=== block 1 ===
### Wiring by layer, block 1

(6 px per um) Two of the layers only.
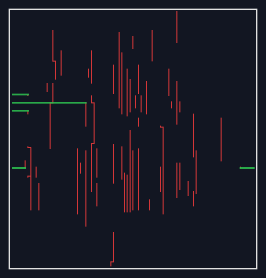

`src/rtl/c4_input_cond.sv`:
```
// Two-channel input conditioner for c4: 2-flop synchroniser plus per-channel debounce counter.
// Define C4_INPUT_PULSE_EN to emit a one-cycle pulse on each accepted rising commit instead of the level.
module c4_input_cond #(
    parameter int DEBOUNCE_CYCLES = 4
) (
    input  logic clk,
    input  logic n_rst,
    input  logic a_raw,
    input  logic c_raw,
    output logic a,
    output logic c,
    output logic busy
);

    localparam int CW = (DEBOUNCE_CYCLES > 2) ? $clog2(DEBOUNCE_CYCLES) : 1;
    localparam logic [CW-1:0] CNT_LAST = CW'(DEBOUNCE_CYCLES - 1);

    logic [1:0] w_raw;
    logic [1:0] w_out;
    logic [1:0] w_busy;

    assign w_raw = {c_raw, a_raw};

    for (genvar ch = 0; ch < 2; ch++) begin : g_chan
        logic          r_sync1;
        logic          r_sync2;
        logic          r_db;
        logic [CW-1:0] r_cnt;
        logic          r_out;
        logic          w_commit;

        // Commit only after the mismatch has persisted for DEBOUNCE_CYCLES samples.
        assign w_commit = (r_sync2 != r_db) && (r_cnt == CNT_LAST);

        always_ff @(posedge clk or negedge n_rst) begin
            if (!n_rst) begin
                r_sync1 <= 1'b0;
                r_sync2 <= 1'b0;
                r_db    <= 1'b0;
                r_cnt   <= '0;
                r_out   <= 1'b0;
            end else begin
                r_sync1 <= w_raw[ch];
                r_sync2 <= r_sync1;
                if (r_sync2 == r_db) begin
                    r_cnt <= '0;
                end else if (w_commit) begin
                    r_db  <= r_sync2;
                    r_cnt <= '0;
                end else begin
                    r_cnt <= r_cnt + 1'b1;
                end
`ifdef C4_INPUT_PULSE_EN
                r_out <= w_commit && r_sync2;
`else
                r_out <= w_commit ? r_sync2 : r_db;
`endif
            end
        end

        assign w_out[ch]  = r_out;
        assign w_busy[ch] = (r_cnt != '0);
    end

    assign a    = w_out[0];
    assign c    = w_out[1];
    assign busy = |w_busy;

endmodule
```
`config.mk`:
```
export PLATFORM = sky130hd
export DESIGN_NAME = c4_input_cond
export DESIGN_NICKNAME = d
export VERILOG_FILES = /design/src/rtl/c4_input_cond.sv
export SDC_FILE = /design/constraint.sdc
export NUM_CORES = 1
export LEC_CHECK = 0
export ABC_CLOCK_PERIOD_IN_PS = 1300
export CAP_MARGIN = 20
export CORE_AREA = 2 2 39 41
export CTS_BUF_LIST = sky130_fd_sc_hd__clkbuf_8
export DETAILED_ROUTE_END_ITERATION = 8
export DIE_AREA = 0 0 41 43
export GPL_TIMING_DRIVEN = 0
export PLACE_DENSITY = 0.54
export SYNTH_ARGS = -nofsm -noshare
export SYNTH_HDL_FRONTEND = slang
export SYNTH_SLANG_ARGS = --single-unit
```
`constraint.sdc`:
```
create_clock -name clk -period 1.3 [get_ports clk]
set_input_delay 0.13 -clock clk [delete_from_list [all_inputs] [get_ports clk]]
set_output_delay 0.13 -clock clk [all_outputs]
set_load 0.005 [all_outputs]
```
=== block 2 ===
<file path="config.mk">
export PLATFORM = sky130hd
export DESIGN_NAME = vis_stream_packer
export DESIGN_NICKNAME = d
export VERILOG_FILES = /design/src/rtl/vis_stream_packer.sv
export SDC_FILE = /design/constraint.sdc
export NUM_CORES = 1
export LEC_CHECK = 0
export CAP_MARGIN = 20
export CELL_PAD_IN_SITES_DETAIL_PLACEMENT = 0
export CELL_PAD_IN_SITES_GLOBAL_PLACEMENT = 2
export CORE_MARGIN = 1
export CORE_UTILIZATION = 32
export CTS_BUF_LIST = sky130_fd_sc_hd__clkbuf_16
export DETAILED_ROUTE_END_ITERATION = 16
export PLACE_DENSITY = 0.88
export SLEW_MARGIN = 20
export SYNTH_ARGS = -nofsm -noshare
export SYNTH_HDL_FRONTEND = slang
export SYNTH_SLANG_ARGS = --single-unit
export TNS_END_PERCENT = 10
</file>
<file path="constraint.sdc">
create_clock -name bus_clock -period 2.08 [get_ports bus_clock]
set_input_delay 0.208 -clock bus_clock [delete_from_list [all_inputs] [get_ports bus_clock]]
set_output_delay 0.208 -clock bus_clock [all_outputs]
set_load 0.05 [all_outputs]
</file>
<file path="src/rtl/vis_stream_packer.sv">
// Serialises correlator visibility sets into a byte-wide framed stream for the host link.
// Frame: 'T' 'V' seq_lo seq_hi, then NB bytes re and NB bytes im per visibility, then a status byte.
module vis_stream_packer #(
   parameter int ACCUM = 36,
   parameter int CORES = 18,
   parameter int TRATE = 30
) (
   input  logic             bus_clock,
   input  logic             reset_n,
   input  logic [ACCUM-1:0] bus_revis_i,
   input  logic [ACCUM-1:0] bus_imvis_i,
   input  logic             bus_valid_i,
   output logic             bus_ready_o,
   input  logic             bus_last_i,
   output logic [7:0]       m_tdata_o,
   output logic             m_tvalid_o,
   input  logic             m_tready_i,
   output logic             m_tlast_o,
   output logic [15:0]      frame_seq_o,
   output logic [7:0]       err_count_o
);
   localparam int TOTAL = CORES * TRATE;
   localparam int NB    = (ACCUM + 7) / 8;
   localparam int SW    = 2 * NB * 8;
   localparam int IW    = (TOTAL > 1) ? $clog2(TOTAL) : 1;
   localparam int BW    = $clog2(2 * NB);
   localparam logic [IW-1:0] LAST_IDX  = IW'(TOTAL - 1);
   localparam logic [BW-1:0] LAST_BYTE = BW'(2 * NB - 1);

   typedef enum logic [2:0] {IDLE, HDR0, HDR1, SEQ0, SEQ1, LOAD, SEND, STAT} state_t;

   state_t         state_q;
   logic           bus_ready_q;
   logic           m_tvalid_q;
   logic [7:0]     m_tdata_q;
   logic           m_tlast_q;
   logic [15:0]    seq_q;
   logic [7:0]     err_q;
   logic [IW-1:0]  idx_q;
   logic [BW-1:0]  byte_q;
   logic [SW-1:0]  shift_q;
   logic           early_q;
   logic           missing_q;
   logic           end_q;

   logic [NB*8-1:0] re_ext;
   logic [NB*8-1:0] im_ext;
   logic [SW-1:0]   cap_word;
   logic            out_acc;
   logic            in_acc;
   logic            at_end_idx;
   logic            early_d;
   logic            missing_d;

   generate
      if (NB * 8 > ACCUM) begin : g_sext
         assign re_ext = {{(NB*8-ACCUM){bus_revis_i[ACCUM-1]}}, bus_revis_i};
         assign im_ext = {{(NB*8-ACCUM){bus_imvis_i[ACCUM-1]}}, bus_imvis_i};
      end else begin : g_nosext
         assign re_ext = bus_revis_i;
         assign im_ext = bus_imvis_i;
      end
   endgenerate

   // Real part sits in the low half so it leaves first, LSB first.
   assign cap_word   = {im_ext, re_ext};
   assign out_acc    = m_tvalid_q & m_tready_i;
   assign in_acc     = bus_valid_i & bus_ready_q;
   assign at_end_idx = (idx_q == LAST_IDX);
   assign early_d    = bus_last_i & ~at_end_idx;
   assign missing_d  = ~bus_last_i & at_end_idx;

   always_ff @(posedge bus_clock) begin
      if (!reset_n) begin
         state_q     <= IDLE;
         bus_ready_q <= 1'b0;
         m_tvalid_q  <= 1'b0;
         m_tdata_q   <= 8'h00;
         m_tlast_q   <= 1'b0;
         seq_q       <= 16'h0000;
         err_q       <= 8'h00;
         idx_q       <= '0;
         byte_q      <= '0;
         shift_q     <= '0;
         early_q     <= 1'b0;
         missing_q   <= 1'b0;
         end_q       <= 1'b0;
      end else begin
         case (state_q)
            IDLE: if (bus_valid_i) begin
               m_tvalid_q <= 1'b1;
               m_tdata_q  <= 8'h54;
               state_q    <= HDR0;
            end
            HDR0: if (out_acc) begin
               m_tdata_q <= 8'h56;
               state_q   <= HDR1;
            end
            HDR1: if (out_acc) begin
               m_tdata_q <= seq_q[7:0];
               state_q   <= SEQ0;
            end
            SEQ0: if (out_acc) begin
               m_tdata_q <= seq_q[15:8];
               state_q   <= SEQ1;
            end
            SEQ1: if (out_acc) begin
               m_tvalid_q  <= 1'b0;
               bus_ready_q <= 1'b1;
               state_q     <= LOAD;
            end
            LOAD: if (in_acc) begin
               bus_ready_q <= 1'b0;
               m_tvalid_q  <= 1'b1;
               m_tdata_q   <= cap_word[7:0];
               shift_q     <= cap_word >> 8;
               byte_q      <= '0;
               early_q     <= early_d;
               missing_q   <= missing_d;
               end_q       <= bus_last_i | at_end_idx;
               state_q     <= SEND;
            end
            SEND: if (out_acc) begin
               if (byte_q == LAST_BYTE) begin
                  if (end_q) begin
                     m_tdata_q <= {6'b0, missing_q, early_q};
                     m_tlast_q <= 1'b1;
                     state_q   <= STAT;
                  end else begin
                     idx_q       <= idx_q + IW'(1);
                     m_tvalid_q  <= 1'b0;
                     bus_ready_q <= 1'b1;
                     state_q     <= LOAD;
                  end
               end else begin
                  m_tdata_q <= shift_q[7:0];
                  shift_q   <= shift_q >> 8;
                  byte_q    <= byte_q + BW'(1);
               end
            end
            STAT: if (out_acc) begin
               m_tvalid_q <= 1'b0;
               m_tlast_q  <= 1'b0;
               seq_q      <= seq_q + 16'd1;
               if ((early_q | missing_q) && (err_q != 8'hFF))
                  err_q <= err_q + 8'd1;
               early_q    <= 1'b0;
               missing_q  <= 1'b0;
               end_q      <= 1'b0;
               idx_q      <= '0;
               state_q    <= IDLE;
            end
            default: state_q <= IDLE;
         endcase
      end
   end

   assign bus_ready_o = bus_ready_q;
   assign m_tvalid_o  = m_tvalid_q;
   assign m_tdata_o   = m_tdata_q;
   assign m_tlast_o   = m_tlast_q;
   assign frame_seq_o = seq_q;
   assign err_count_o = err_q;
endmodule

</file>
=== block 3 ===
<file path="src/rtl/ram_stream_if.sv">
// Command/response bundle for ram_stream: command strobe and fields in,
// registered read data, pointer and status out.
interface ram_stream_if #(
    parameter int DATA_BITS = 8,
    parameter int ADDR_BITS = 6
);
    // cmd_valid is a one-cycle strobe taken whenever busy is low; busy is the
    // only backpressure, and rvalid answers an accepted read exactly one cycle later.
    logic                 cmd_valid;
    logic                 cmd_write;
    logic                 cmd_stream;
    logic [ADDR_BITS-1:0] cmd_addr;
    logic [DATA_BITS-1:0] cmd_wdata;
    logic                 ptr_load;
    logic [ADDR_BITS-1:0] ptr_load_val;
    logic                 clear;
    logic [DATA_BITS-1:0] rdata;
    logic                 rvalid;
    logic [ADDR_BITS-1:0] ptr;
    logic                 busy;
    logic                 err;

    modport master (
        output cmd_valid, cmd_write, cmd_stream, cmd_addr, cmd_wdata,
        output ptr_load, ptr_load_val, clear,
        input  rdata, rvalid, ptr, busy, err
    );

    modport slave (
        input  cmd_valid, cmd_write, cmd_stream, cmd_addr, cmd_wdata,
        input  ptr_load, ptr_load_val, clear,
        output rdata, rvalid, ptr, busy, err
    );
endinterface

</file>
<file path="src/rtl/ram_stream.sv">
// Single-port RAM with registered read, stream pointer and sticky range error.
// Define RAM_STREAM_CLEAR_EN to build the hardware clear sequencer.
module ram_stream #(
    parameter int DATA_BITS = 8,
    parameter int DEPTH     = 48,
    parameter int ADDR_BITS = 6
) (
    input  logic         clk,
    input  logic         rst,
    ram_stream_if.slave  bus
);
    localparam logic [ADDR_BITS:0]   DEPTH_W = (ADDR_BITS + 1)'(DEPTH);
    localparam logic [ADDR_BITS-1:0] LAST    = ADDR_BITS'(DEPTH - 1);

    logic [DATA_BITS-1:0] mem_q [DEPTH];
    logic [DATA_BITS-1:0] rdata_q, rdata_d;
    logic                 rvalid_q, rvalid_d;
    logic [ADDR_BITS-1:0] ptr_q, ptr_d;
    logic                 err_q, err_d;

    logic                 busy;
    logic                 accept;
    logic                 in_range;
    logic [ADDR_BITS-1:0] eff_addr;
    logic                 wr_en;
    logic [ADDR_BITS-1:0] wr_addr;
    logic [DATA_BITS-1:0] wr_data;

`ifdef RAM_STREAM_CLEAR_EN
    typedef enum logic {S_IDLE, S_CLEAR} state_e;
    state_e               state_q, state_d;
    logic [ADDR_BITS-1:0] cnt_q, cnt_d;

    always_ff @(posedge clk) begin
        if (rst) begin
            state_q <= S_IDLE;
            cnt_q   <= '0;
        end else begin
            state_q <= state_d;
            cnt_q   <= cnt_d;
        end
    end

    always_comb begin
        state_d = state_q;
        cnt_d   = cnt_q;
        case (state_q)
            S_IDLE: begin
                if (bus.clear) begin
                    state_d = S_CLEAR;
                    cnt_d   = '0;
                end
            end
            S_CLEAR: begin
                if (cnt_q == LAST) begin
                    state_d = S_IDLE;
                    cnt_d   = '0;
                end else begin
                    cnt_d = cnt_q + 1'b1;
                end
            end
            default: state_d = S_IDLE;
        endcase
    end

    assign busy = (state_q == S_CLEAR);
`else
    assign busy = 1'b0;
`endif

    always_comb begin
        accept   = bus.cmd_valid && !busy;
        eff_addr = bus.cmd_stream ? ptr_q : bus.cmd_addr;
        in_range = {1'b0, eff_addr} < DEPTH_W;

        rdata_d  = rdata_q;
        rvalid_d = 1'b0;
        ptr_d    = ptr_q;
        err_d    = err_q;

        wr_en    = accept && bus.cmd_write && in_range;
        wr_addr  = eff_addr;
        wr_data  = bus.cmd_wdata;
`ifdef RAM_STREAM_CLEAR_EN
        // The sequencer owns the write port while clearing; commands are locked out.
        if (busy) begin
            wr_en   = 1'b1;
            wr_addr = cnt_q;
            wr_data = '0;
        end
`endif

        if (accept) begin
            if (!bus.cmd_write) begin
                rvalid_d = 1'b1;
                rdata_d  = in_range ? mem_q[eff_addr] : '0;
            end
            if (!in_range) err_d = 1'b1;
            if (bus.cmd_stream) ptr_d = (ptr_q == LAST || !in_range) ? '0 : ptr_q + 1'b1;
        end
        // A load overrides any increment from a stream command in the same cycle.
        if (bus.ptr_load) ptr_d = bus.ptr_load_val;
    end

    always_ff @(posedge clk) begin
        if (rst) begin
            rdata_q  <= '0;
            rvalid_q <= 1'b0;
            ptr_q    <= '0;
            err_q    <= 1'b0;
        end else begin
            rdata_q  <= rdata_d;
            rvalid_q <= rvalid_d;
            ptr_q    <= ptr_d;
            err_q    <= err_d;
        end
    end

    // Storage is never reset; reset only suppresses the write in its own cycle.
    always_ff @(posedge clk) begin
        if (!rst && wr_en) mem_q[wr_addr] <= wr_data;
    end

    assign bus.rdata  = rdata_q;
    assign bus.rvalid = rvalid_q;
    assign bus.ptr    = ptr_q;
    assign bus.busy   = busy;
    assign bus.err    = err_q;
endmodule

</file>
<file path="src/flat_wrapper.sv">
// flat-port wrapper written by rule: the top's interface ports become plain ports
module ram_stream_flat 
#(
    parameter int DATA_BITS = 8,
    parameter int DEPTH     = 48,
    parameter int ADDR_BITS = 6
)
  (clk, rst, bus_cmd_valid, bus_cmd_write, bus_cmd_stream, bus_cmd_addr, bus_cmd_wdata, bus_ptr_load, bus_ptr_load_val, bus_clear, bus_rdata, bus_rvalid, bus_ptr, bus_busy, bus_err);
  ram_stream_if #(.DATA_BITS(DATA_BITS), .ADDR_BITS(ADDR_BITS)) bus_i ();
  input  logic clk;
  input  logic rst;
  input wire logic [$bits(bus_i.cmd_valid)-1:0] bus_cmd_valid;
  input wire logic [$bits(bus_i.cmd_write)-1:0] bus_cmd_write;
  input wire logic [$bits(bus_i.cmd_stream)-1:0] bus_cmd_stream;
  input wire logic [$bits(bus_i.cmd_addr)-1:0] bus_cmd_addr;
  input wire logic [$bits(bus_i.cmd_wdata)-1:0] bus_cmd_wdata;
  input wire logic [$bits(bus_i.ptr_load)-1:0] bus_ptr_load;
  input wire logic [$bits(bus_i.ptr_load_val)-1:0] bus_ptr_load_val;
  input wire logic [$bits(bus_i.clear)-1:0] bus_clear;
  output wire logic [$bits(bus_i.rdata)-1:0] bus_rdata;
  output wire logic [$bits(bus_i.rvalid)-1:0] bus_rvalid;
  output wire logic [$bits(bus_i.ptr)-1:0] bus_ptr;
  output wire logic [$bits(bus_i.busy)-1:0] bus_busy;
  output wire logic [$bits(bus_i.err)-1:0] bus_err;
  assign bus_i.cmd_valid = bus_cmd_valid;
  assign bus_i.cmd_write = bus_cmd_write;
  assign bus_i.cmd_stream = bus_cmd_stream;
  assign bus_i.cmd_addr = bus_cmd_addr;
  assign bus_i.cmd_wdata = bus_cmd_wdata;
  assign bus_i.ptr_load = bus_ptr_load;
  assign bus_i.ptr_load_val = bus_ptr_load_val;
  assign bus_i.clear = bus_clear;
  assign bus_rdata = bus_i.rdata;
  assign bus_rvalid = bus_i.rvalid;
  assign bus_ptr = bus_i.ptr;
  assign bus_busy = bus_i.busy;
  assign bus_err = bus_i.err;
  ram_stream #(.DATA_BITS(DATA_BITS), .DEPTH(DEPTH), .ADDR_BITS(ADDR_BITS)) u_core (.clk(clk), .rst(rst), .bus(bus_i));
endmodule
</file>
<file path="config.mk">
export PLATFORM = sky130hd
export DESIGN_NAME = ram_stream_flat
export DESIGN_NICKNAME = d
export VERILOG_FILES = /design/src/rtl/ram_stream_if.sv /design/src/rtl/ram_stream.sv /design/src/flat_wrapper.sv
export SDC_FILE = /design/constraint.sdc
export NUM_CORES = 1
export LEC_CHECK = 0
export ABC_AREA = 1
export CAP_MARGIN = 15
export CORE_ASPECT_RATIO = 0.6
export CORE_MARGIN = 2
export CORE_UTILIZATION = 62
export CTS_CLUSTER_SIZE = 30
export DETAILED_ROUTE_END_ITERATION = 7
export PLACE_DENSITY = 0.91
export SYNTH_ARGS = -nofsm -noshare
export SYNTH_HDL_FRONTEND = slang
export SYNTH_SLANG_ARGS = --single-unit
</file>
<file path="constraint.sdc">
create_clock -name clk -period 3.9 [get_ports clk]
set_clock_uncertainty 0.15 [all_clocks]
set_input_delay 1.17 -clock clk [delete_from_list [all_inputs] [get_ports clk]]
set_output_delay 1.17 -clock clk [all_outputs]
set_load 0.005 [all_outputs]
</file>
=== block 4 ===
[src/rtl/booth_seq_mult_if.sv]
// rtl/booth_seq_mult_if.sv - start/rdy handshake and operand/result bundle for booth_seq_mult
interface booth_seq_mult_if #(
  parameter int DP_WIDTH = 8
);
  logic                    start;
  logic                    signed_mode;
  logic [DP_WIDTH-1:0]     multiplicand;
  logic [DP_WIDTH-1:0]     multiplier;
  logic                    rdy;
  logic                    done;
  logic [2*DP_WIDTH-1:0]   product;

  modport master (
    output start, signed_mode, multiplicand, multiplier,
    input  rdy, done, product
  );

  modport slave (
    input  start, signed_mode, multiplicand, multiplier,
    output rdy, done, product
  );
endinterface

[src/rtl/booth_seq_mult.sv]
// rtl/booth_seq_mult.sv - radix-2 Booth sequential multiplier, optional EARLY_TERM_EN shortcut
module booth_seq_mult #(
  parameter int DP_WIDTH = 8
) (
  input  logic            clk,
  input  logic            rst_b,
  booth_seq_mult_if.slave bus
);
  // Operands carry one extra bit so unsigned values stay positive in the signed Booth datapath.
  localparam int N       = DP_WIDTH + 1;
  localparam int BC_SIZE = $clog2(DP_WIDTH + 2);

  localparam logic [0:0] S_IDLE = 1'b0;
  localparam logic [0:0] S_RUN  = 1'b1;

  localparam logic [BC_SIZE-1:0] P_INIT = BC_SIZE'(N);
  localparam logic [BC_SIZE-1:0] P_ONE  = BC_SIZE'(1);

  logic [0:0]              r_state;
  logic [N-1:0]            r_a;
  logic [N-1:0]            r_q;
  logic [N-1:0]            r_m;
  logic                    r_q_m1;
  logic [BC_SIZE-1:0]      r_p;
  logic                    r_done;
  logic [2*DP_WIDTH-1:0]   r_product;

  logic [N-1:0]            w_m_ext;
  logic [N-1:0]            w_q_ext;
  logic [N-1:0]            w_a_add;
  logic signed [2*N:0]     w_step;
  logic [N-1:0]            w_a_nxt;
  logic [N-1:0]            w_q_nxt;
  logic                    w_q_m1_nxt;
  logic                    w_last;

  assign w_m_ext = {bus.signed_mode & bus.multiplicand[DP_WIDTH-1], bus.multiplicand};
  assign w_q_ext = {bus.signed_mode & bus.multiplier[DP_WIDTH-1], bus.multiplier};

  // Booth add/subtract selected by the current bit pair; the carry out is dropped.
  always_comb begin
    w_a_add = r_a;
    case ({r_q[0], r_q_m1})
      2'b01:   w_a_add = r_a + r_m;
      2'b10:   w_a_add = r_a - r_m;
      default: w_a_add = r_a;
    endcase
  end

  assign w_step = $signed({w_a_add, r_q, r_q_m1}) >>> 1;

`ifdef EARLY_TERM_EN
  logic [N-1:0]            w_mask;
  logic                    w_et;
  logic signed [2*N:0]     w_jump;

  // Mask of the P bits of Q that still have to be scanned.
  always_comb begin
    w_mask = '0;
    for (int i = 0; i < N; i++) begin
      w_mask[i] = (BC_SIZE'(i) < r_p);
    end
  end

  // When every unscanned bit equals Q_-1 the rest are pure shifts and can be done at once.
  assign w_et   = (((r_q ^ {N{r_q_m1}}) & w_mask) == '0);
  assign w_jump = $signed({r_a, r_q, r_q_m1}) >>> r_p;

  // Choose between a single Booth step and the collapsed shift-by-P.
  always_comb begin
    if (w_et) begin
      {w_a_nxt, w_q_nxt, w_q_m1_nxt} = w_jump;
      w_last = 1'b1;
    end else begin
      {w_a_nxt, w_q_nxt, w_q_m1_nxt} = w_step;
      w_last = (r_p == P_ONE);
    end
  end
`else
  // Plain one-step-per-cycle iteration.
  always_comb begin
    {w_a_nxt, w_q_nxt, w_q_m1_nxt} = w_step;
    w_last = (r_p == P_ONE);
  end
`endif

  // Control FSM and datapath registers; product only changes when an operation completes.
  always_ff @(posedge clk or negedge rst_b) begin
    if (!rst_b) begin
      r_state   <= S_IDLE;
      r_a       <= '0;
      r_q       <= '0;
      r_m       <= '0;
      r_q_m1    <= 1'b0;
      r_p       <= '0;
      r_done    <= 1'b0;
      r_product <= '0;
    end else begin
      r_done <= 1'b0;
      case (r_state)
        S_IDLE: begin
          if (bus.start) begin
            r_state <= S_RUN;
            r_a     <= '0;
            r_q     <= w_q_ext;
            r_m     <= w_m_ext;
            r_q_m1  <= 1'b0;
            r_p     <= P_INIT;
          end
        end
        S_RUN: begin
          r_a    <= w_a_nxt;
          r_q    <= w_q_nxt;
          r_q_m1 <= w_q_m1_nxt;
          if (w_last) begin
            r_p       <= '0;
            r_state   <= S_IDLE;
            r_done    <= 1'b1;
            r_product <= {w_a_nxt[DP_WIDTH-2:0], w_q_nxt};
          end else begin
            r_p <= r_p - P_ONE;
          end
        end
        default: r_state <= S_IDLE;
      endcase
    end
  end

  assign bus.rdy     = (r_state == S_IDLE);
  assign bus.done    = r_done;
  assign bus.product = r_product;
endmodule
[src/flat_wrapper.sv]
// flat-port wrapper written by rule: the top's interface ports become plain ports
module booth_seq_mult_flat 
#(
  parameter int DP_WIDTH = 8
)
  (clk, rst_b, bus_start, bus_signed_mode, bus_multiplicand, bus_multiplier, bus_rdy, bus_done, bus_product);
  booth_seq_mult_if #(.DP_WIDTH(DP_WIDTH)) bus_i ();
  input  logic clk;
  input  logic rst_b;
  input wire logic [$bits(bus_i.start)-1:0] bus_start;
  input wire logic [$bits(bus_i.signed_mode)-1:0] bus_signed_mode;
  input wire logic [$bits(bus_i.multiplicand)-1:0] bus_multiplicand;
  input wire logic [$bits(bus_i.multiplier)-1:0] bus_multiplier;
  output wire logic [$bits(bus_i.rdy)-1:0] bus_rdy;
  output wire logic [$bits(bus_i.done)-1:0] bus_done;
  output wire logic [$bits(bus_i.product)-1:0] bus_product;
  assign bus_i.start = bus_start;
  assign bus_i.signed_mode = bus_signed_mode;
  assign bus_i.multiplicand = bus_multiplicand;
  assign bus_i.multiplier = bus_multiplier;
  assign bus_rdy = bus_i.rdy;
  assign bus_done = bus_i.done;
  assign bus_product = bus_i.product;
  booth_seq_mult #(.DP_WIDTH(DP_WIDTH)) u_core (.clk(clk), .rst_b(rst_b), .bus(bus_i));
endmodule
[config.mk]
export PLATFORM = sky130hd
export DESIGN_NAME = booth_seq_mult_flat
export DESIGN_NICKNAME = d
export VERILOG_FILES = /design/src/rtl/booth_seq_mult_if.sv /design/src/rtl/booth_seq_mult.sv /design/src/flat_wrapper.sv
export SDC_FILE = /design/constraint.sdc
export NUM_CORES = 1
export LEC_CHECK = 0
export CORE_MARGIN = 1.5
export CORE_UTILIZATION = 39
export CTS_BUF_LIST = sky130_fd_sc_hd__clkbuf_8
export DETAILED_ROUTE_END_ITERATION = 16
export MAX_ROUTING_LAYER = met4
export PLACE_DENSITY = 0.74
export SLEW_MARGIN = 20
export SYNTH_ARGS = -nofsm -noshare
export SYNTH_HDL_FRONTEND = slang
export SYNTH_SLANG_ARGS = --single-unit
[constraint.sdc]
create_clock -name clk -period 2.5 [get_ports clk]
set_input_delay 0.5 -clock clk [delete_from_list [all_inputs] [get_ports clk]]
set_output_delay 0.5 -clock clk [all_outputs]
set_load 0.005 [all_outputs]

==> screenshots <==
M2 wires.
picture 1
(3 px per um)
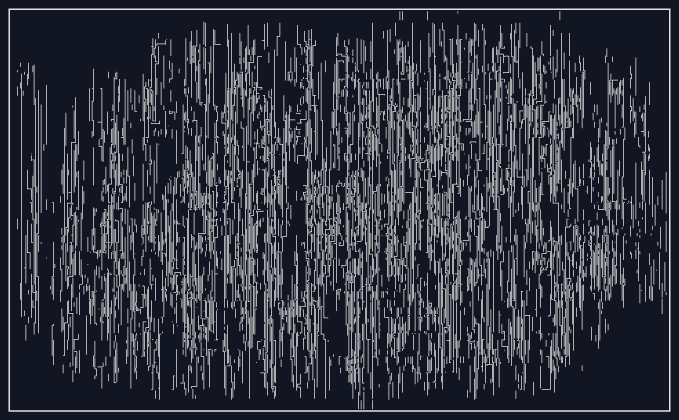
picture 2
(12 px per um)
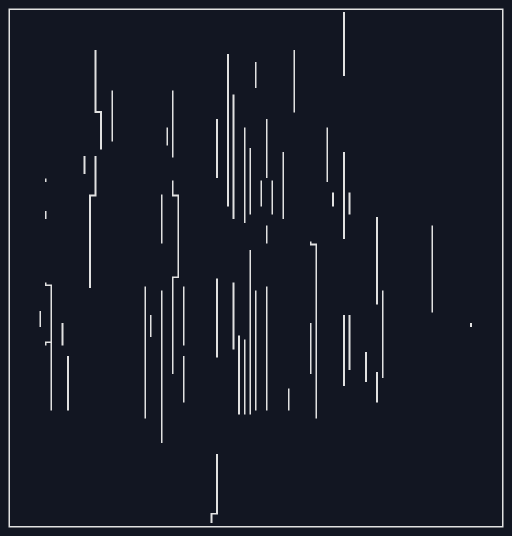
picture 3
(3 px per um)
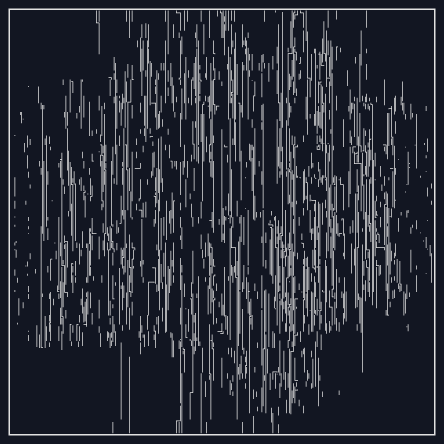
picture 4
(6 px per um)
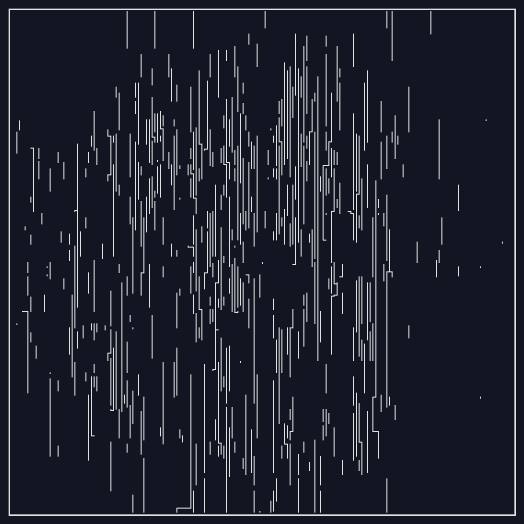
- largest die: picture 1
- picture 4 = block 4
- picture 1 = block 3
- picture 3 = block 2
- picture 2 = block 1

### Placed standard cells, block 1

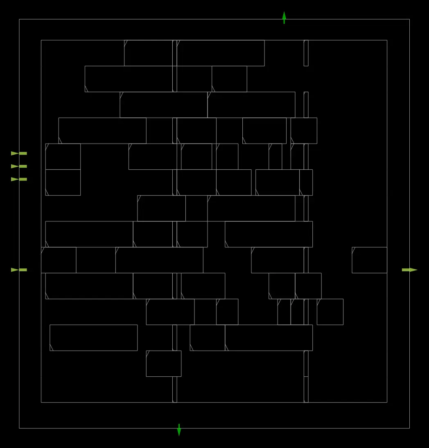
post-layout utilization of the core: 45.66%
core region area: 0.001384 sq mm

## Picture notes: 'Wiring by layer' of block 1
- met2: red (wire length 312 um)
- met3: green (wire length 21.5 um)

==> notes.md, block 1 <==
Here are the numbers from the latest Yosys + OpenROAD run.

The cell area reported after detailed placement is 544.3 sq um. The fraction of power consumed by the clock network came out at 27.6%. Among all stages on the critical path, the maximum delay recorded is 0.37 ns. The global-route wire length before repair is 1028 um. The insertion delay at the late pin of the worst-skew pair came out at 0.23 ns. The flip-flop and latch count is 12. The launch point of the worst register-to-register path is recorded as g_chan[1].r_cnt[1]. The net switching power in the latest report is 0.3522 mW. Among the stages of the critical path, the cell type that occurs most often is sky130_fd_sc_hd__buf_4. The report lists the cells along the critical path as buf_4 > buf_4 > ha_1 > mux2_2. In the post-synthesis netlist, the cell with the most instances is sky130_fd_sc_hd__dfrtp_1. The total power of the final layout is 1.407 mW. The count of inserted tapcells came out at 16. The run finished with clean final reports. The number of non-clock inverters came out at 4. The final critical delay including setup and external delays is 1.236 ns.

The internal power is 1.055 mW.
## block 1: state kept, by name (all words and copies together), names as in the netlist
| signal | cells |
|---|---|
| a | 1 |
| c | 1 |
| g_chan.r_cnt | 4 |
| g_chan.r_db | 2 |
| g_chan.r_sync1 | 2 |
| g_chan.r_sync2 | 2 |
## block 1: logic make-up (layout without fill, tap and decap cells)
family | Yosys count | count (layout) | share of synthesized area, %
mux | 4 | 4 | 9.703
xor+xnor | 2 | 2 | 3.774
fa+ha+maj | 4 | 4 | 10.78
simple gates | 5 | 5 | 7.816
flops | 12 | 12 | 64.69
buf+inv | 4 | 18 | 3.234
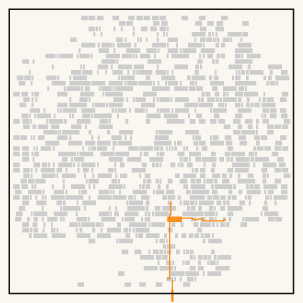
*Port wiring, block 2*
(2 px per um)
- bus_ready_o: orange (bits 1; direction output; edge bottom; end cells 1; buffers 1; wire 77.2 um)

==> notes.md, block 2 <==
Here are the numbers from the latest Yosys + OpenROAD run.

For reference, the top cells by count after synthesis are 146 x sky130_fd_sc_hd__nand2_1, 123 x sky130_fd_sc_hd__dfxtp_1, 110 x sky130_fd_sc_hd__nor2_1. The cell resize tally after clock tree synthesis is 0. The highest metal layer carrying signal wires in the routed design is met4. Checking max transition, the worst relative margin is 63.96%. Per the log, the first TritonRoute iteration ended with a DRC count of 401.

The number of nets at the end of the flow came out at 922. Summed over all nets, the switching power comes to 1.814 mW. The insertion delay at the late pin of the worst-skew pair is 0.41 ns.

The wire length on met2 is 8033 um. The number of inserted filler cells in the final layout came out at 1882. The met3 global-route usage came out at 4.084%.

Buffers inserted during clock tree synthesis total 17. The number of OpenROAD warnings is 27. Once placement finished, the instance area stood at 0.007725 sq mm.

The clock transition at the registers of the reported paths is 0.05 ns. By instance count after routing, the leading logic cell type is sky130_fd_sc_hd__nand2_1. STA reports the tightest min-delay check as being of type in2reg. The flow ran to the end, and the final reports show no timing, DRC or antenna violations. Summed over all nets, wire length on met3 after detailed routing comes to 756 um. The number of nets produced by synthesis is 796. The routed length per instance is 15.41 um.

The depth of the critical timing path with buffers and inverters included is 1.
[block 2: worst reg2reg max path, delay by kind of cell, from the launching register on]
kind / cells / cell delay, ns
compound gates: 2 / 0.35
simple gates: 2 / 0.50
fa+ha+maj: 1 / 0.20
buf+inv: 3 / 0.40
flops: 1 / 0.36
[block 2: power groups by stage]
stage	Clock, mW	Combinational (mW)	Sequential [mW]
CTS	2.93	1.26	2.53
finish	2.86	1.28	2.54
detailed placement	0	1.26	2.58
floorplan	0	0.729	2.63
global route	3.04	1.39	2.55
global placement	0	1.26	2.58
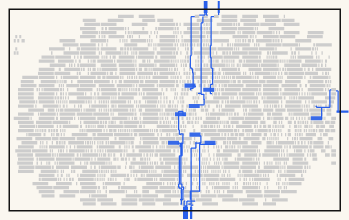
*Port wiring, block 3*
(1.5 px per um)
- bus_rdata: blue (bits 8; direction output; edge 4 bottom, 3 top, 1 right; end cells 8; buffers 8; wire 504 um)

==> notes.md, block 3 <==
Here are the numbers from the latest Yosys + OpenROAD run.

The flow ran to the end, and the final reports show no timing, DRC or antenna violations. The share of the synthesized netlist area taken by xor and xnor gates is 0.05063%. The setup slack on the worst flop-to-flop path came out at 1.23 ns.

The final weighted congestion in routability-driven placement is 0.9741. The met3 global-route usage came out at 8.813%. The wire length on met3 came out at 6625 um.

For reference, the placement row count at floorplan is 47. The most critical setup path has its endpoint at u_core.mem_q[9][1]. The number of enable-type register cells in the synthesized netlist came out at 384. The depth of the critical timing path with buffers and inverters included is 9. The final count of pins violating max slew is 0. Warnings reported by Yosys during synthesis add up to 0. The overall fraction of global-route tracks in use came out at 31.16%. The area recorded from the Yosys report for this design is 0.01730 sq mm.

Per the timing report, the most critical flop-to-flop path finishes at u_core.mem_q[29][0]. The power report puts the leakage power at 7.968 nW. In the layout the commonest cells are 578 x sky130_fd_sc_hd__nand2_1, 384 x sky130_fd_sc_hd__edfxtp_1, 183 x sky130_fd_sc_hd__nor2_1. The initial core utilization came out at 62.86%. Global routing put the most usage on met1. The largest individual stage delay along the critical path comes from the cell sky130_fd_sc_hd__clkdlybuf4s50_1. The hold buffer count at CTS came out at 0.

The combined flip-flop and latch cell area came out at 0.01185 sq mm. Counting I/O delays and the setup requirement, the final critical path takes 3.579 ns. The number of antenna violations at the first check in global routing came out at 1. Clock tree synthesis selected as its root buffer the cell sky130_fd_sc_hd__clkbuf_16. The multi-input combinational cell area came out at 0.004379 sq mm. The cell resize tally after clock tree synthesis came out at 0.
block 3: power breakdown:
group	total [mW]	internal, mW	switching, mW
clock network	3.56	2.01	1.55
logic	0.865	0.259	0.606
registers	4.74	4.72	0.0149
total	9.16	6.99	2.17
block 3: flip-flops by register name (all words and copies together) (netlist names):
name               count
u_core.mem_q         384
u_core.bus.rdata       8
u_core.bus.ptr         6
u_core.bus.err         1
u_core.bus.rvalid      1
### Port wiring, block 4

(3 px per um)
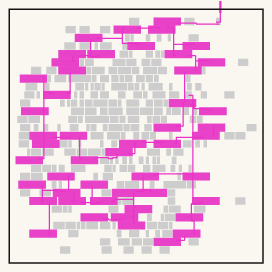
- rst_b: magenta (bits 1; direction input; edge top; end cells 49; buffers 2; wire 379 um)

==> notes.md, block 4 <==
Here are the numbers from the latest Yosys + OpenROAD run.

The port buffer count is 37. The global-route track usage on met2 is 25.02%. The final weighted congestion in routability-driven placement is 0.8873. The flow ran to the end, and the final reports show no timing, DRC or antenna violations. In this run the mean area of a mapped cell was 10.73 sq um. The worst register-to-register path ends at u_core.bus.product[14].

Per the OpenROAD floorplan log, the width of the die is 84.08 um. The final critical delay including setup and external delays came out at 2.356 ns. After detailed routing, the met2 layer carries 2421 um of wire. The post-DP HPWL came out at 3690 um.

Per STA, the worst path is made up of inv_2 > ha_1 > mux2_2 > fa_2 > nand2b_4 > a21oi_2 > a211oi_2 > xnor2_1 > mux2i_1 > a21oi_1. The first global-routing pass estimated 8859 um of wire. The library cells used most frequently in the layout, excluding fill and tap cells, are 49 x sky130_fd_sc_hd__dfrtp_1, 36 x sky130_fd_sc_hd__clkdlybuf4s50_1, 18 x sky130_fd_sc_hd__o21ai_0. Per the area breakdown, the dominant cell category is logic gates.

The fraction of synthesis flops using an asynchronous set or reset pin is 100.0%. The length of the first detailed-routing pass in iterations is 4. The complex-gate fraction of the synthesized area came out at 13.23%.
==> block 4: flip-flops by register name (all words and copies together) (netlist names) <==
signal	count
u_core.bus.done	1
u_core.bus.product	16
u_core.r_a	8
u_core.r_m	9
u_core.r_p	4
u_core.r_q	9
u_core.r_q_m1	1
u_core.r_state	1
==> block 4: report_power, final <==
group	switching (mW)	total (mW)	internal [mW]
registers	0.326	1.54	1.21
clock network	0.258	0.477	0.219
logic	1.69	3.47	1.78

=== block 5 ===
### Placed standard cells, block 5

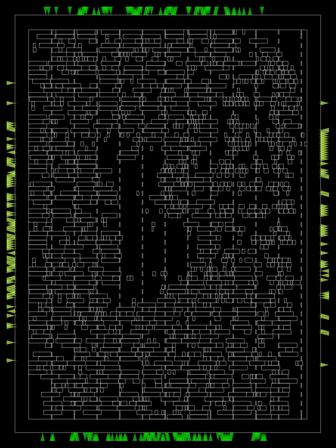

## config.mk

```make
export PLATFORM = sky130hd
export DESIGN_NAME = regfile_wb_arbiter
export DESIGN_NICKNAME = d
export VERILOG_FILES = /design/src/rtl/rv_wb_pkg.sv /design/src/rtl/wb_fifo.sv /design/src/rtl/regfile_wb_arbiter.sv
export SDC_FILE = /design/constraint.sdc
export NUM_CORES = 1
export LEC_CHECK = 0
export CORE_ASPECT_RATIO = 1.4
export CORE_MARGIN = 8
export CORE_UTILIZATION = 40
export CTS_BUF_LIST = sky130_fd_sc_hd__clkbuf_2
export CTS_CLUSTER_DIAMETER = 50
export DETAILED_ROUTE_END_ITERATION = 6
export DONT_BUFFER_PORTS = 1
export GPL_TIMING_DRIVEN = 0
export HOLD_SLACK_MARGIN = 0.1
export PLACE_DENSITY = 0.51
export SYNTH_ARGS = -nofsm -noshare
export SYNTH_HDL_FRONTEND = slang
export SYNTH_HIERARCHICAL = 1
export SYNTH_SLANG_ARGS = --single-unit
```

## constraint.sdc

```tcl
create_clock -name clk -period 5.05 [get_ports clk]
set_input_delay 1.2625 -clock clk [delete_from_list [all_inputs] [get_ports clk]]
set_output_delay 1.2625 -clock clk [all_outputs]
set_load 0.02 [all_outputs]
```

## src/rtl/rv_wb_pkg.sv

```systemverilog
`default_nettype none
// ============================================================================
// rv_wb_pkg : shared types and sizes for the register-file writeback path
// Revision  : 1.0
// ============================================================================
package rv_wb_pkg;

    localparam int XLEN     = 64;
    localparam int REG_AW   = 5;
    localparam int NUM_REGS = 32;

    typedef struct packed {
        logic [REG_AW-1:0] rd;
        logic [XLEN-1:0]   data;
    } wb_req_t;

    typedef enum logic {
        PORT_A = 1'b0,
        PORT_L = 1'b1
    } wb_port_e;

endpackage
`default_nettype wire

```

## src/rtl/wb_fifo.sv

```systemverilog
`default_nettype none
// ============================================================================
// wb_fifo : small writeback request FIFO exposing per-entry valid/rd
// Revision : 1.0
// ============================================================================
module wb_fifo import rv_wb_pkg::*; #(
    parameter int  DEPTH = 2,
    parameter int  RD_W  = 5,
    parameter type T     = wb_req_t
) (
    input  logic                       clk,
    input  logic                       rst_n,
    input  logic                       flush,
    input  logic                       push,
    input  logic                       pop,
    input  T                           wr_data,
    output T                           head,
    output logic                       full,
    output logic                       empty,
    output logic [$clog2(DEPTH):0]     count,
    output logic [DEPTH-1:0]           ent_valid,
    output logic [DEPTH-1:0][RD_W-1:0] ent_rd
);

    localparam int PW = $clog2(DEPTH);
    localparam logic [PW:0] CNT_FULL = (PW+1)'(DEPTH);

    T              mem [DEPTH];
    logic [PW-1:0] wr_ptr;
    logic [PW-1:0] rd_ptr;
    logic          do_push;
    logic          do_pop;

    assign full    = (count == CNT_FULL);
    assign empty   = (count == '0);
    assign do_push = push && !full;
    assign do_pop  = pop && !empty;
    assign head    = mem[rd_ptr];

    // Push and pop can only hit the same slot when empty or full, and
    // neither is then allowed, so the valid-bit updates never collide.
    always_ff @(posedge clk or negedge rst_n) begin
        if (!rst_n) begin
            wr_ptr    <= '0;
            rd_ptr    <= '0;
            count     <= '0;
            ent_valid <= '0;
        end else if (flush) begin
            wr_ptr    <= '0;
            rd_ptr    <= '0;
            count     <= '0;
            ent_valid <= '0;
        end else begin
            if (do_push) begin
                wr_ptr            <= wr_ptr + 1'b1;
                ent_valid[wr_ptr] <= 1'b1;
            end
            if (do_pop) begin
                rd_ptr            <= rd_ptr + 1'b1;
                ent_valid[rd_ptr] <= 1'b0;
            end
            case ({do_push, do_pop})
                2'b10:   count <= count + 1'b1;
                2'b01:   count <= count - 1'b1;
                default: count <= count;
            endcase
        end
    end

    always_ff @(posedge clk) begin
        if (do_push) begin
            mem[wr_ptr] <= wr_data;
        end
    end

    for (genvar i = 0; i < DEPTH; i++) begin : g_ent_rd
        assign ent_rd[i] = mem[i].rd;
    end

endmodule
`default_nettype wire

```

## src/rtl/regfile_wb_arbiter.sv

```systemverilog
`default_nettype none
// ============================================================================
// regfile_wb_arbiter : round-robin merge of ALU and load writebacks onto the
//                      single register-bank write port, with hazard tracking
// Revision           : 1.0
// ============================================================================
module regfile_wb_arbiter #(
    parameter int XLEN   = rv_wb_pkg::XLEN,
    parameter int REG_AW = rv_wb_pkg::REG_AW,
    parameter int DEPTH  = 2
) (
    input  logic                            clk,
    input  logic                            rst_n,
    input  logic                            flush,
    input  logic                            a_valid,
    output logic                            a_ready,
    input  logic [REG_AW-1:0]               a_rd,
    input  logic [XLEN-1:0]                 a_data,
    input  logic                            l_valid,
    output logic                            l_ready,
    input  logic [REG_AW-1:0]               l_rd,
    input  logic [XLEN-1:0]                 l_data,
    output logic                            rf_we,
    output logic [REG_AW-1:0]               rf_waddr,
    output logic [XLEN-1:0]                 rf_wdata,
    output logic [rv_wb_pkg::NUM_REGS-1:0]  pending,
    output logic                            hazard_err,
    output logic                            idle
);
    import rv_wb_pkg::*;

    localparam int CW = $clog2(DEPTH) + 1;
    localparam logic [CW-1:0] CNT_DEPTH = CW'(DEPTH);

    typedef struct packed {
        logic [REG_AW-1:0] rd;
        logic [XLEN-1:0]   data;
    } req_t;

    req_t                          a_wr, l_wr, a_head, l_head, head;
    logic [CW-1:0]                 a_count, l_count;
    logic                          a_full, l_full, a_empty, l_empty;
    logic                          a_push, l_push, grant_a, grant_l, grant_any;
    logic                          hazard_hit;
    logic [DEPTH-1:0]              a_ent_valid, l_ent_valid;
    logic [DEPTH-1:0][REG_AW-1:0]  a_ent_rd, l_ent_rd;
    logic [NUM_REGS-1:0]           pend;
    wb_port_e                      rr_last;
    logic                          unused_full;

    assign a_wr   = '{rd: a_rd, data: a_data};
    assign l_wr   = '{rd: l_rd, data: l_data};

    assign a_ready = rst_n && !flush && (a_count < CNT_DEPTH);
    assign l_ready = rst_n && !flush && (l_count < CNT_DEPTH);
    assign a_push  = a_valid && a_ready;
    assign l_push  = l_valid && l_ready;
    assign unused_full = a_full ^ l_full;

    wb_fifo #(.DEPTH(DEPTH), .RD_W(REG_AW), .T(req_t)) u_fifo_a (
        .clk(clk), .rst_n(rst_n), .flush(flush),
        .push(a_push), .pop(grant_a && !flush), .wr_data(a_wr), .head(a_head),
        .full(a_full), .empty(a_empty), .count(a_count),
        .ent_valid(a_ent_valid), .ent_rd(a_ent_rd)
    );

    wb_fifo #(.DEPTH(DEPTH), .RD_W(REG_AW), .T(req_t)) u_fifo_l (
        .clk(clk), .rst_n(rst_n), .flush(flush),
        .push(l_push), .pop(grant_l && !flush), .wr_data(l_wr), .head(l_head),
        .full(l_full), .empty(l_empty), .count(l_count),
        .ent_valid(l_ent_valid), .ent_rd(l_ent_rd)
    );

    // Under contention the port that did not win last time gets the grant.
    assign grant_a   = !a_empty && (l_empty || rr_last == PORT_L);
    assign grant_l   = !l_empty && (a_empty || rr_last == PORT_A);
    assign grant_any = grant_a || grant_l;
    assign head      = grant_a ? a_head : l_head;

    always_comb begin
        pend = '0;
        for (int i = 0; i < DEPTH; i++) begin
            if (a_ent_valid[i]) pend[a_ent_rd[i]] = 1'b1;
            if (l_ent_valid[i]) pend[l_ent_rd[i]] = 1'b1;
        end
        if (rf_we) pend[rf_waddr] = 1'b1;
        pend[0] = 1'b0;
    end
    assign pending = pend;

    assign hazard_hit = (a_push && a_rd != '0 && pending[a_rd])
                     || (l_push && l_rd != '0 && pending[l_rd])
                     || (a_push && l_push && a_rd == l_rd && a_rd != '0);

    assign idle = a_empty && l_empty && !rf_we;

    always_ff @(posedge clk or negedge rst_n) begin
        if (!rst_n) begin
            rf_we      <= 1'b0;
            rf_waddr   <= '0;
            rf_wdata   <= '0;
            rr_last    <= PORT_A;
            hazard_err <= 1'b0;
        end else begin
            if (hazard_hit) hazard_err <= 1'b1;
            if (flush) begin
                rf_we <= 1'b0;
            end else begin
                rf_we <= grant_any && (head.rd != '0);
                if (grant_any) begin
                    rf_waddr <= head.rd;
                    rf_wdata <= head.data;
                end
                if (!a_empty && !l_empty) begin
                    rr_last <= grant_a ? PORT_A : PORT_L;
                end
            end
        end
    end

endmodule
`default_nettype wire

```

=== block 6 ===
[config.mk]
export PLATFORM = sky130hd
export DESIGN_NAME = uart_tx_fifo_reader
export DESIGN_NICKNAME = d
export VERILOG_FILES = /design/src/rtl/uart_tx_pkg.sv /design/src/rtl/uart_tx_bit_timer.sv /design/src/rtl/uart_tx_fifo_reader.sv
export SDC_FILE = /design/constraint.sdc
export NUM_CORES = 1
export LEC_CHECK = 0
export CAP_MARGIN = 10
export CORE_MARGIN = 10
export CORE_UTILIZATION = 51
export CTS_BUF_LIST = sky130_fd_sc_hd__clkbuf_16
export DETAILED_ROUTE_END_ITERATION = 7
export GPL_ROUTABILITY_DRIVEN = 0
export PLACE_DENSITY = 0.87
export SYNTH_ARGS = -nofsm -noshare
export SYNTH_HDL_FRONTEND = slang
export SYNTH_SLANG_ARGS = --single-unit
[constraint.sdc]
create_clock -name clk -period 3.65 [get_ports clk]
set_input_delay 0.9125 -clock clk [delete_from_list [all_inputs] [get_ports clk]]
set_output_delay 0.9125 -clock clk [all_outputs]
set_load 0.05 [all_outputs]
[src/rtl/uart_tx_pkg.sv]
// Shared types and line constants for the UART TX FIFO reader.
// Optional parity support is selected with the UART_TX_PARITY_EN macro.
package uart_tx_pkg;

  typedef enum logic [2:0] {
    IDLE,
    START,
    DATA,
    PARITY,
    STOP
  } tx_state_t;

  localparam logic TX_IDLE_LVL = 1'b1;
  localparam logic START_LVL   = 1'b0;
  localparam logic STOP_LVL    = 1'b1;

  localparam logic PAR_EVEN = 1'b0;
  localparam logic PAR_ODD  = 1'b1;

endpackage

[src/rtl/uart_tx_bit_timer.sv]
// Bit-period counter: counts 0..CLKS_PER_BIT-1 while run is high and
// raises bit_end combinationally during the terminal-count cycle.
module uart_tx_bit_timer #(
  parameter int CLKS_PER_BIT = 16,
  parameter int CNT_WIDTH    = 8
) (
  input  logic clk,
  input  logic rst,
  input  logic clear,
  input  logic run,
  output logic bit_end
);

  localparam logic [CNT_WIDTH-1:0] TERMINAL = CNT_WIDTH'(CLKS_PER_BIT - 1);

  logic [CNT_WIDTH-1:0] cnt;

  assign bit_end = run && (cnt == TERMINAL);

  // Counter wraps to zero at each bit end so the next bit starts fresh.
  always_ff @(posedge clk) begin
    if (rst || clear) begin
      cnt <= '0;
    end else if (bit_end) begin
      cnt <= '0;
    end else if (run) begin
      cnt <= cnt + CNT_WIDTH'(1);
    end
  end

endmodule

[src/rtl/uart_tx_fifo_reader.sv]
// UART TX FIFO reader: pops bytes from a show-ahead FIFO and serializes
// them as start / data (LSB first) / optional parity / stop frames.
// Define UART_TX_PARITY_EN to insert a parity bit after the data bits.
module uart_tx_fifo_reader
  import uart_tx_pkg::*;
#(
  parameter int DATA_WIDTH   = 8,
  parameter int CLKS_PER_BIT = 16,
  parameter int CNT_WIDTH    = 8
) (
  input  logic                  clk,
  input  logic                  rst,
  input  logic                  tx_en,
  input  logic                  fifo_rempty,
  input  logic [DATA_WIDTH-1:0] fifo_rdata,
  output logic                  fifo_rinc,
  input  logic                  par_type,
  output logic                  tx_out,
  output logic                  busy,
  output logic                  frame_done
);

  localparam int IDX_W = (DATA_WIDTH > 1) ? $clog2(DATA_WIDTH) : 1;
  localparam logic [IDX_W-1:0] LAST_IDX = IDX_W'(DATA_WIDTH - 1);

  tx_state_t             state;
  tx_state_t             state_next;
  logic [DATA_WIDTH-1:0] shift_q;
  logic [DATA_WIDTH-1:0] shift_next;
  logic [IDX_W-1:0]      bit_idx;
  logic [IDX_W-1:0]      idx_next;
  logic                  tx_q;
  logic                  tx_next;
  logic                  bit_end;
  logic                  last_stop;
  logic                  pop;

`ifdef UART_TX_PARITY_EN
  logic par_q;
  logic par_next;
`else
  logic unused_par_type;
  assign unused_par_type = par_type;
`endif

  uart_tx_bit_timer #(
    .CLKS_PER_BIT (CLKS_PER_BIT),
    .CNT_WIDTH    (CNT_WIDTH)
  ) u_bit_timer (
    .clk     (clk),
    .rst     (rst),
    .clear   (pop),
    .run     (state != IDLE),
    .bit_end (bit_end)
  );

  assign fifo_rinc = pop;
  assign busy      = (state != IDLE);
  assign tx_out    = tx_q;

  // Next-state, pop decision and the line level for the following cycle.
  always_comb begin
    state_next = state;
    shift_next = shift_q;
    idx_next   = bit_idx;
    tx_next    = TX_IDLE_LVL;
`ifdef UART_TX_PARITY_EN
    par_next   = par_q;
`endif
    last_stop  = (state == STOP) && bit_end;
    pop        = !rst && tx_en && !fifo_rempty && ((state == IDLE) || last_stop);
    frame_done = last_stop;

    case (state)
      IDLE: begin
        state_next = IDLE;
      end
      START: begin
        if (bit_end) state_next = DATA;
      end
      DATA: begin
        if (bit_end) begin
          shift_next = shift_q >> 1;
          if (bit_idx == LAST_IDX) begin
            idx_next = '0;
`ifdef UART_TX_PARITY_EN
            state_next = PARITY;
`else
            state_next = STOP;
`endif
          end else begin
            idx_next = bit_idx + IDX_W'(1);
          end
        end
      end
`ifdef UART_TX_PARITY_EN
      PARITY: begin
        if (bit_end) state_next = STOP;
      end
`endif
      STOP: begin
        if (bit_end) state_next = IDLE;
      end
      default: begin
        state_next = IDLE;
      end
    endcase

    if (pop) begin
      shift_next = fifo_rdata;
      idx_next   = '0;
      state_next = START;
`ifdef UART_TX_PARITY_EN
      par_next   = (^fifo_rdata) ^ (par_type == PAR_ODD);
`endif
    end

    case (state_next)
      START:   tx_next = START_LVL;
      DATA:    tx_next = shift_next[0];
`ifdef UART_TX_PARITY_EN
      PARITY:  tx_next = par_next;
`endif
      STOP:    tx_next = STOP_LVL;
      default: tx_next = TX_IDLE_LVL;
    endcase
  end

  // State register.
  always_ff @(posedge clk) begin
    if (rst) begin
      state <= IDLE;
    end else begin
      state <= state_next;
    end
  end

  // Datapath registers; the line itself is registered so it never glitches.
  always_ff @(posedge clk) begin
    if (rst) begin
      shift_q <= '0;
      bit_idx <= '0;
      tx_q    <= TX_IDLE_LVL;
`ifdef UART_TX_PARITY_EN
      par_q   <= 1'b0;
`endif
    end else begin
      shift_q <= shift_next;
      bit_idx <= idx_next;
      tx_q    <= tx_next;
`ifdef UART_TX_PARITY_EN
      par_q   <= par_next;
`endif
    end
  end

endmodule

=== block 7 ===
$ cat src/rtl/rh_axi4_wr_burst_tracker.sv
// Passive AXI4 write-channel tracker: queues AW commands, counts W beats against AWLEN,
// counts bursts awaiting B and raises sticky protocol errors. Optional macro: RH_AXI4_WR_TIMEOUT_EN.
module rh_axi4_wr_burst_tracker #(
    parameter int IW      = 4,
    parameter int DEPTH   = 8,
    parameter int BCW     = 8,
    parameter int TIMEOUT = 1024
) (
    input  logic                     ACLK,
    input  logic                     ARESETN,
    input  logic                     AWVALID,
    input  logic                     AWREADY,
    input  logic [7:0]               AWLEN,
    input  logic [IW-1:0]            AWID,
    input  logic                     WVALID,
    input  logic                     WREADY,
    input  logic                     WLAST,
    input  logic                     BVALID,
    input  logic                     BREADY,
    input  logic [IW-1:0]            BID,
    input  logic                     err_clr,
    output logic [$clog2(DEPTH):0]   aw_level,
    output logic [7:0]               beat_cnt,
    output logic [BCW-1:0]           b_pending,
    output logic                     err_wlast_early,
    output logic                     err_wlast_missing,
    output logic                     err_aw_overflow,
    output logic                     err_w_no_aw,
    output logic                     err_b_unexpected,
    output logic                     err_timeout
);

    localparam int PW  = $clog2(DEPTH);
    localparam int LVW = PW + 1;
    localparam int EW  = 8 + IW;

    typedef enum logic [0:0] {ST_IDLE, ST_DATA} state_t;

    logic              aw_hs, w_hs, b_hs;
    logic [EW-1:0]     fifo_mem [DEPTH];
    logic [EW-1:0]     head_ent;
    logic [7:0]        head_len;
    logic [IW-1:0]     head_id;
    logic              fifo_empty, fifo_full;
    logic              head_from_fifo, head_valid;
    logic              burst_beat, at_len, burst_end;
    logic              pop, push, bypass_done;
    logic              set_early, set_missing, set_ovf, set_noaw, set_bunexp;
    logic              unused_ok;

    state_t            state_q, state_d;
    logic [PW-1:0]     wr_ptr_q, wr_ptr_d, rd_ptr_q, rd_ptr_d;
    logic [LVW-1:0]    level_q, level_d;
    logic [7:0]        beat_q, beat_d;
    logic [BCW-1:0]    bpend_q, bpend_d;
    logic              err_early_q, err_early_d;
    logic              err_missing_q, err_missing_d;
    logic              err_ovf_q, err_ovf_d;
    logic              err_noaw_q, err_noaw_d;
    logic              err_bunexp_q, err_bunexp_d;

    assign aw_hs = AWVALID & AWREADY;
    assign w_hs  = WVALID & WREADY;
    assign b_hs  = BVALID & BREADY;

    // The head command comes from the queue, or straight from the AW bus when the queue is empty.
    assign fifo_empty     = (level_q == '0);
    assign fifo_full      = (level_q == LVW'(DEPTH));
    assign head_ent       = fifo_mem[rd_ptr_q];
    assign head_from_fifo = ~fifo_empty;
    assign head_valid     = head_from_fifo | aw_hs;
    assign head_len       = head_from_fifo ? head_ent[EW-1:IW] : AWLEN;
    assign head_id        = head_ent[IW-1:0];

    assign burst_beat  = w_hs & head_valid;
    assign at_len      = (beat_q == head_len);
    assign burst_end   = burst_beat & (at_len | WLAST);
    assign pop         = burst_end & head_from_fifo;
    assign bypass_done = burst_end & ~head_from_fifo;
    // A bypassed command that does not finish this cycle is still queued and becomes the head.
    assign push        = aw_hs & ~bypass_done & (~fifo_full | pop);

    assign set_early   = burst_beat & WLAST & (beat_q < head_len);
    assign set_missing = burst_beat & at_len & ~WLAST;
    assign set_ovf     = aw_hs & fifo_full & ~pop;
    assign set_noaw    = w_hs & ~head_valid;

    // BID and the queued ID are carried for diagnostics only.
    assign unused_ok = ^{BID, head_id, (TIMEOUT > 0)};

    always_ff @(posedge ACLK) begin
        if (push) begin
            fifo_mem[wr_ptr_q] <= {AWLEN, AWID};
        end
    end

    always_ff @(posedge ACLK or negedge ARESETN) begin
        if (!ARESETN) begin
            state_q       <= ST_IDLE;
            wr_ptr_q      <= '0;
            rd_ptr_q      <= '0;
            level_q       <= '0;
            beat_q        <= '0;
            bpend_q       <= '0;
            err_early_q   <= 1'b0;
            err_missing_q <= 1'b0;
            err_ovf_q     <= 1'b0;
            err_noaw_q    <= 1'b0;
            err_bunexp_q  <= 1'b0;
        end else begin
            state_q       <= state_d;
            wr_ptr_q      <= wr_ptr_d;
            rd_ptr_q      <= rd_ptr_d;
            level_q       <= level_d;
            beat_q        <= beat_d;
            bpend_q       <= bpend_d;
            err_early_q   <= err_early_d;
            err_missing_q <= err_missing_d;
            err_ovf_q     <= err_ovf_d;
            err_noaw_q    <= err_noaw_d;
            err_bunexp_q  <= err_bunexp_d;
        end
    end

    always_comb begin
        state_d    = state_q;
        beat_d     = beat_q;
        wr_ptr_d   = wr_ptr_q;
        rd_ptr_d   = rd_ptr_q;
        bpend_d    = bpend_q;
        set_bunexp = 1'b0;

        if (burst_end) begin
            state_d = ST_IDLE;
            beat_d  = '0;
        end else if (burst_beat) begin
            state_d = ST_DATA;
            beat_d  = beat_q + 8'd1;
        end

        if (push) wr_ptr_d = wr_ptr_q + PW'(1);
        if (pop)  rd_ptr_d = rd_ptr_q + PW'(1);
        level_d = level_q + LVW'(push) - LVW'(pop);

        // A completion and a B response in the same cycle cancel out.
        if (burst_end && !b_hs) begin
            if (bpend_q != '1) bpend_d = bpend_q + BCW'(1);
        end else if (b_hs && !burst_end) begin
            if (bpend_q == '0) set_bunexp = 1'b1;
            else               bpend_d    = bpend_q - BCW'(1);
        end

        err_early_d   = (err_early_q   & ~err_clr) | set_early;
        err_missing_d = (err_missing_q & ~err_clr) | set_missing;
        err_ovf_d     = (err_ovf_q     & ~err_clr) | set_ovf;
        err_noaw_d    = (err_noaw_q    & ~err_clr) | set_noaw;
        err_bunexp_d  = (err_bunexp_q  & ~err_clr) | set_bunexp;
    end

    always_comb begin
        aw_level          = level_q;
        beat_cnt          = beat_q;
        b_pending         = bpend_q;
        err_wlast_early   = err_early_q;
        err_wlast_missing = err_missing_q;
        err_aw_overflow   = err_ovf_q;
        err_w_no_aw       = err_noaw_q;
        err_b_unexpected  = err_bunexp_q;
    end

`ifdef RH_AXI4_WR_TIMEOUT_EN
    logic [31:0] idle_cnt_q, idle_cnt_d;
    logic        err_timeout_q, err_timeout_d;

    // Counts cycles without W progress while work is outstanding; holds once it reaches TIMEOUT.
    always_comb begin
        idle_cnt_d = idle_cnt_q;
        if (w_hs) begin
            idle_cnt_d = '0;
        end else if (fifo_empty && state_q == ST_IDLE) begin
            idle_cnt_d = '0;
        end else if (idle_cnt_q < 32'(TIMEOUT)) begin
            idle_cnt_d = idle_cnt_q + 32'd1;
        end
        err_timeout_d = (err_timeout_q & ~err_clr) | (idle_cnt_d >= 32'(TIMEOUT));
    end

    always_ff @(posedge ACLK or negedge ARESETN) begin
        if (!ARESETN) begin
            idle_cnt_q    <= '0;
            err_timeout_q <= 1'b0;
        end else begin
            idle_cnt_q    <= idle_cnt_d;
            err_timeout_q <= err_timeout_d;
        end
    end

    assign err_timeout = err_timeout_q;
`else
    assign err_timeout = 1'b0;
`endif

endmodule

$ cat config.mk
export PLATFORM = sky130hd
export DESIGN_NAME = rh_axi4_wr_burst_tracker
export DESIGN_NICKNAME = d
export VERILOG_FILES = /design/src/rtl/rh_axi4_wr_burst_tracker.sv
export SDC_FILE = /design/constraint.sdc
export NUM_CORES = 1
export LEC_CHECK = 0
export CELL_PAD_IN_SITES_DETAIL_PLACEMENT = 0
export CELL_PAD_IN_SITES_GLOBAL_PLACEMENT = 1
export CORE_ASPECT_RATIO = 1.2
export CORE_MARGIN = 5
export CORE_UTILIZATION = 46
export CTS_CLUSTER_DIAMETER = 120
export CTS_CLUSTER_SIZE = 30
export DETAILED_ROUTE_END_ITERATION = 6
export HOLD_SLACK_MARGIN = 0.02
export PLACE_DENSITY = 0.77
export REMOVE_ABC_BUFFERS = 1
export SYNTH_ARGS = -nofsm -noshare
export SYNTH_HDL_FRONTEND = slang
export SYNTH_SLANG_ARGS = --single-unit
$ cat constraint.sdc
create_clock -name ACLK -period 4.6 [get_ports ACLK]
set_clock_uncertainty 0.1 [all_clocks]
set_input_delay 0.92 -clock ACLK [delete_from_list [all_inputs] [get_ports ACLK]]
set_output_delay 0.92 -clock ACLK [all_outputs]
set_load 0.02 [all_outputs]
=== block 8 ===
`src/rtl/operand_issue_stage_pkg.sv`:
```
// Shared constants for the operand issue stage and its scoreboard.
package operand_issue_stage_pkg;

    localparam int unsigned XLEN_DEFAULT = 32;
    localparam int unsigned REG_ADDR_W   = 5;
    localparam int unsigned NUM_REGS     = 32;
    localparam logic [REG_ADDR_W-1:0] REG_ZERO = 5'd0;

    typedef logic [REG_ADDR_W-1:0] reg_addr_t;

endpackage

```
`src/rtl/operand_issue_stage_scoreboard_counters.sv`:
```
// Per-register pending-write counters; x0 never counts, and a retire with
// nothing pending latches a sticky error.
module scoreboard_counters
    import operand_issue_stage_pkg::*;
#(
    parameter int unsigned MAX_PENDING = 3
) (
    input  logic                                                  clk,
    input  logic                                                  rst,
    input  logic                                                  inc_valid,
    input  logic [REG_ADDR_W-1:0]                                 inc_rd,
    input  logic                                                  dec_valid,
    input  logic [REG_ADDR_W-1:0]                                 dec_rd,
    output logic [NUM_REGS-1:0]                                   busy,
    output logic [NUM_REGS-1:0][$clog2(MAX_PENDING+1)-1:0]        count,
    output logic                                                  sb_error
);

    localparam int unsigned CNT_W = $clog2(MAX_PENDING + 1);
    localparam logic [CNT_W-1:0]    MAX_CNT  = CNT_W'(MAX_PENDING);
    localparam logic [NUM_REGS-1:0] REG_ONE  = NUM_REGS'(1);
    localparam logic [NUM_REGS-1:0] LIVE_MSK = ~REG_ONE;

    logic [NUM_REGS-1:0] inc_hit;
    logic [NUM_REGS-1:0] dec_req;
    logic [NUM_REGS-1:0] dec_hit;

    assign inc_hit = inc_valid ? ((REG_ONE << inc_rd) & LIVE_MSK) : '0;
    assign dec_req = dec_valid ? ((REG_ONE << dec_rd) & LIVE_MSK) : '0;
    assign dec_hit = dec_req & busy;

    always_comb begin
        busy = '0;
        for (int unsigned r = 0; r < NUM_REGS; r++) begin
            busy[r] = (count[r] != '0);
        end
    end

    always_ff @(posedge clk or posedge rst) begin
        if (rst) begin
            count    <= '0;
            sb_error <= 1'b0;
        end else begin
            // simultaneous issue and retire on the same register cancel out
            for (int unsigned r = 0; r < NUM_REGS; r++) begin
                if (inc_hit[r] && !dec_hit[r] && count[r] != MAX_CNT) begin
                    count[r] <= count[r] + CNT_W'(1);
                end else if (dec_hit[r] && !inc_hit[r]) begin
                    count[r] <= count[r] - CNT_W'(1);
                end
            end
            if (dec_valid && dec_rd != REG_ZERO && !busy[dec_rd]) begin
                sb_error <= 1'b1;
            end
        end
    end

endmodule

```
`src/rtl/operand_issue_stage.sv`:
```
// Decode/issue stage: RAW hazard check against the pending-write scoreboard,
// writeback bypass, and a single valid/ready slot feeding execute.
module operand_issue_stage
    import operand_issue_stage_pkg::*;
#(
    parameter int unsigned XLEN        = XLEN_DEFAULT,
    parameter int unsigned CTRL_W      = 16,
    parameter int unsigned MAX_PENDING = 3
) (
    input  logic                  clk,
    input  logic                  rst,
    input  logic                  in_valid,
    output logic                  in_ready,
    input  logic [REG_ADDR_W-1:0] in_rs1,
    input  logic [REG_ADDR_W-1:0] in_rs2,
    input  logic                  in_uses_rs1,
    input  logic                  in_uses_rs2,
    input  logic [REG_ADDR_W-1:0] in_rd,
    input  logic                  in_reg_write,
    input  logic [CTRL_W-1:0]     in_ctrl,
    output logic [REG_ADDR_W-1:0] rf_read_reg1,
    output logic [REG_ADDR_W-1:0] rf_read_reg2,
    input  logic [XLEN-1:0]       rf_read_data1,
    input  logic [XLEN-1:0]       rf_read_data2,
    input  logic                  wb_valid,
    input  logic [REG_ADDR_W-1:0] wb_rd,
    input  logic [XLEN-1:0]       wb_data,
    output logic                  ex_valid,
    input  logic                  ex_ready,
    output logic [XLEN-1:0]       ex_rs1_val,
    output logic [XLEN-1:0]       ex_rs2_val,
    output logic [REG_ADDR_W-1:0] ex_rd,
    output logic                  ex_reg_write,
    output logic [CTRL_W-1:0]     ex_ctrl,
    output logic                  sb_error
);

    localparam int unsigned      CNT_W   = $clog2(MAX_PENDING + 1);
    localparam logic [CNT_W-1:0] MAX_CNT = CNT_W'(MAX_PENDING);

    logic [NUM_REGS-1:0]            busy;
    logic [NUM_REGS-1:0][CNT_W-1:0] count;
    logic                           wb_hit1, wb_hit2, wb_hit_rd;
    logic                           hazard1, hazard2, structural;
    logic                           accept;
    logic [XLEN-1:0]                rs1_val, rs2_val;

    assign rf_read_reg1 = in_rs1;
    assign rf_read_reg2 = in_rs2;

    assign wb_hit1   = wb_valid && (wb_rd == in_rs1);
    assign wb_hit2   = wb_valid && (wb_rd == in_rs2);
    assign wb_hit_rd = wb_valid && (wb_rd == in_rd);

    always_comb begin
        rs1_val = rf_read_data1;
        if (in_rs1 == REG_ZERO) rs1_val = '0;
        else if (wb_hit1)       rs1_val = wb_data;
        rs2_val = rf_read_data2;
        if (in_rs2 == REG_ZERO) rs2_val = '0;
        else if (wb_hit2)       rs2_val = wb_data;
    end

    // the last outstanding write retiring this cycle is covered by the bypass
    assign hazard1 = in_uses_rs1 && (in_rs1 != REG_ZERO) && busy[in_rs1]
                     && !((count[in_rs1] == CNT_W'(1)) && wb_hit1);
    assign hazard2 = in_uses_rs2 && (in_rs2 != REG_ZERO) && busy[in_rs2]
                     && !((count[in_rs2] == CNT_W'(1)) && wb_hit2);
    assign structural = in_reg_write && (in_rd != REG_ZERO)
                        && (count[in_rd] == MAX_CNT) && !wb_hit_rd;

    assign in_ready = !hazard1 && !hazard2 && !structural && (!ex_valid || ex_ready);
    assign accept   = in_valid && in_ready;

    always_ff @(posedge clk or posedge rst) begin
        if (rst) begin
            ex_valid     <= 1'b0;
            ex_rs1_val   <= '0;
            ex_rs2_val   <= '0;
            ex_rd        <= '0;
            ex_reg_write <= 1'b0;
            ex_ctrl      <= '0;
        end else if (accept) begin
            ex_valid     <= 1'b1;
            ex_rs1_val   <= rs1_val;
            ex_rs2_val   <= rs2_val;
            ex_rd        <= in_rd;
            ex_reg_write <= in_reg_write && (in_rd != REG_ZERO);
            ex_ctrl      <= in_ctrl;
        end else if (ex_ready) begin
            ex_valid     <= 1'b0;
        end
    end

    scoreboard_counters #(
        .MAX_PENDING(MAX_PENDING)
    ) u_sb (
        .clk      (clk),
        .rst      (rst),
        .inc_valid(accept && in_reg_write),
        .inc_rd   (in_rd),
        .dec_valid(wb_valid),
        .dec_rd   (wb_rd),
        .busy     (busy),
        .count    (count),
        .sb_error (sb_error)
    );

endmodule

```
`config.mk`:
```
export PLATFORM = sky130hd
export DESIGN_NAME = operand_issue_stage
export DESIGN_NICKNAME = d
export VERILOG_FILES = /design/src/rtl/operand_issue_stage_pkg.sv /design/src/rtl/operand_issue_stage_scoreboard_counters.sv /design/src/rtl/operand_issue_stage.sv
export SDC_FILE = /design/constraint.sdc
export NUM_CORES = 1
export LEC_CHECK = 0
export ABC_CLOCK_PERIOD_IN_PS = 5400
export CAP_MARGIN = 10
export CORE_MARGIN = 3
export CORE_UTILIZATION = 50
export CTS_CLUSTER_DIAMETER = 40
export DETAILED_ROUTE_END_ITERATION = 8
export HOLD_SLACK_MARGIN = 0.06
export PLACE_DENSITY_LB_ADDON = 0.3
export SLEW_MARGIN = 20
export SYNTH_ARGS = -nofsm -noshare
export SYNTH_HDL_FRONTEND = slang
export SYNTH_HIERARCHICAL = 1
export SYNTH_SLANG_ARGS = --single-unit
export TNS_END_PERCENT = 1
```
`constraint.sdc`:
```
create_clock -name clk -period 5.4 [get_ports clk]
set_clock_uncertainty 0.15 [all_clocks]
set_input_delay 0.54 -clock clk [delete_from_list [all_inputs] [get_ports clk]]
set_output_delay 0.54 -clock clk [all_outputs]
set_load 0.1 [all_outputs]
```
### I/O pins on the die edge, block 8

(3 px per um) Pins as bars across the die edge, other pins in grey.
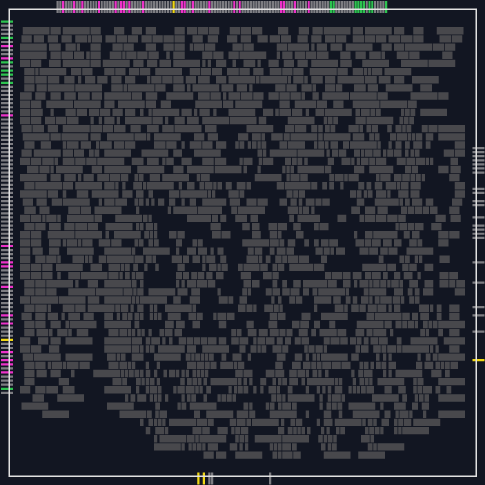
- in_rd: yellow (pins 5; direction input; edge 2 bottom, 1 right, 1 top, 1 left)
- wb_data: magenta (pins 32; direction input; edge 19 top, 13 left)
- ex_ctrl: green (pins 16; direction output; edge 9 top, 7 left)

==> notes.md, block 8 <==
Here are the numbers from the latest Yosys + OpenROAD run.

The part of the power in registers is 27.5%. For reference, the critical path cell chain is clkdlybuf4s50_1 > a2111oi_0 > a31oi_1 > and4b_1 > o41ai_1 > a211oi_1 > nor4_4 > and2_1 > or3b_1 > nor2_2 > a21oi_1 > o32ai_1 > a21oi_1. The count of inserted tapcells came out at 275. The critical-path maximum fanout is 20. The post-DP HPWL is 30440 um. The flow ran to the end, and the final reports show no timing, DRC or antenna violations. The worst-margin pin slew came out at 1.064 ns. The complex-gate fraction of the synthesized area is 15.36%. STA classifies the critical path endpoint as a flip-flop. The combined flip-flop and latch cell area is 0.003754 sq mm. For reference, the most critical setup path is categorized as in2reg.

Setup repair after global routing left no endpoint under its margin. The power consumed by sequential cells came out at 1.45 mW. The endpoint of the lowest-slack register-to-register path is u_sb/count[12].

By instance count after routing, the leading logic cell types are 237 x sky130_fd_sc_hd__clkdlybuf4s50_1, 177 x sky130_fd_sc_hd__nor2_1, 150 x sky130_fd_sc_hd__dfrtp_1. Setup slack on the worst path after placement came out at 0.4020 ns. Among all stages on the critical path, the maximum delay recorded is 0.83 ns.

Of all the cell area in the finished design, the clock network holds 4.102%. In the finished design the tool counted flip-flops and latches totalling 150. The number of warning messages in the yosys log came out at 6. Summing all multiplexer cells gives an area fraction of 19.22%.

Endpoints with negative setup slack in the final report add up to 0. The length of the first detailed-routing pass in iterations is 7. By area, logic gates come first. The fraction of final layout cells sized beyond drive strength 1 came out at 13.52%. The number of inserted filler cells in the final layout came out at 1753.

The smallest hold slack is 0.3350 ns. The share of the synthesized netlist area taken by xor and xnor gates is 1.496%. The port buffer count is 238. Leaving out buffers and inverters, the combinational logic in the layout accounts for 0.006839 sq mm. The violation tally recorded at the end of detailed-routing iteration 0 is 1240.

The root buffer cell is sky130_fd_sc_hd__clkbuf_16. Relative to the synthesized area, the layout overhead comes to 28.60%. The DRC violation count after routing is 0.

The initial core utilization is 51.94%. In this run the count of I/O pins placed on the die edge is 239.
-- block 8: layer usage --
layer,vias to the layer above,global-route usage [%],routed length (um)
met2,727,53.99,19250
met5,-,2.070,69
met3,121,9.930,4440
met4,2,13.37,1690
met1,5397,41.01,15460
li1,5086,-,-
-- block 8: worst max-delay path, delay by kind of cell --
family / cells / cell delay, ns
AND/OR/NAND/NOR: 5 / 1.80
AND-OR/OR-AND: 7 / 1.69
buffers and inverters: 1 / 0.83
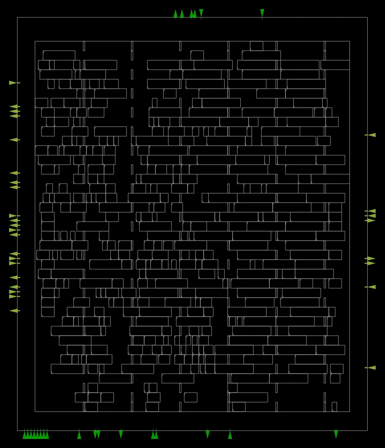
*Placed standard cells, block 7*
core region area: 0.009564 sq mm
post-layout utilization of the core: 57.47%
row count: 39
sequential portion of the cell area: 49.10%

### I/O pins on the die edge, block 7

(4 px per um) Pins as bars across the die edge, other pins in grey.
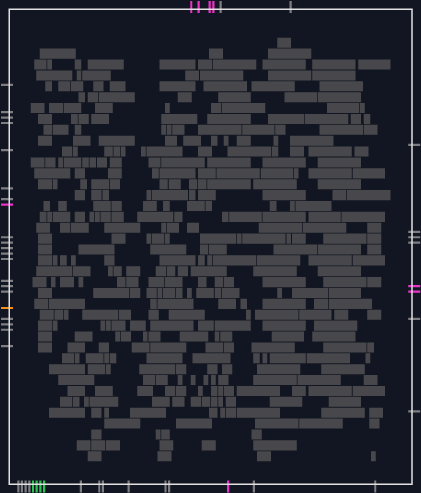
- BID: green (pins 4; direction input; edge bottom)
- err_w_no_aw: orange (pins 1; direction output; edge left)
- beat_cnt: magenta (pins 8; direction output; edge 4 top, 2 right, 1 bottom, 1 left)

==> notes.md, block 7 <==
Here are the numbers from the latest Yosys + OpenROAD run.

The run finished with clean final reports. The kind of end point of the critical path is a flip-flop. Of the total synthesized cell area, the portion taken by AND, OR, NAND and NOR gates is 8.034%.

The worst setup path is launched from a flip-flop. Among the non-sequential cells, multiplexers take the most area. The average size of a mapped cell came out at 14.29 sq um. The remaining global-route overflow came out at 0. The initial core utilization came out at 47.06%. The fraction of final layout cells sized beyond drive strength 1 is 16.19%. Endpoints failing hold in the final report were tallied at 0.

Among all cell types in the netlist, the one instantiated most often is sky130_fd_sc_hd__edfxtp_1. The tally of non-filler cells in the final layout is 506. The part of the power in registers is 38.5%. The main area contributors are sky130_fd_sc_hd__edfxtp_1 43%, sky130_fd_sc_hd__dfrtp_1 17%, sky130_fd_sc_hd__mux4_2 8.0%. The pre-antenna-repair detailed-routing pass consisted of 4 iterations.

The final count of pins violating max slew came out at 0. The post-CTS setup buffer count is 0. Summed over all nets, wire length on met2 after detailed routing comes to 4457 um. According to the hold report, the worst path is of the reg2reg type. The netlist area before placement came out at 0.004501 sq mm. The CTS H-tree depth came out at 3.

Yosys printed 0 warnings. The total power of the final layout came out at 3.224 mW. The pin count of the biggest net entering global routing came out at 32. No sink is reached through more buffers than the 2 on the longest clock path. Per the hold report, the tightest min-delay path originates at err_wlast_missing.
[block 7: cell type report]
cell class	count	area, sq um
clock inverter	3	68.82
clock buffer	12	236.5
fill	790	4068
multi-input combinational	198	1707
tap	123	153.9
inverter	13	48.80
sequential	95	2699
timing repair buffer	62	583.1
[block 7: worst max-delay path: cells and delay by family (launching register included)]
kind / cells / cell delay, ns
XOR/XNOR: 1 / 0.12
AND/OR/NAND/NOR: 3 / 0.23
multiplexers: 2 / 0.69
AND-OR/OR-AND: 6 / 1.28
flip-flops: 1 / 0.41
buffers and inverters: 2 / 0.44
adder cells (fa/ha/maj): 3 / 0.81
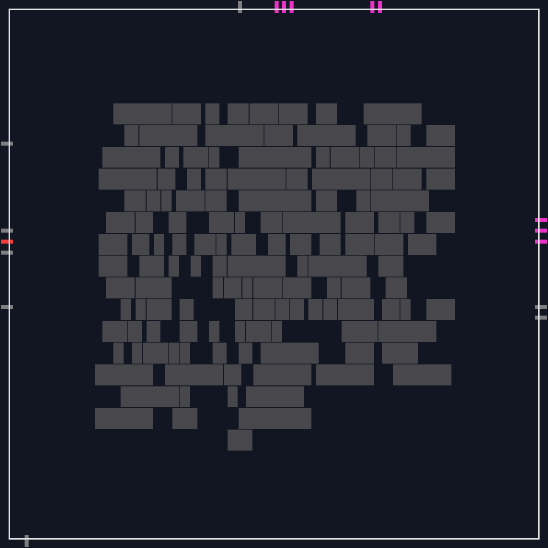
*I/O pins on the die edge, block 6*
(8 px per um) Pins as bars across the die edge, other pins in grey.
- tx_en: red (pins 1; direction input; edge left)
- fifo_rdata: magenta (pins 8; direction input; edge 5 top, 3 right)
- all pins by edge: 6 top, 5 left, 5 right, 1 bottom

==> notes.md, block 6 <==
Here are the numbers from the latest Yosys + OpenROAD run.

The run finished with clean final reports. The longest clock path from root to sink contains 2 buffers. met2 is the most crowded layer.

The design has 23 sequential cells. The overall fraction of global-route tracks in use came out at 11.66%. The hold buffer count at CTS came out at 0. Data on the critical path arrives at its endpoint at 2.62 ns.

The largest single stage delay on the critical path is 0.45 ns. For the worst-skew pair, the clock arrives at the later sink with an insertion delay of 0.25 ns. The wire length after detailed routing is 2427 um. The combined flip-flop and latch cell area came out at 460.4 sq um. The launch point of the worst register-to-register path is recorded as u_bit_timer.cnt[4]. Setup repair after global routing left no endpoint under its margin.

The endpoint of the lowest-slack register-to-register path is bit_idx[0]. After filler insertion, the fill cell instance count of the layout stands at 166. The fraction of synthesis flops using an asynchronous set or reset pin came out at 0%. By instance count after routing, the leading logic cell types are 23 x sky130_fd_sc_hd__dfxtp_1, 14 x sky130_fd_sc_hd__nor3_1, 14 x sky130_fd_sc_hd__clkdlybuf4s50_1. Per the OpenROAD floorplan log, the width of the die is 66.02 um. The area of all placed cells without fillers came out at 0.001351 sq mm. The post-DP HPWL is 1784 um.

The post-placement cell count is 159. The smallest hold slack is 0.4888 ns. The worst-margin pin slew came out at 0.7039 ns. met3 track demand over resource after global routing is 3.729%.

The fraction of final layout cells sized beyond drive strength 1 came out at 8.824%. The number of instances in the synthesized netlist came out at 121. The register fraction of the total cell area is 34.07%.

The final critical path takes up 96.78% of the cycle. The cell count listed in synth_stat.txt is 121. The worst path buffer plus inverter count came out at 3. The chip area line of the yosys report came out at 0.001080 sq mm. The type of the worst min-delay path is reg2reg. The number of maximum-capacitance violations came out at 0. The number of antenna violations at the first check in global routing is 0. The clock buffer count from CTS is 3. The part of the power in registers came out at 48.0%.

The endpoint required time on the critical path is 2.74 ns. The critical path ends at fifo_rinc. The slowest stage of the critical path is the sky130_fd_sc_hd__clkdlybuf4s50_1 cell. The worst hold path stage count is 2. The most instantiated library cell after synthesis is sky130_fd_sc_hd__dfxtp_1. After synthesis, the cell types taking the most area are sky130_fd_sc_hd__dfxtp_1 43%, sky130_fd_sc_hd__mux2i_1 8.3%, sky130_fd_sc_hd__nor3_1 6.5%. The number of enable-type register cells in the synthesized netlist came out at 0. Port buffering added 15 buffers.
## block 6: logic make-up after synthesis
family	count (synthesis)	synth area share, %
AND-OR/OR-AND	18	12.51
XOR/XNOR	7	5.678
adder cells (fa/ha/maj)	3	3.477
buffers and inverters	11	4.055
flip-flops	23	42.64
multiplexers	9	8.343
AND/OR/NAND/NOR	50	23.29
## block 6: registers in the layout, summed over array words and instances, names as in the netlist
name / cells
bit_idx: 3
tx_out: 1
state: 3
u_bit_timer.cnt: 8
shift_q: 8
### Port wiring, block 5

(1 px per um)
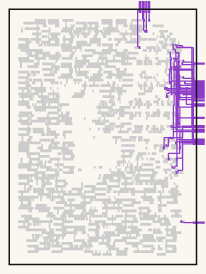
- pending: purple (bits 32; direction output; edge 27 right, 5 top; end cells 32; buffers 1; wire 1850 um)

## Picture notes: 'Placed standard cells' of block 5
sequential portion of the cell area: 57.63%
core region area: 0.04006 sq mm

==> notes.md, block 5 <==
Here are the numbers from the latest Yosys + OpenROAD run.

Walking the critical path from launch to capture passes 4 cell instances. The met3 global-route usage is 7.382%. The pin count of the biggest net entering global routing came out at 85. The number of maximum-capacitance violations came out at 0. The largest individual stage delay along the critical path comes from the cell sky130_fd_sc_hd__nor4_1. The clock network power consumption is 2.06 mW.

The root buffer cell is sky130_fd_sc_hd__clkbuf_2. The detail route stage leaves a number of antenna-violating nets equal to 0. The number of antenna violations at the first check in global routing came to 3. Looking at the power breakdown, sequential logic takes 59.7% of the total.

The number of nets produced by synthesis is 1303. The registers reported with the highest flop counts are u_fifo_a/mem x138, u_fifo_l/mem x138, rf_wdata x64. The first global-routing pass estimated 70260 um of wire. The layout has 136 clock buffers.

The endpoint identified for the worst register-to-register timing path is u_fifo_l/mem[1][66]. The buffer count excluding the clock tree in the final layout is 87. Relative to the synthesized area, the layout overhead comes to 11.57%. The wire length on met2 came out at 26390 um. The commonest cells after synthesis are 276 x sky130_fd_sc_hd__edfxtp_1, 138 x sky130_fd_sc_hd__mux2_2, 98 x sky130_fd_sc_hd__nor2_1. The most instantiated library cell after synthesis is sky130_fd_sc_hd__edfxtp_1. The flip-flop and latch count is 360.

The area share of the largest cell type after synthesis came out at 51.29%. The final weighted congestion in routability-driven placement is 0.9009. The flow ran to the end, and the final reports show no timing, DRC or antenna violations.
[block 5: metrics by stage]
| step | power, mW | area [sq um] | utilization, % | hold slack, ns | setup TNS (ns) |
|---|---|---|---|---|---|
| 4_1_cts | 6.634 | 18010 | 44.97 | 0.1232 | 0 |
| 6_report | 6.517 | 18030 | 45.01 | 0.2381 | 0 |
| 5_1_grt | 6.842 | 18030 | 45.01 | 0.1268 | 0 |
| 3_5_place_dp | 4.516 | 17100 | 42.69 | 0.4815 | 0 |
| 3_3_place_gp | 4.505 | 16840 | 42.04 | 0.4751 | -262.50 |
| 2_1_floorplan | 4.255 | 16170 | - | 0.4586 | 0 |

=== block 9 ===
### Wiring by layer, block 9

(4 px per um) Two of the layers only.
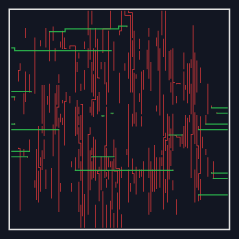

--- config.mk ---
export PLATFORM = sky130hd
export DESIGN_NAME = func_sweep_ctrl_flat
export DESIGN_NICKNAME = d
export VERILOG_FILES = /design/src/rtl/func_sweep_pkg.sv /design/src/rtl/func_sweep_ctrl_if.sv /design/src/rtl/func_sweep_settle.sv /design/src/rtl/func_sweep_ctrl.sv /design/src/flat_wrapper.sv
export SDC_FILE = /design/constraint.sdc
export NUM_CORES = 1
export LEC_CHECK = 0
export CORE_UTILIZATION = 49
export DETAILED_ROUTE_END_ITERATION = 10
export GPL_TIMING_DRIVEN = 1
export PLACE_DENSITY = 0.76
export SLEW_MARGIN = 25
export SYNTH_ARGS = -nofsm -noshare
export SYNTH_HDL_FRONTEND = slang
export SYNTH_SLANG_ARGS = --single-unit
--- constraint.sdc ---
create_clock -name clk -period 1.99 [get_ports clk]
set_clock_uncertainty 0.15 [all_clocks]
set_input_delay 0.2985 -clock clk [delete_from_list [all_inputs] [get_ports clk]]
set_output_delay 0.2985 -clock clk [all_outputs]
set_load 0.05 [all_outputs]
--- src/rtl/func_sweep_pkg.sv ---
// Shared types and defaults for the SOP/POS function-pair sweep sequencer.
// Optional build macro honoured by func_sweep_ctrl: SWEEP_ERR_STOP_EN.
package func_sweep_pkg;

   localparam int NVARS_DEF      = 3;
   localparam int SETTLE_CYC_DEF = 1;

   function automatic int tbl_w(input int nvars);
      return 2 ** nvars;
   endfunction

   localparam int TBL_W = tbl_w(NVARS_DEF);

   typedef enum logic [2:0] {
      IDLE,
      LOAD,
      SETTLE,
      SAMPLE,
      DONE
   } state_t;

endpackage

--- src/rtl/func_sweep_ctrl_if.sv ---
// Sweep bus between the sequencer (master) and the function-pair datapath / host (slave).
interface func_sweep_ctrl_if
   import func_sweep_pkg::*;
#(
   parameter int NVARS = NVARS_DEF
);
   localparam int TW = tbl_w(NVARS);

   logic             start;
   logic             fs_in;
   logic             fp_in;
   logic [NVARS-1:0] vec_out;
   logic             busy;
   logic             done;
   logic [TW-1:0]    truth_sop;
   logic [TW-1:0]    truth_pos;
   logic             mismatch;
   logic [NVARS:0]   mismatch_cnt;

   modport master (
      input  start, fs_in, fp_in,
      output vec_out, busy, done, truth_sop, truth_pos, mismatch, mismatch_cnt
   );

   modport slave (
      output start, fs_in, fp_in,
      input  vec_out, busy, done, truth_sop, truth_pos, mismatch, mismatch_cnt
   );

endinterface

--- src/rtl/func_sweep_settle.sv ---
// Loadable settle down-counter; o_expired is high once the input vector has been held long enough.
module func_sweep_settle #(
   parameter int SETTLE_CYC = 1
) (
   input  logic clk,
   input  logic rst_n,
   input  logic i_load,
   input  logic i_en,
   output logic o_expired
);
   localparam int CW = (SETTLE_CYC > 1) ? $clog2(SETTLE_CYC) : 1;

   logic [CW-1:0] r_cnt;

   // Loaded one below SETTLE_CYC so the SETTLE state lasts exactly SETTLE_CYC cycles.
   always_ff @(posedge clk or negedge rst_n) begin
      if (!rst_n) begin
         r_cnt <= '0;
      end else if (i_load) begin
         r_cnt <= CW'(SETTLE_CYC - 1);
      end else if (i_en && (r_cnt != '0)) begin
         r_cnt <= r_cnt - CW'(1);
      end
   end

   assign o_expired = (r_cnt == '0);

endmodule

--- src/rtl/func_sweep_ctrl.sv ---
// Sweeps {x,y,z} through every minterm, samples SOP/POS outputs and counts disagreements.
// Build macro SWEEP_ERR_STOP_EN: end the sweep at the first disagreeing minterm.
module func_sweep_ctrl
   import func_sweep_pkg::*;
#(
   parameter int NVARS      = NVARS_DEF,
   parameter int SETTLE_CYC = SETTLE_CYC_DEF
) (
   input logic               clk,
   input logic               rst_n,
   func_sweep_ctrl_if.master bus
);
   localparam int                TW       = tbl_w(NVARS);
   localparam logic [NVARS-1:0] LAST_VEC = NVARS'(TW - 1);

   state_t           r_state, w_next;
   logic [NVARS-1:0] r_vec;
   logic             r_busy, r_done, r_mismatch;
   logic [TW-1:0]    r_sop, r_pos;
   logic [NVARS:0]   r_cnt;
   logic             w_diff, w_last, w_stop, w_expired, w_settle_load, w_settle_en;

   assign w_diff = bus.fs_in ^ bus.fp_in;
   assign w_last = (r_vec == LAST_VEC);
`ifdef SWEEP_ERR_STOP_EN
   assign w_stop = w_last | w_diff;
`else
   assign w_stop = w_last;
`endif

   assign w_settle_load = (w_next == SETTLE) && (r_state != SETTLE);
   assign w_settle_en   = (r_state == SETTLE);

   func_sweep_settle #(.SETTLE_CYC(SETTLE_CYC)) u_settle (
      .clk       (clk),
      .rst_n     (rst_n),
      .i_load    (w_settle_load),
      .i_en      (w_settle_en),
      .o_expired (w_expired)
   );

   // NOTE: w_next gets its default before the case so no path leaves it unassigned (no latch).
   always_comb begin
      w_next = r_state;
      case (r_state)
         IDLE:    if (bus.start) w_next = LOAD;
         LOAD:    w_next = SETTLE;
         SETTLE:  if (w_expired) w_next = SAMPLE;
         SAMPLE:  w_next = w_stop ? DONE : SETTLE;
         DONE:    w_next = IDLE;
         default: w_next = IDLE;
      endcase
   end

   // NOTE: state is updated with non-blocking assignments so every register sees pre-edge values.
   always_ff @(posedge clk or negedge rst_n) begin
      if (!rst_n) begin
         r_state    <= IDLE;
         r_vec      <= '0;
         r_busy     <= 1'b0;
         r_done     <= 1'b0;
         r_mismatch <= 1'b0;
         r_sop      <= '0;
         r_pos      <= '0;
         r_cnt      <= '0;
      end else begin
         r_state <= w_next;
         r_done  <= (w_next == DONE);
         // Outputs are registered, so LOAD's effects are applied on the edge that enters LOAD.
         if ((r_state == IDLE) && bus.start) begin
            r_vec      <= '0;
            r_sop      <= '0;
            r_pos      <= '0;
            r_mismatch <= 1'b0;
            r_cnt      <= '0;
            r_busy     <= 1'b1;
         end
         if (r_state == SAMPLE) begin
            r_sop[r_vec] <= bus.fs_in;
            r_pos[r_vec] <= bus.fp_in;
            if (w_diff) begin
               r_mismatch <= 1'b1;
               r_cnt      <= r_cnt + (NVARS+1)'(1);
            end
            if (w_stop) r_busy <= 1'b0;
            else        r_vec  <= r_vec + NVARS'(1);
         end
      end
   end

   assign bus.vec_out      = r_vec;
   assign bus.busy         = r_busy;
   assign bus.done         = r_done;
   assign bus.truth_sop    = r_sop;
   assign bus.truth_pos    = r_pos;
   assign bus.mismatch     = r_mismatch;
   assign bus.mismatch_cnt = r_cnt;

endmodule

--- src/flat_wrapper.sv ---
// flat-port wrapper written by rule: the top's interface ports become plain ports
module func_sweep_ctrl_flat import func_sweep_pkg::*;
#(
   parameter int NVARS      = NVARS_DEF,
   parameter int SETTLE_CYC = SETTLE_CYC_DEF
)
  (clk, rst_n, bus_start, bus_fs_in, bus_fp_in, bus_vec_out, bus_busy, bus_done, bus_truth_sop, bus_truth_pos, bus_mismatch, bus_mismatch_cnt);
  func_sweep_ctrl_if #(.NVARS(NVARS)) bus_i ();
  input logic clk;
  input logic rst_n;
  input wire logic [$bits(bus_i.start)-1:0] bus_start;
  input wire logic [$bits(bus_i.fs_in)-1:0] bus_fs_in;
  input wire logic [$bits(bus_i.fp_in)-1:0] bus_fp_in;
  output wire logic [$bits(bus_i.vec_out)-1:0] bus_vec_out;
  output wire logic [$bits(bus_i.busy)-1:0] bus_busy;
  output wire logic [$bits(bus_i.done)-1:0] bus_done;
  output wire logic [$bits(bus_i.truth_sop)-1:0] bus_truth_sop;
  output wire logic [$bits(bus_i.truth_pos)-1:0] bus_truth_pos;
  output wire logic [$bits(bus_i.mismatch)-1:0] bus_mismatch;
  output wire logic [$bits(bus_i.mismatch_cnt)-1:0] bus_mismatch_cnt;
  assign bus_i.start = bus_start;
  assign bus_i.fs_in = bus_fs_in;
  assign bus_i.fp_in = bus_fp_in;
  assign bus_vec_out = bus_i.vec_out;
  assign bus_busy = bus_i.busy;
  assign bus_done = bus_i.done;
  assign bus_truth_sop = bus_i.truth_sop;
  assign bus_truth_pos = bus_i.truth_pos;
  assign bus_mismatch = bus_i.mismatch;
  assign bus_mismatch_cnt = bus_i.mismatch_cnt;
  func_sweep_ctrl #(.NVARS(NVARS), .SETTLE_CYC(SETTLE_CYC)) u_core (.clk(clk), .rst_n(rst_n), .bus(bus_i));
endmodule
=== block 10 ===
## src/rtl/skin_pkg.sv

```systemverilog
// Shared definitions for the skin-mask statistics block: FSM state encoding,
// default colour thresholds and frame geometry, and counter width helpers.
package skin_pkg;

  // Frame tracking state: IDLE waits for sof, ACTIVE accumulates a frame.
  typedef enum logic {
    IDLE   = 1'b0,
    ACTIVE = 1'b1
  } state_t;

  // Default sample width and frame geometry.
  localparam int DEF_WIDTH  = 8;
  localparam int DEF_IMG_W  = 640;
  localparam int DEF_IMG_H  = 480;

  // Default YCbCr skin window (inclusive bounds, unsigned samples).
  localparam int DEF_CB_MIN = 77;
  localparam int DEF_CB_MAX = 127;
  localparam int DEF_CR_MIN = 133;
  localparam int DEF_CR_MAX = 173;
  localparam int DEF_Y_MIN  = 40;

  // Counter width for values 0..v-1, never narrower than one bit.
  function automatic int clog2_min1(input int v);
    return (v <= 2) ? 1 : $clog2(v);
  endfunction

endpackage

```

## src/rtl/skin_classify.sv

```systemverilog
// Combinational skin classifier: Y above a floor and Cb/Cr inside an
// inclusive window. The parent registers the result.
module skin_classify
  import skin_pkg::*;
#(
  parameter int WIDTH  = DEF_WIDTH,
  parameter int CB_MIN = DEF_CB_MIN,
  parameter int CB_MAX = DEF_CB_MAX,
  parameter int CR_MIN = DEF_CR_MIN,
  parameter int CR_MAX = DEF_CR_MAX,
  parameter int Y_MIN  = DEF_Y_MIN
) (
  input  logic [WIDTH-1:0] i_luma,
  input  logic [WIDTH-1:0] i_cb,
  input  logic [WIDTH-1:0] i_cr,
  output logic             o_skin
);

  localparam logic [WIDTH-1:0] C_CB_MIN = WIDTH'(CB_MIN);
  localparam logic [WIDTH-1:0] C_CB_MAX = WIDTH'(CB_MAX);
  localparam logic [WIDTH-1:0] C_CR_MIN = WIDTH'(CR_MIN);
  localparam logic [WIDTH-1:0] C_CR_MAX = WIDTH'(CR_MAX);
  localparam logic [WIDTH-1:0] C_Y_MIN  = WIDTH'(Y_MIN);

  logic w_y_ok;
  logic w_cb_ok;
  logic w_cr_ok;

  assign w_y_ok  = (i_luma >= C_Y_MIN);
  assign w_cb_ok = (i_cb >= C_CB_MIN) && (i_cb <= C_CB_MAX);
  assign w_cr_ok = (i_cr >= C_CR_MIN) && (i_cr <= C_CR_MAX);
  assign o_skin  = w_y_ok && w_cb_ok && w_cr_ok;

endmodule

```

## src/rtl/skin_mask_stats.sv

```systemverilog
// Skin mask generator with per-frame statistics (skin pixel count and sums of
// column/row indices). Define SKIN_BBOX_EN to also publish the bounding box
// of skin pixels; without it the bbox ports and logic are absent.
module skin_mask_stats
  import skin_pkg::*;
#(
  parameter int WIDTH  = DEF_WIDTH,
  parameter int IMG_W  = DEF_IMG_W,
  parameter int IMG_H  = DEF_IMG_H,
  parameter int CB_MIN = DEF_CB_MIN,
  parameter int CB_MAX = DEF_CB_MAX,
  parameter int CR_MIN = DEF_CR_MIN,
  parameter int CR_MAX = DEF_CR_MAX,
  parameter int Y_MIN  = DEF_Y_MIN
) (
  input  logic                                         clk,
  input  logic                                         rst,
  input  logic                                         pix_valid,
  input  logic                                         sof,
  input  logic [WIDTH-1:0]                             luma_ch,
  input  logic [WIDTH-1:0]                             cb_ch,
  input  logic [WIDTH-1:0]                             cr_ch,
  output logic                                         mask_valid,
  output logic                                         mask_bit,
  output logic                                         frame_done,
  output logic [$clog2(IMG_W*IMG_H+1)-1:0]             pix_count,
  output logic [$clog2(IMG_W*IMG_W*IMG_H):0]           sum_x,
  output logic [$clog2(IMG_W*IMG_W*IMG_H):0]           sum_y
`ifdef SKIN_BBOX_EN
  ,
  output logic [clog2_min1(IMG_W)-1:0]                 bbox_xmin,
  output logic [clog2_min1(IMG_W)-1:0]                 bbox_xmax,
  output logic [clog2_min1(IMG_H)-1:0]                 bbox_ymin,
  output logic [clog2_min1(IMG_H)-1:0]                 bbox_ymax
`endif
);

  localparam int XW = clog2_min1(IMG_W);
  localparam int YW = clog2_min1(IMG_H);
  localparam int CW = $clog2(IMG_W*IMG_H+1);
  localparam int SW = $clog2(IMG_W*IMG_W*IMG_H) + 1;

  localparam logic [XW-1:0] X_LAST = XW'(IMG_W - 1);
  localparam logic [YW-1:0] Y_LAST = YW'(IMG_H - 1);

  // Frame state, position and working accumulators
  state_t          r_state;
  logic [XW-1:0]   r_x;
  logic [YW-1:0]   r_y;
  logic [CW-1:0]   r_cnt;
  logic [SW-1:0]   r_sx;
  logic [SW-1:0]   r_sy;

  // Published results and registered mask
  logic            r_mask_valid;
  logic            r_mask_bit;
  logic            r_frame_done;
  logic [CW-1:0]   r_pix_count;
  logic [SW-1:0]   r_sum_x;
  logic [SW-1:0]   r_sum_y;

  logic            w_skin;
  logic            w_take;
  logic            w_last;
  logic [XW-1:0]   w_x_cur;
  logic [YW-1:0]   w_y_cur;
  logic [CW-1:0]   w_cnt_next;
  logic [SW-1:0]   w_sx_next;
  logic [SW-1:0]   w_sy_next;

  skin_classify #(
    .WIDTH  (WIDTH),
    .CB_MIN (CB_MIN),
    .CB_MAX (CB_MAX),
    .CR_MIN (CR_MIN),
    .CR_MAX (CR_MAX),
    .Y_MIN  (Y_MIN)
  ) u_classify (
    .i_luma (luma_ch),
    .i_cb   (cb_ch),
    .i_cr   (cr_ch),
    .o_skin (w_skin)
  );

  // A pixel contributes to a frame when it starts one or arrives mid-frame;
  // sof always restarts at (0,0) with cleared accumulators, so the base
  // values are selected here rather than cleared a cycle early.
  always_comb begin
    w_take     = pix_valid && (sof || (r_state == ACTIVE));
    w_x_cur    = sof ? '0 : r_x;
    w_y_cur    = sof ? '0 : r_y;
    w_last     = (w_x_cur == X_LAST) && (w_y_cur == Y_LAST);
    w_cnt_next = (sof ? '0 : r_cnt) + CW'(w_skin);
    w_sx_next  = (sof ? '0 : r_sx) + (w_skin ? SW'(w_x_cur) : '0);
    w_sy_next  = (sof ? '0 : r_sy) + (w_skin ? SW'(w_y_cur) : '0);
  end

`ifdef SKIN_BBOX_EN
  logic            r_any;
  logic [XW-1:0]   r_xmin;
  logic [XW-1:0]   r_xmax;
  logic [YW-1:0]   r_ymin;
  logic [YW-1:0]   r_ymax;
  logic [XW-1:0]   r_bxmin;
  logic [XW-1:0]   r_bxmax;
  logic [YW-1:0]   r_bymin;
  logic [YW-1:0]   r_bymax;

  logic            w_any_base;
  logic            w_any_next;
  logic [XW-1:0]   w_xmin_next;
  logic [XW-1:0]   w_xmax_next;
  logic [YW-1:0]   w_ymin_next;
  logic [YW-1:0]   w_ymax_next;

  // Running bounding box; the first skin pixel of a frame seeds all four edges.
  always_comb begin
    w_any_base  = sof ? 1'b0 : r_any;
    w_any_next  = w_any_base || w_skin;
    w_xmin_next = sof ? '0 : r_xmin;
    w_xmax_next = sof ? '0 : r_xmax;
    w_ymin_next = sof ? '0 : r_ymin;
    w_ymax_next = sof ? '0 : r_ymax;
    if (w_skin) begin
      if (!w_any_base || (w_x_cur < r_xmin)) w_xmin_next = w_x_cur;
      if (!w_any_base || (w_x_cur > r_xmax)) w_xmax_next = w_x_cur;
      if (!w_any_base || (w_y_cur < r_ymin)) w_ymin_next = w_y_cur;
      if (!w_any_base || (w_y_cur > r_ymax)) w_ymax_next = w_y_cur;
    end
  end

  // Working and published bounding box; empty frames publish zeros.
  always_ff @(posedge clk or posedge rst) begin
    if (rst) begin
      r_any   <= 1'b0;
      r_xmin  <= '0;
      r_xmax  <= '0;
      r_ymin  <= '0;
      r_ymax  <= '0;
      r_bxmin <= '0;
      r_bxmax <= '0;
      r_bymin <= '0;
      r_bymax <= '0;
    end else if (w_take) begin
      r_any  <= w_any_next;
      r_xmin <= w_xmin_next;
      r_xmax <= w_xmax_next;
      r_ymin <= w_ymin_next;
      r_ymax <= w_ymax_next;
      if (w_last) begin
        r_bxmin <= w_any_next ? w_xmin_next : '0;
        r_bxmax <= w_any_next ? w_xmax_next : '0;
        r_bymin <= w_any_next ? w_ymin_next : '0;
        r_bymax <= w_any_next ? w_ymax_next : '0;
      end
    end
  end

  assign bbox_xmin = r_bxmin;
  assign bbox_xmax = r_bxmax;
  assign bbox_ymin = r_bymin;
  assign bbox_ymax = r_bymax;
`endif

  // Mask output tracks every valid pixel with one cycle of latency, in any state.
  always_ff @(posedge clk or posedge rst) begin
    if (rst) begin
      r_mask_valid <= 1'b0;
      r_mask_bit   <= 1'b0;
    end else begin
      r_mask_valid <= pix_valid;
      r_mask_bit   <= pix_valid && w_skin;
    end
  end

  // Frame FSM: advance position, accumulate, and publish on the last pixel.
  always_ff @(posedge clk or posedge rst) begin
    if (rst) begin
      r_state      <= IDLE;
      r_x          <= '0;
      r_y          <= '0;
      r_cnt        <= '0;
      r_sx         <= '0;
      r_sy         <= '0;
      r_frame_done <= 1'b0;
      r_pix_count  <= '0;
      r_sum_x      <= '0;
      r_sum_y      <= '0;
    end else begin
      r_frame_done <= 1'b0;
      if (w_take) begin
        r_cnt <= w_cnt_next;
        r_sx  <= w_sx_next;
        r_sy  <= w_sy_next;
        if (w_last) begin
          r_state      <= IDLE;
          r_x          <= '0;
          r_y          <= '0;
          r_pix_count  <= w_cnt_next;
          r_sum_x      <= w_sx_next;
          r_sum_y      <= w_sy_next;
          r_frame_done <= 1'b1;
        end else begin
          r_state <= ACTIVE;
          if (w_x_cur == X_LAST) begin
            r_x <= '0;
            r_y <= w_y_cur + YW'(1);
          end else begin
            r_x <= w_x_cur + XW'(1);
            r_y <= w_y_cur;
          end
        end
      end
    end
  end

  assign mask_valid = r_mask_valid;
  assign mask_bit   = r_mask_bit;
  assign frame_done = r_frame_done;
  assign pix_count  = r_pix_count;
  assign sum_x      = r_sum_x;
  assign sum_y      = r_sum_y;

endmodule

```

## config.mk

```make
export PLATFORM = sky130hd
export DESIGN_NAME = skin_mask_stats
export DESIGN_NICKNAME = d
export VERILOG_FILES = /design/src/rtl/skin_pkg.sv /design/src/rtl/skin_classify.sv /design/src/rtl/skin_mask_stats.sv
export SDC_FILE = /design/constraint.sdc
export NUM_CORES = 1
export LEC_CHECK = 0
export ABC_AREA = 1
export CAP_MARGIN = 20
export CORE_MARGIN = 5
export CORE_UTILIZATION = 60
export CTS_BUF_LIST = sky130_fd_sc_hd__clkbuf_2 sky130_fd_sc_hd__clkbuf_4 sky130_fd_sc_hd__clkbuf_8
export CTS_CLUSTER_DIAMETER = 30
export CTS_CLUSTER_SIZE = 14
export DETAILED_ROUTE_END_ITERATION = 12
export GPL_TIMING_DRIVEN = 1
export PLACE_DENSITY = 0.83
export RECOVER_POWER = 100
export SKIP_LAST_GASP = 1
export SYNTH_ARGS = -nofsm -noshare
export SYNTH_HDL_FRONTEND = slang
export SYNTH_SLANG_ARGS = --single-unit
```

## constraint.sdc

```tcl
create_clock -name clk -period 7.7 [get_ports clk]
set_input_delay 1.54 -clock clk [delete_from_list [all_inputs] [get_ports clk]]
set_output_delay 1.54 -clock clk [all_outputs]
set_load 0.02 [all_outputs]
```

### Wiring by layer, block 10

(2 px per um) Two of the layers only.
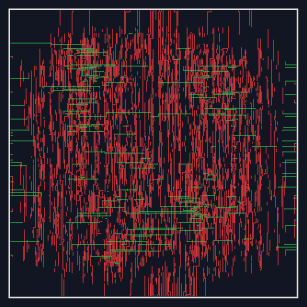
- met2: red (wire length 12400 um)
- met3: green (wire length 1590 um)

==> notes.md, block 10 <==
Here are the numbers from the latest Yosys + OpenROAD run.

The launch point of the worst register-to-register path is recorded as r_state. The worst hold path stage count came out at 2. For reference, XOR and XNOR gates occupy 2.955% of the area reported after synthesis.

The cell area reported after detailed placement came out at 0.01182 sq mm. The run finished, with violations left. The count of inserted tapcells came out at 225. The post-CTS setup buffer count is 0. The wire length after detailed routing is 26390 um. For met1 alone, demand over resource in global routing was 36.44%. Logged for this run, the post-placement worst setup slack is 2.816 ns. The routed length per instance came out at 13.89 um. The root buffer cell is sky130_fd_sc_hd__clkbuf_8. The floorplan step set the die height to 143.3 um. The required time at the worst endpoint is listed as 8.05 ns. The multi-input combinational cell area is 0.005301 sq mm. The number of endpoints failing setup at the final stage came out at 0.

The final count of pins violating max slew is 130. Max fanout on the critical path was recorded as 35. The number of hold buffers added after CTS was 0.

Per the placement log, port buffering inserted 104 buffers. The top-level I/O count is 108. Across all hold checks on the routed design, the worst slack comes to 0.4764 ns. Per the cell usage report, the commonest logic cells after layout are 648 x sky130_fd_sc_hd__nand2_1, 177 x sky130_fd_sc_hd__dfrtp_1, 175 x sky130_fd_sc_hd__inv_1. The area growth from synthesis to final layout came out at 14.95%. The chip area line of the yosys report is 0.01067 sq mm. Per the layout area report, the register area comes to 0.004429 sq mm. The maximum clock path buffer count is 2. Setup repair after global routing left no endpoint under its margin.

The finished layout reports a core utilization of 70.66%. The number of warnings reported in the stage logs is 29. The number of antenna violations at the first check in global routing is 0. Counting buffers and inverters, the worst setup path is 7 cells deep. The final clock skew came out at 0.01422 ns. The final reports fail on max-capacitance violations, max-slew violations.

The length of routed wiring on met1 is 11660 um. The number of maximum-capacitance violations is 2.
[block 10: sequential cells by signal, summed over array words and instances (netlist names)]
register / count
frame_done: 1
mask_bit: 1
mask_valid: 1
pix_count: 19
r_cnt: 19
r_state: 1
r_sx: 29
r_sy: 29
r_x: 10
r_y: 9
sum_x: 29
sum_y: 29
### Placed standard cells, block 9

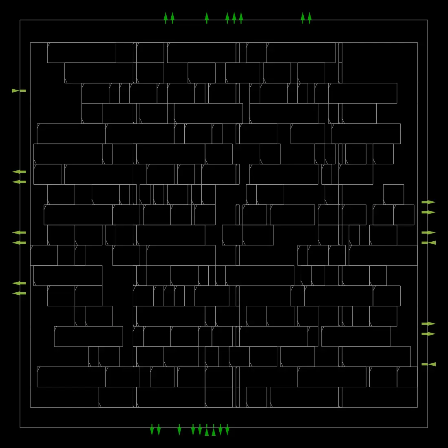
row count: 18
core region area: 0.002545 sq mm
flip-flops: 30

## Picture notes: 'Wiring by layer' of block 9
- met2: red (wire length 1370 um)
- met3: green (wire length 140 um)

==> notes.md, block 9 <==
Here are the numbers from the latest Yosys + OpenROAD run.

The clock tree synthesis step divided the H-tree into 2 levels. The post-placement cell count is 180. Clock buffers in the final layout number 7. The number of endpoints failing setup at the final stage is 0.

The worst setup path is captured at a primary output. The data-path buffer share of cell area in the final layout came out at 19.67%. The setup slack on the worst flop-to-flop path came out at 0.22 ns. The final layout report lists a non-clock buffer count of 36. Looking at the reg2reg group, the worst path ends at u_core.bus.vec_out[1]. The share of the synthesized netlist area taken by xor and xnor gates came out at 0.6434%. The remaining global-route overflow is 0. By area the synthesized netlist is led by sky130_fd_sc_hd__dfrtp_1 55%, sky130_fd_sc_hd__mux2i_1 14%, sky130_fd_sc_hd__nand2_1 6.6%. The via count of the first global-routing pass is 986. Looking at the cell usage after synthesis, the top flip-flop cell is sky130_fd_sc_hd__dfrtp_1. The met1 routing resource usage after global routing is 28.62%. The wire length after detailed routing came out at 2811 um. The hold buffer count at CTS is 0. Looking at the area split, the leading class of cells is sequential cells. The cell resize tally after clock tree synthesis is 1. The smallest hold slack is 0.1982 ns. The cell count listed in synth_stat.txt is 118. The synthesis-stage register bit count is 30. The cell area reported after detailed placement came out at 0.001703 sq mm. The insertion delay at the late pin of the worst-skew pair is 0.33 ns. The combined flip-flop and latch cell area came out at 750.7 sq um. The initial core utilization is 53.49%. The depth of the critical timing path with buffers and inverters included is 1. The length of the first detailed-routing pass in iterations came out at 4. The simple-gate share of the synthesized area is 18.20%.

The clock transition at the registers of the reported paths came out at 0.08 ns. The worst path buffer plus inverter count is 1.

The average size of a mapped cell is 11.54 sq um. The critical path in this run is classified as reg2out. Setup total negative slack on the finished layout was measured at 0 ns. The mapped netlist covers 0.001361 sq mm. Across the placement rows, the number of tap cells is 30.

The final critical delay including setup and external delays is 1.940 ns. The chip occupies 0.002993 sq mm. The global-route wire length before repair came out at 4540 um.

79 cells are multi-input combinational gates. For this sky-water flow run, the detailed-routed wirelength per cell is reported as 15.03 um. The flow ran to the end, and the final reports show no timing, DRC or antenna violations. The fraction of synthesis flops using an asynchronous set or reset pin is 100.0%.
-- block 9: layer usage --
layer  vias to the layer above  part of all wire (%)
met5                         -                     0
met4                         0                   1.8
met1                       493                    44
met2                        24                    49
li1                        496                     -
met3                         5                   4.9

==> gallery <==
I/O pins on the die edge.
(a)
(8 px per um) Pins as bars across the die edge, other pins in grey.
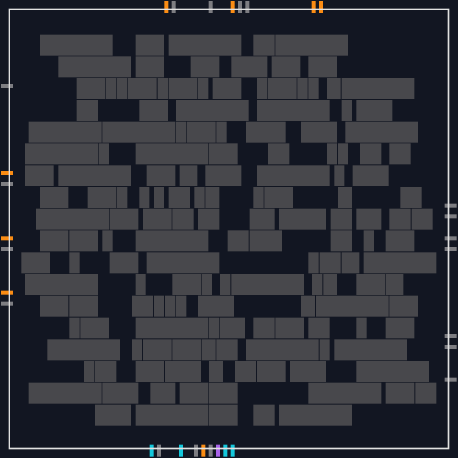
(b)
(3 px per um) Pins as bars across the die edge, other pins in grey.
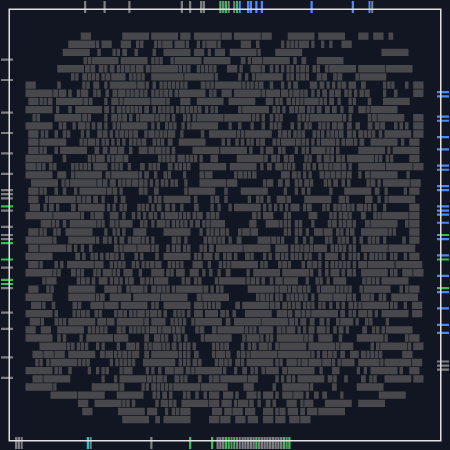
| from | picture |
|---|---|
| block 9 | (a) |
| block 10 | (b) |

Key to (b):
- frame_done: cyan (pins 1; direction output; edge bottom)
- sum_x: blue (pins 29; direction output; edge 21 right, 8 top)
- pix_count: green (pins 19; direction output; edge 8 bottom, 5 left, 3 top, 3 right)
- all pins by edge: 35 bottom, 27 right, 24 left, 22 top


=== block 11 ===
### Wiring by layer, block 11

(1.5 px per um) Two of the layers only.
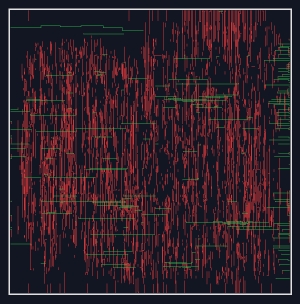
### Port wiring, block 11

(1.5 px per um)
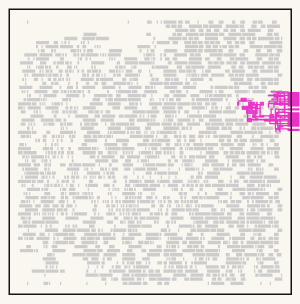
### Placed standard cells, block 11

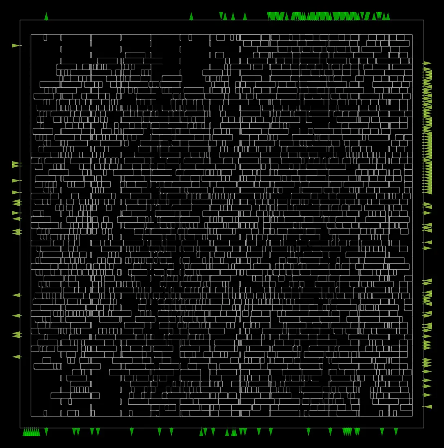
File: src/rtl/gpioemu_mulpop_if.sv
// Register-bus bundle for gpioemu_mulpop: address, one-cycle read/write strobes,
// write data and registered read data.
interface gpioemu_mulpop_if;
  // Strobe protocol: srd/swr are single-cycle strobes sampled on posedge clk.
  // There is no back-pressure. Read data appears on sdata_out after the edge
  // that samples srd and holds until the next read.
  logic [15:0] saddress;
  logic        srd;
  logic        swr;
  logic [31:0] sdata_in;
  logic [31:0] sdata_out;

  modport master (output saddress, output srd, output swr, output sdata_in,
                  input sdata_out);
  modport slave  (input saddress, input srd, input swr, input sdata_in,
                  output sdata_out);
endinterface

File: src/rtl/gpioemu_mulpop.sv
// Bus-mapped serial shift-add multiplier with popcount, status flags, op counter and GPIO snapshot.
// Optional macro GPIOEMU_MULPOP_SAT_EN: saturate W to all ones on overflow instead of truncating.
module gpioemu_mulpop #(
  parameter logic [15:0] BASE_ADDR = 16'h0380,
  parameter int          OP_W      = 24,
  parameter int          RES_W     = 32,
  parameter int          CNT_W     = 16
) (
  input  logic                    clk,
  input  logic                    n_reset,
  gpioemu_mulpop_if.slave         bus,
  input  logic [31:0]             gpio_in,
  input  logic                    gpio_latch,
  output logic [31:0]             gpio_out,
  output logic [31:0]             gpio_in_s_insp,
  output logic [1:0]              state_dbg
);
  localparam int AW = (2 * OP_W > RES_W) ? 2 * OP_W : RES_W;
  localparam int IW = $clog2(OP_W);
  localparam logic [15:0] ADDR_A1   = BASE_ADDR + 16'h0000;
  localparam logic [15:0] ADDR_A2   = BASE_ADDR + 16'h0008;
  localparam logic [15:0] ADDR_W    = BASE_ADDR + 16'h0010;
  localparam logic [15:0] ADDR_L    = BASE_ADDR + 16'h0018;
  localparam logic [15:0] ADDR_CTRL = BASE_ADDR + 16'h0020;

  typedef enum logic [1:0] {IDLE, MULT, COUNT, DONE} state_t;
  state_t state_q, state_d;

  logic [OP_W-1:0]  a1_q, a1_d, a2_q, a2_d, mplier_q, mplier_d;
  logic [AW-1:0]    mcand_q, mcand_d, acc_q, acc_d;
  logic [IW-1:0]    idx_q, idx_d;
  logic [RES_W-1:0] w_q, w_d, w_new;
  logic [5:0]       l_q, l_d, l_new;
  logic             ready_q, ready_d, valid_q, valid_d, ovf;
  logic [CNT_W-1:0] cnt_q, cnt_d;
  logic [31:0]      gpio_in_s_q, gpio_in_s_d, sdata_out_q, sdata_out_d;
  logic             start_go, step, last, do_count, do_done, busy;
  logic [31:0]      unused_wdata;

  assign unused_wdata = bus.sdata_in;

  always_ff @(posedge clk or negedge n_reset) begin
    if (!n_reset) state_q <= IDLE;
    else          state_q <= state_d;
  end

  always_comb begin
    state_d = state_q;
    case (state_q)
      IDLE:    if (start_go) state_d = MULT;
      MULT:    if (last) state_d = COUNT;
      COUNT:   state_d = DONE;
      DONE:    state_d = IDLE;
      default: state_d = IDLE;
    endcase
  end

  // Start is only honoured from IDLE; a start write at any other time is dropped.
  always_comb begin
    busy     = (state_q != IDLE);
    start_go = (state_q == IDLE) && bus.swr && (bus.saddress == ADDR_CTRL);
    step     = (state_q == MULT);
    last     = step && (idx_q == IW'(OP_W - 1));
    do_count = (state_q == COUNT);
    do_done  = (state_q == DONE);
  end

  always_comb begin
    ovf = (acc_q >> RES_W) != '0;
`ifdef GPIOEMU_MULPOP_SAT_EN
    w_new = ovf ? '1 : acc_q[RES_W-1:0];
`else
    w_new = acc_q[RES_W-1:0];
`endif
    l_new = '0;
    for (int i = 0; i < RES_W; i++) l_new = l_new + 6'(w_new[i]);
  end

  always_comb begin
    a1_d        = a1_q;
    a2_d        = a2_q;
    mcand_d     = mcand_q;
    mplier_d    = mplier_q;
    acc_d       = acc_q;
    idx_d       = idx_q;
    w_d         = w_q;
    l_d         = l_q;
    ready_d     = ready_q;
    valid_d     = valid_q;
    cnt_d       = cnt_q;
    gpio_in_s_d = gpio_in_s_q;
    sdata_out_d = sdata_out_q;

    if (bus.swr && bus.saddress == ADDR_A1) a1_d = bus.sdata_in[OP_W-1:0];
    if (bus.swr && bus.saddress == ADDR_A2) a2_d = bus.sdata_in[OP_W-1:0];

    if (start_go) begin
      mcand_d  = AW'(a1_q);
      mplier_d = a2_q;
      acc_d    = '0;
      idx_d    = '0;
      ready_d  = 1'b0;
      valid_d  = 1'b0;
    end
    // One multiplier bit per cycle: multiplicand shifts up as multiplier shifts down.
    if (step) begin
      if (mplier_q[0]) acc_d = acc_q + mcand_q;
      mcand_d  = mcand_q << 1;
      mplier_d = mplier_q >> 1;
      idx_d    = idx_q + 1'b1;
    end
    if (do_count) begin
      w_d     = w_new;
      l_d     = l_new;
      valid_d = !ovf;
    end
    if (do_done) begin
      ready_d = 1'b1;
      cnt_d   = cnt_q + 1'b1;
    end

    if (gpio_latch) gpio_in_s_d = gpio_in;

    // Register values before this edge are returned, so read-during-write sees old data.
    if (bus.srd) begin
      case (bus.saddress)
        ADDR_A1:   sdata_out_d = 32'(a1_q);
        ADDR_A2:   sdata_out_d = 32'(a2_q);
        ADDR_W:    sdata_out_d = ready_q ? 32'(w_q) : 32'h0;
        ADDR_L:    sdata_out_d = ready_q ? 32'(l_q) : 32'h0;
        ADDR_CTRL: sdata_out_d = {29'b0, busy, ready_q, valid_q};
        default:   sdata_out_d = 32'h0;
      endcase
    end
  end

  always_ff @(posedge clk or negedge n_reset) begin
    if (!n_reset) begin
      a1_q        <= '0;
      a2_q        <= '0;
      mcand_q     <= '0;
      mplier_q    <= '0;
      acc_q       <= '0;
      idx_q       <= '0;
      w_q         <= '0;
      l_q         <= '0;
      ready_q     <= 1'b0;
      valid_q     <= 1'b0;
      cnt_q       <= '0;
      gpio_in_s_q <= '0;
      sdata_out_q <= '0;
    end else begin
      a1_q        <= a1_d;
      a2_q        <= a2_d;
      mcand_q     <= mcand_d;
      mplier_q    <= mplier_d;
      acc_q       <= acc_d;
      idx_q       <= idx_d;
      w_q         <= w_d;
      l_q         <= l_d;
      ready_q     <= ready_d;
      valid_q     <= valid_d;
      cnt_q       <= cnt_d;
      gpio_in_s_q <= gpio_in_s_d;
      sdata_out_q <= sdata_out_d;
    end
  end

  assign bus.sdata_out   = sdata_out_q;
  assign gpio_out        = 32'(cnt_q);
  assign gpio_in_s_insp  = gpio_in_s_q;
  assign state_dbg       = state_q;
endmodule

File: src/flat_wrapper.sv
// flat-port wrapper written by rule: the top's interface ports become plain ports
module gpioemu_mulpop_flat 
#(
  parameter logic [15:0] BASE_ADDR = 16'h0380,
  parameter int          OP_W      = 24,
  parameter int          RES_W     = 32,
  parameter int          CNT_W     = 16
)
  (clk, n_reset, gpio_in, gpio_latch, gpio_out, gpio_in_s_insp, state_dbg, bus_saddress, bus_srd, bus_swr, bus_sdata_in, bus_sdata_out);
  gpioemu_mulpop_if bus_i ();
  input  logic clk;
  input  logic n_reset;
  input  logic [31:0] gpio_in;
  input  logic gpio_latch;
  output logic [31:0] gpio_out;
  output logic [31:0] gpio_in_s_insp;
  output logic [1:0] state_dbg;
  input wire logic [$bits(bus_i.saddress)-1:0] bus_saddress;
  input wire logic [$bits(bus_i.srd)-1:0] bus_srd;
  input wire logic [$bits(bus_i.swr)-1:0] bus_swr;
  input wire logic [$bits(bus_i.sdata_in)-1:0] bus_sdata_in;
  output wire logic [$bits(bus_i.sdata_out)-1:0] bus_sdata_out;
  assign bus_i.saddress = bus_saddress;
  assign bus_i.srd = bus_srd;
  assign bus_i.swr = bus_swr;
  assign bus_i.sdata_in = bus_sdata_in;
  assign bus_sdata_out = bus_i.sdata_out;
  gpioemu_mulpop #(.BASE_ADDR(BASE_ADDR), .OP_W(OP_W), .RES_W(RES_W), .CNT_W(CNT_W)) u_core (.clk(clk), .n_reset(n_reset), .bus(bus_i), .gpio_in(gpio_in), .gpio_latch(gpio_latch), .gpio_out(gpio_out), .gpio_in_s_insp(gpio_in_s_insp), .state_dbg(state_dbg));
endmodule
File: config.mk
export PLATFORM = sky130hd
export DESIGN_NAME = gpioemu_mulpop_flat
export DESIGN_NICKNAME = d
export VERILOG_FILES = /design/src/rtl/gpioemu_mulpop_if.sv /design/src/rtl/gpioemu_mulpop.sv /design/src/flat_wrapper.sv
export SDC_FILE = /design/constraint.sdc
export NUM_CORES = 1
export LEC_CHECK = 0
export CAP_MARGIN = 15
export CORE_AREA = 5 5 182 184
export DETAILED_ROUTE_END_ITERATION = 8
export DIE_AREA = 0 0 187 189
export PLACE_DENSITY_LB_ADDON = 0.1
export SYNTH_ARGS = -nofsm -noshare
export SYNTH_HDL_FRONTEND = slang
export SYNTH_SLANG_ARGS = --single-unit
File: constraint.sdc
create_clock -name clk -period 14.4 [get_ports clk]
set_input_delay 1.44 -clock clk [delete_from_list [all_inputs] [get_ports clk]]
set_output_delay 1.44 -clock clk [all_outputs]
set_load 0.02 [all_outputs]
==> notes.md <==
Here are the numbers from the latest Yosys + OpenROAD run.

The run finished with clean final reports. The initial core utilization came out at 50.56%. The number of hold-slack violations in the final timing report came out at 0. The fraction of power consumed by the clock network came out at 36.7%. The share of synthesized area in the top cell type comes to 46.75%. The clock sink count is 295.

In this run the core area contains 65 standard-cell rows. The number of maximum-capacitance violations came out at 0. The OpenROAD report gives the critical path a required time of 14.78 ns. The die boundary height is 189 um. The share of the synthesized netlist area taken by xor and xnor gates is 3.328%.

The antenna diode instance count came out at 0. By area, the combinational part of the netlist is dominated by AND-OR/OR-AND gates. In this run, the synthesized area fraction spent on adder and majority cells is recorded as 8.003%. The maximum VDD drop is 0.0001350 V. The combinational fraction of design power came out at 26.3%. The setup slack on the worst flop-to-flop path came out at 9.20 ns. The commonest cells after synthesis are 295 x sky130_fd_sc_hd__dfrtp_1, 170 x sky130_fd_sc_hd__nand2_1, 147 x sky130_fd_sc_hd__o21ai_0. The layout has 172 buffers outside the clock class.

The count of inserted tapcells is 402. In this run the critical register-to-register path is captured at u_core.l_q[4]. The sequential share of the synthesized area came out at 46.75%. The number of nets at the end of the flow came out at 1801.

The cell area reported after detailed placement came out at 0.01759 sq mm. The routed length per instance is 18.68 um. The fraction of area in multi-input gates came out at 40.85%. The number of non-clock inverters came out at 88. In this run, synthesis inferred 0 flip-flops with an integrated enable. According to the timing report, the critical path is launched from u_core.acc_q[1]. The number of DRC markers after the initial detailed-route iteration is 820. The root buffer cell is sky130_fd_sc_hd__clkbuf_16. Ranked by total cell area, the synthesized netlist is headed by sky130_fd_sc_hd__dfrtp_1 47%, sky130_fd_sc_hd__mux2_2 7.0%, sky130_fd_sc_hd__ha_1 4.8%.

Counting flops with an async set or reset pin after synthesis yields a share of 100.0%. The layout summary lists the proportion of cells stronger than drive strength 1 as 13.17%. The global-route wire length before repair came out at 63180 um. The most frequently used library cell after synthesis is sky130_fd_sc_hd__dfrtp_1. The count of vias placed by the detailed router came out at 11550. The overall fraction of global-route tracks in use came out at 21.66%. Post-synthesis, Yosys gives the total cell area as 0.01579 sq mm. Yosys printed 0 warnings. The number of inserted filler cells in the final layout is 2662. The depth of the critical timing path with buffers and inverters included came out at 15. The period utilization is 36.14%.

The via count of the first global-routing pass was 11570. The maximum clock path buffer count is 3. The number of instances in the synthesized netlist came out at 1504. The final design was reported to hold multi-input combinational gates totalling 1038.

The power dissipated in combinational cells came out at 0.660 mW. The power consumed by sequential cells came out at 0.931 mW. The transition time recorded at the tightest slew-check pin is 1.117 ns. STA lists the startpoint of the worst register-to-register path as u_core.acc_q[1]. The worst-case setup margin in the final layout is 9.197 ns. The worst setup path is launched from a flip-flop. The multi-input combinational cell area is 0.007681 sq mm. The area of all placed cells without fillers is 0.01881 sq mm. The cell count listed in synth_stat.txt came out at 1504. The highest clock frequency the design can meet came out at 192.2 MHz.
## Picture notes: 'Wiring by layer' of block 11
- met2: red (wire length 17700 um)
- met3: green (wire length 2030 um)

## Picture notes: 'Port wiring' of block 11
- bus_saddress: magenta (bits 16; direction input; edge right; end cells 16; buffers 16; wire 440 um)

## Picture notes: 'Placed standard cells' of block 11
post-layout utilization of the core: 60.22%
non-filler cells, final: 2057

-- metal layers --
metal | routed length [um] | GRT usage (%)
met1 | 17990 | 30.90
met2 | 17680 | 34.39
met3 | 2025 | 4.277
met4 | 739 | 5.347
met5 | 0 | 0
-- stage by stage --
step | hold WS [ns] | util [%] | power, mW
finish | 0.4751 | 60.22 | 2.512
detailed placement | 0.4679 | 56.32 | 1.607
CTS | 0.4787 | 60.22 | 2.539
global route | 0.5036 | 60.22 | 2.657
global placement | 0.4607 | 56.32 | 1.593
floorplan | 0.4460 | - | 1.413


## Gallery

M2 wires.
Plate I
(2 px per um)
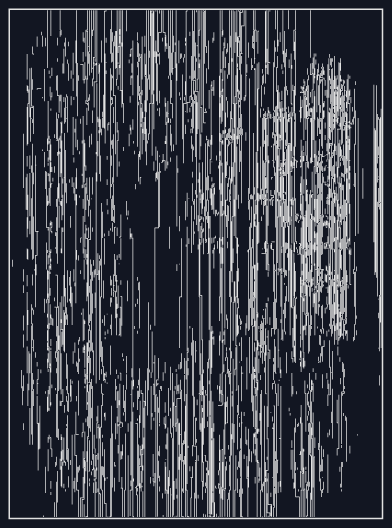
Plate II
(8 px per um)
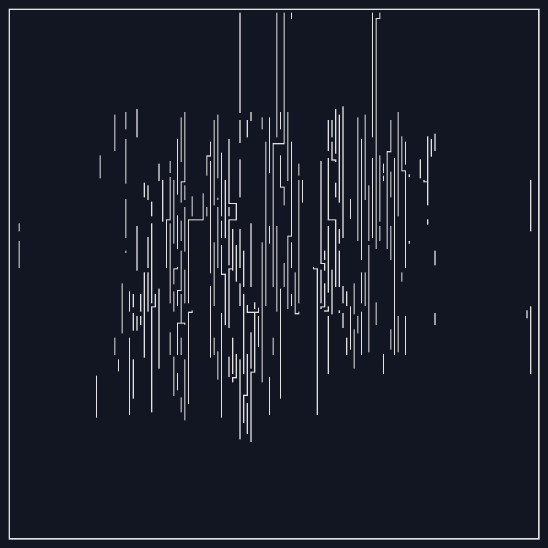
Plate III
(3 px per um)
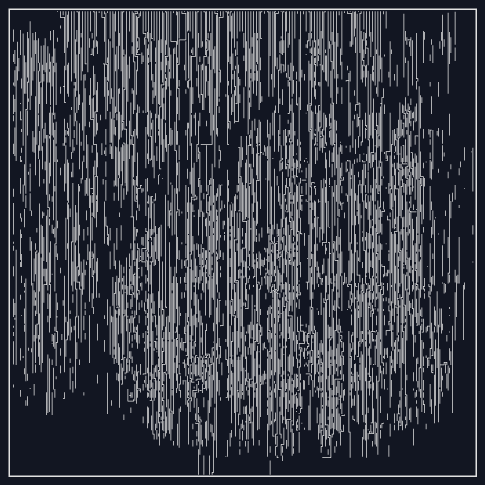
Plate IV
(2 px per um)
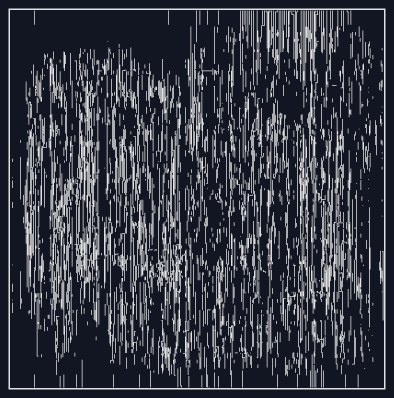
Plate V
(8 px per um)
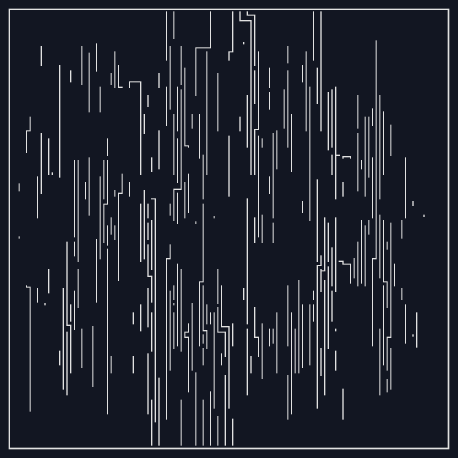
Plate VI
(4 px per um)
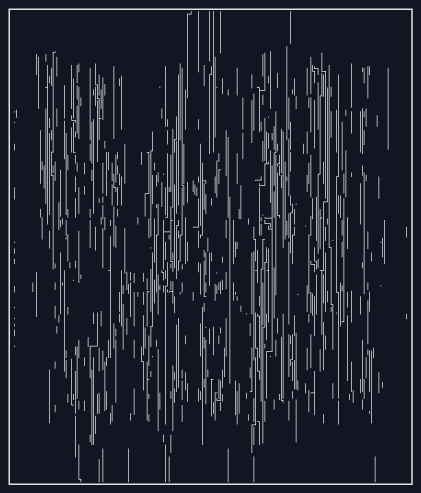
- Plate V = block 9
- Plate VI = block 7
- Plate III = block 8
- Plate II = block 6
- Plate I = block 5
- Plate IV = block 11

Key to Plate III:
- longest straight run: 69.4 um
- main direction: vertical
- wire length on this layer: 19200 um
- nets with wire on the layer: 1415


## Gallery

Wiring by layer.
panel A
(2 px per um) Two of the layers only.
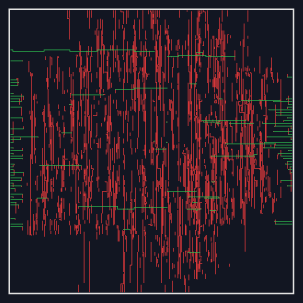
panel B
(1 px per um) Two of the layers only.
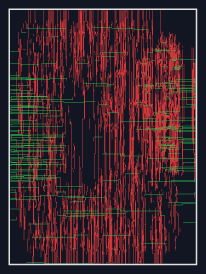
panel C
(1.5 px per um) Two of the layers only.
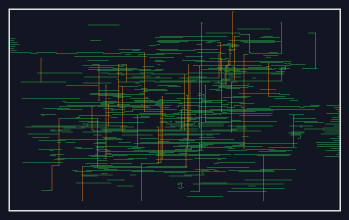
panel D
(4 px per um) Two of the layers only.
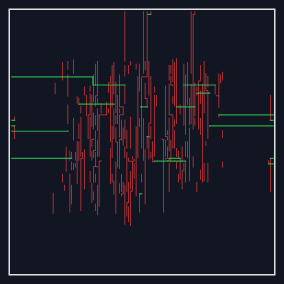
panel E
(2 px per um) Two of the layers only.
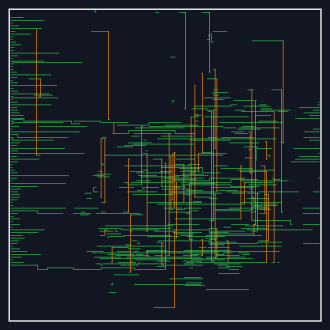
panel F
(3 px per um) Two of the layers only.
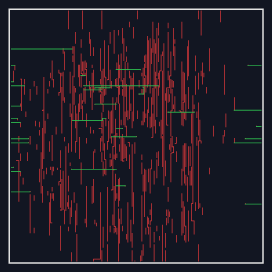
Panel F is block 4.
Panel B is block 5.
Panel D is block 6.
Panel E is block 8.
Panel C is block 3.
Panel A is block 2.

Key to panel F:
- met3: green (wire length 195 um)
- met2: red (wire length 2420 um)

No activity file was given, so power comes from the tool's default toggle rates.
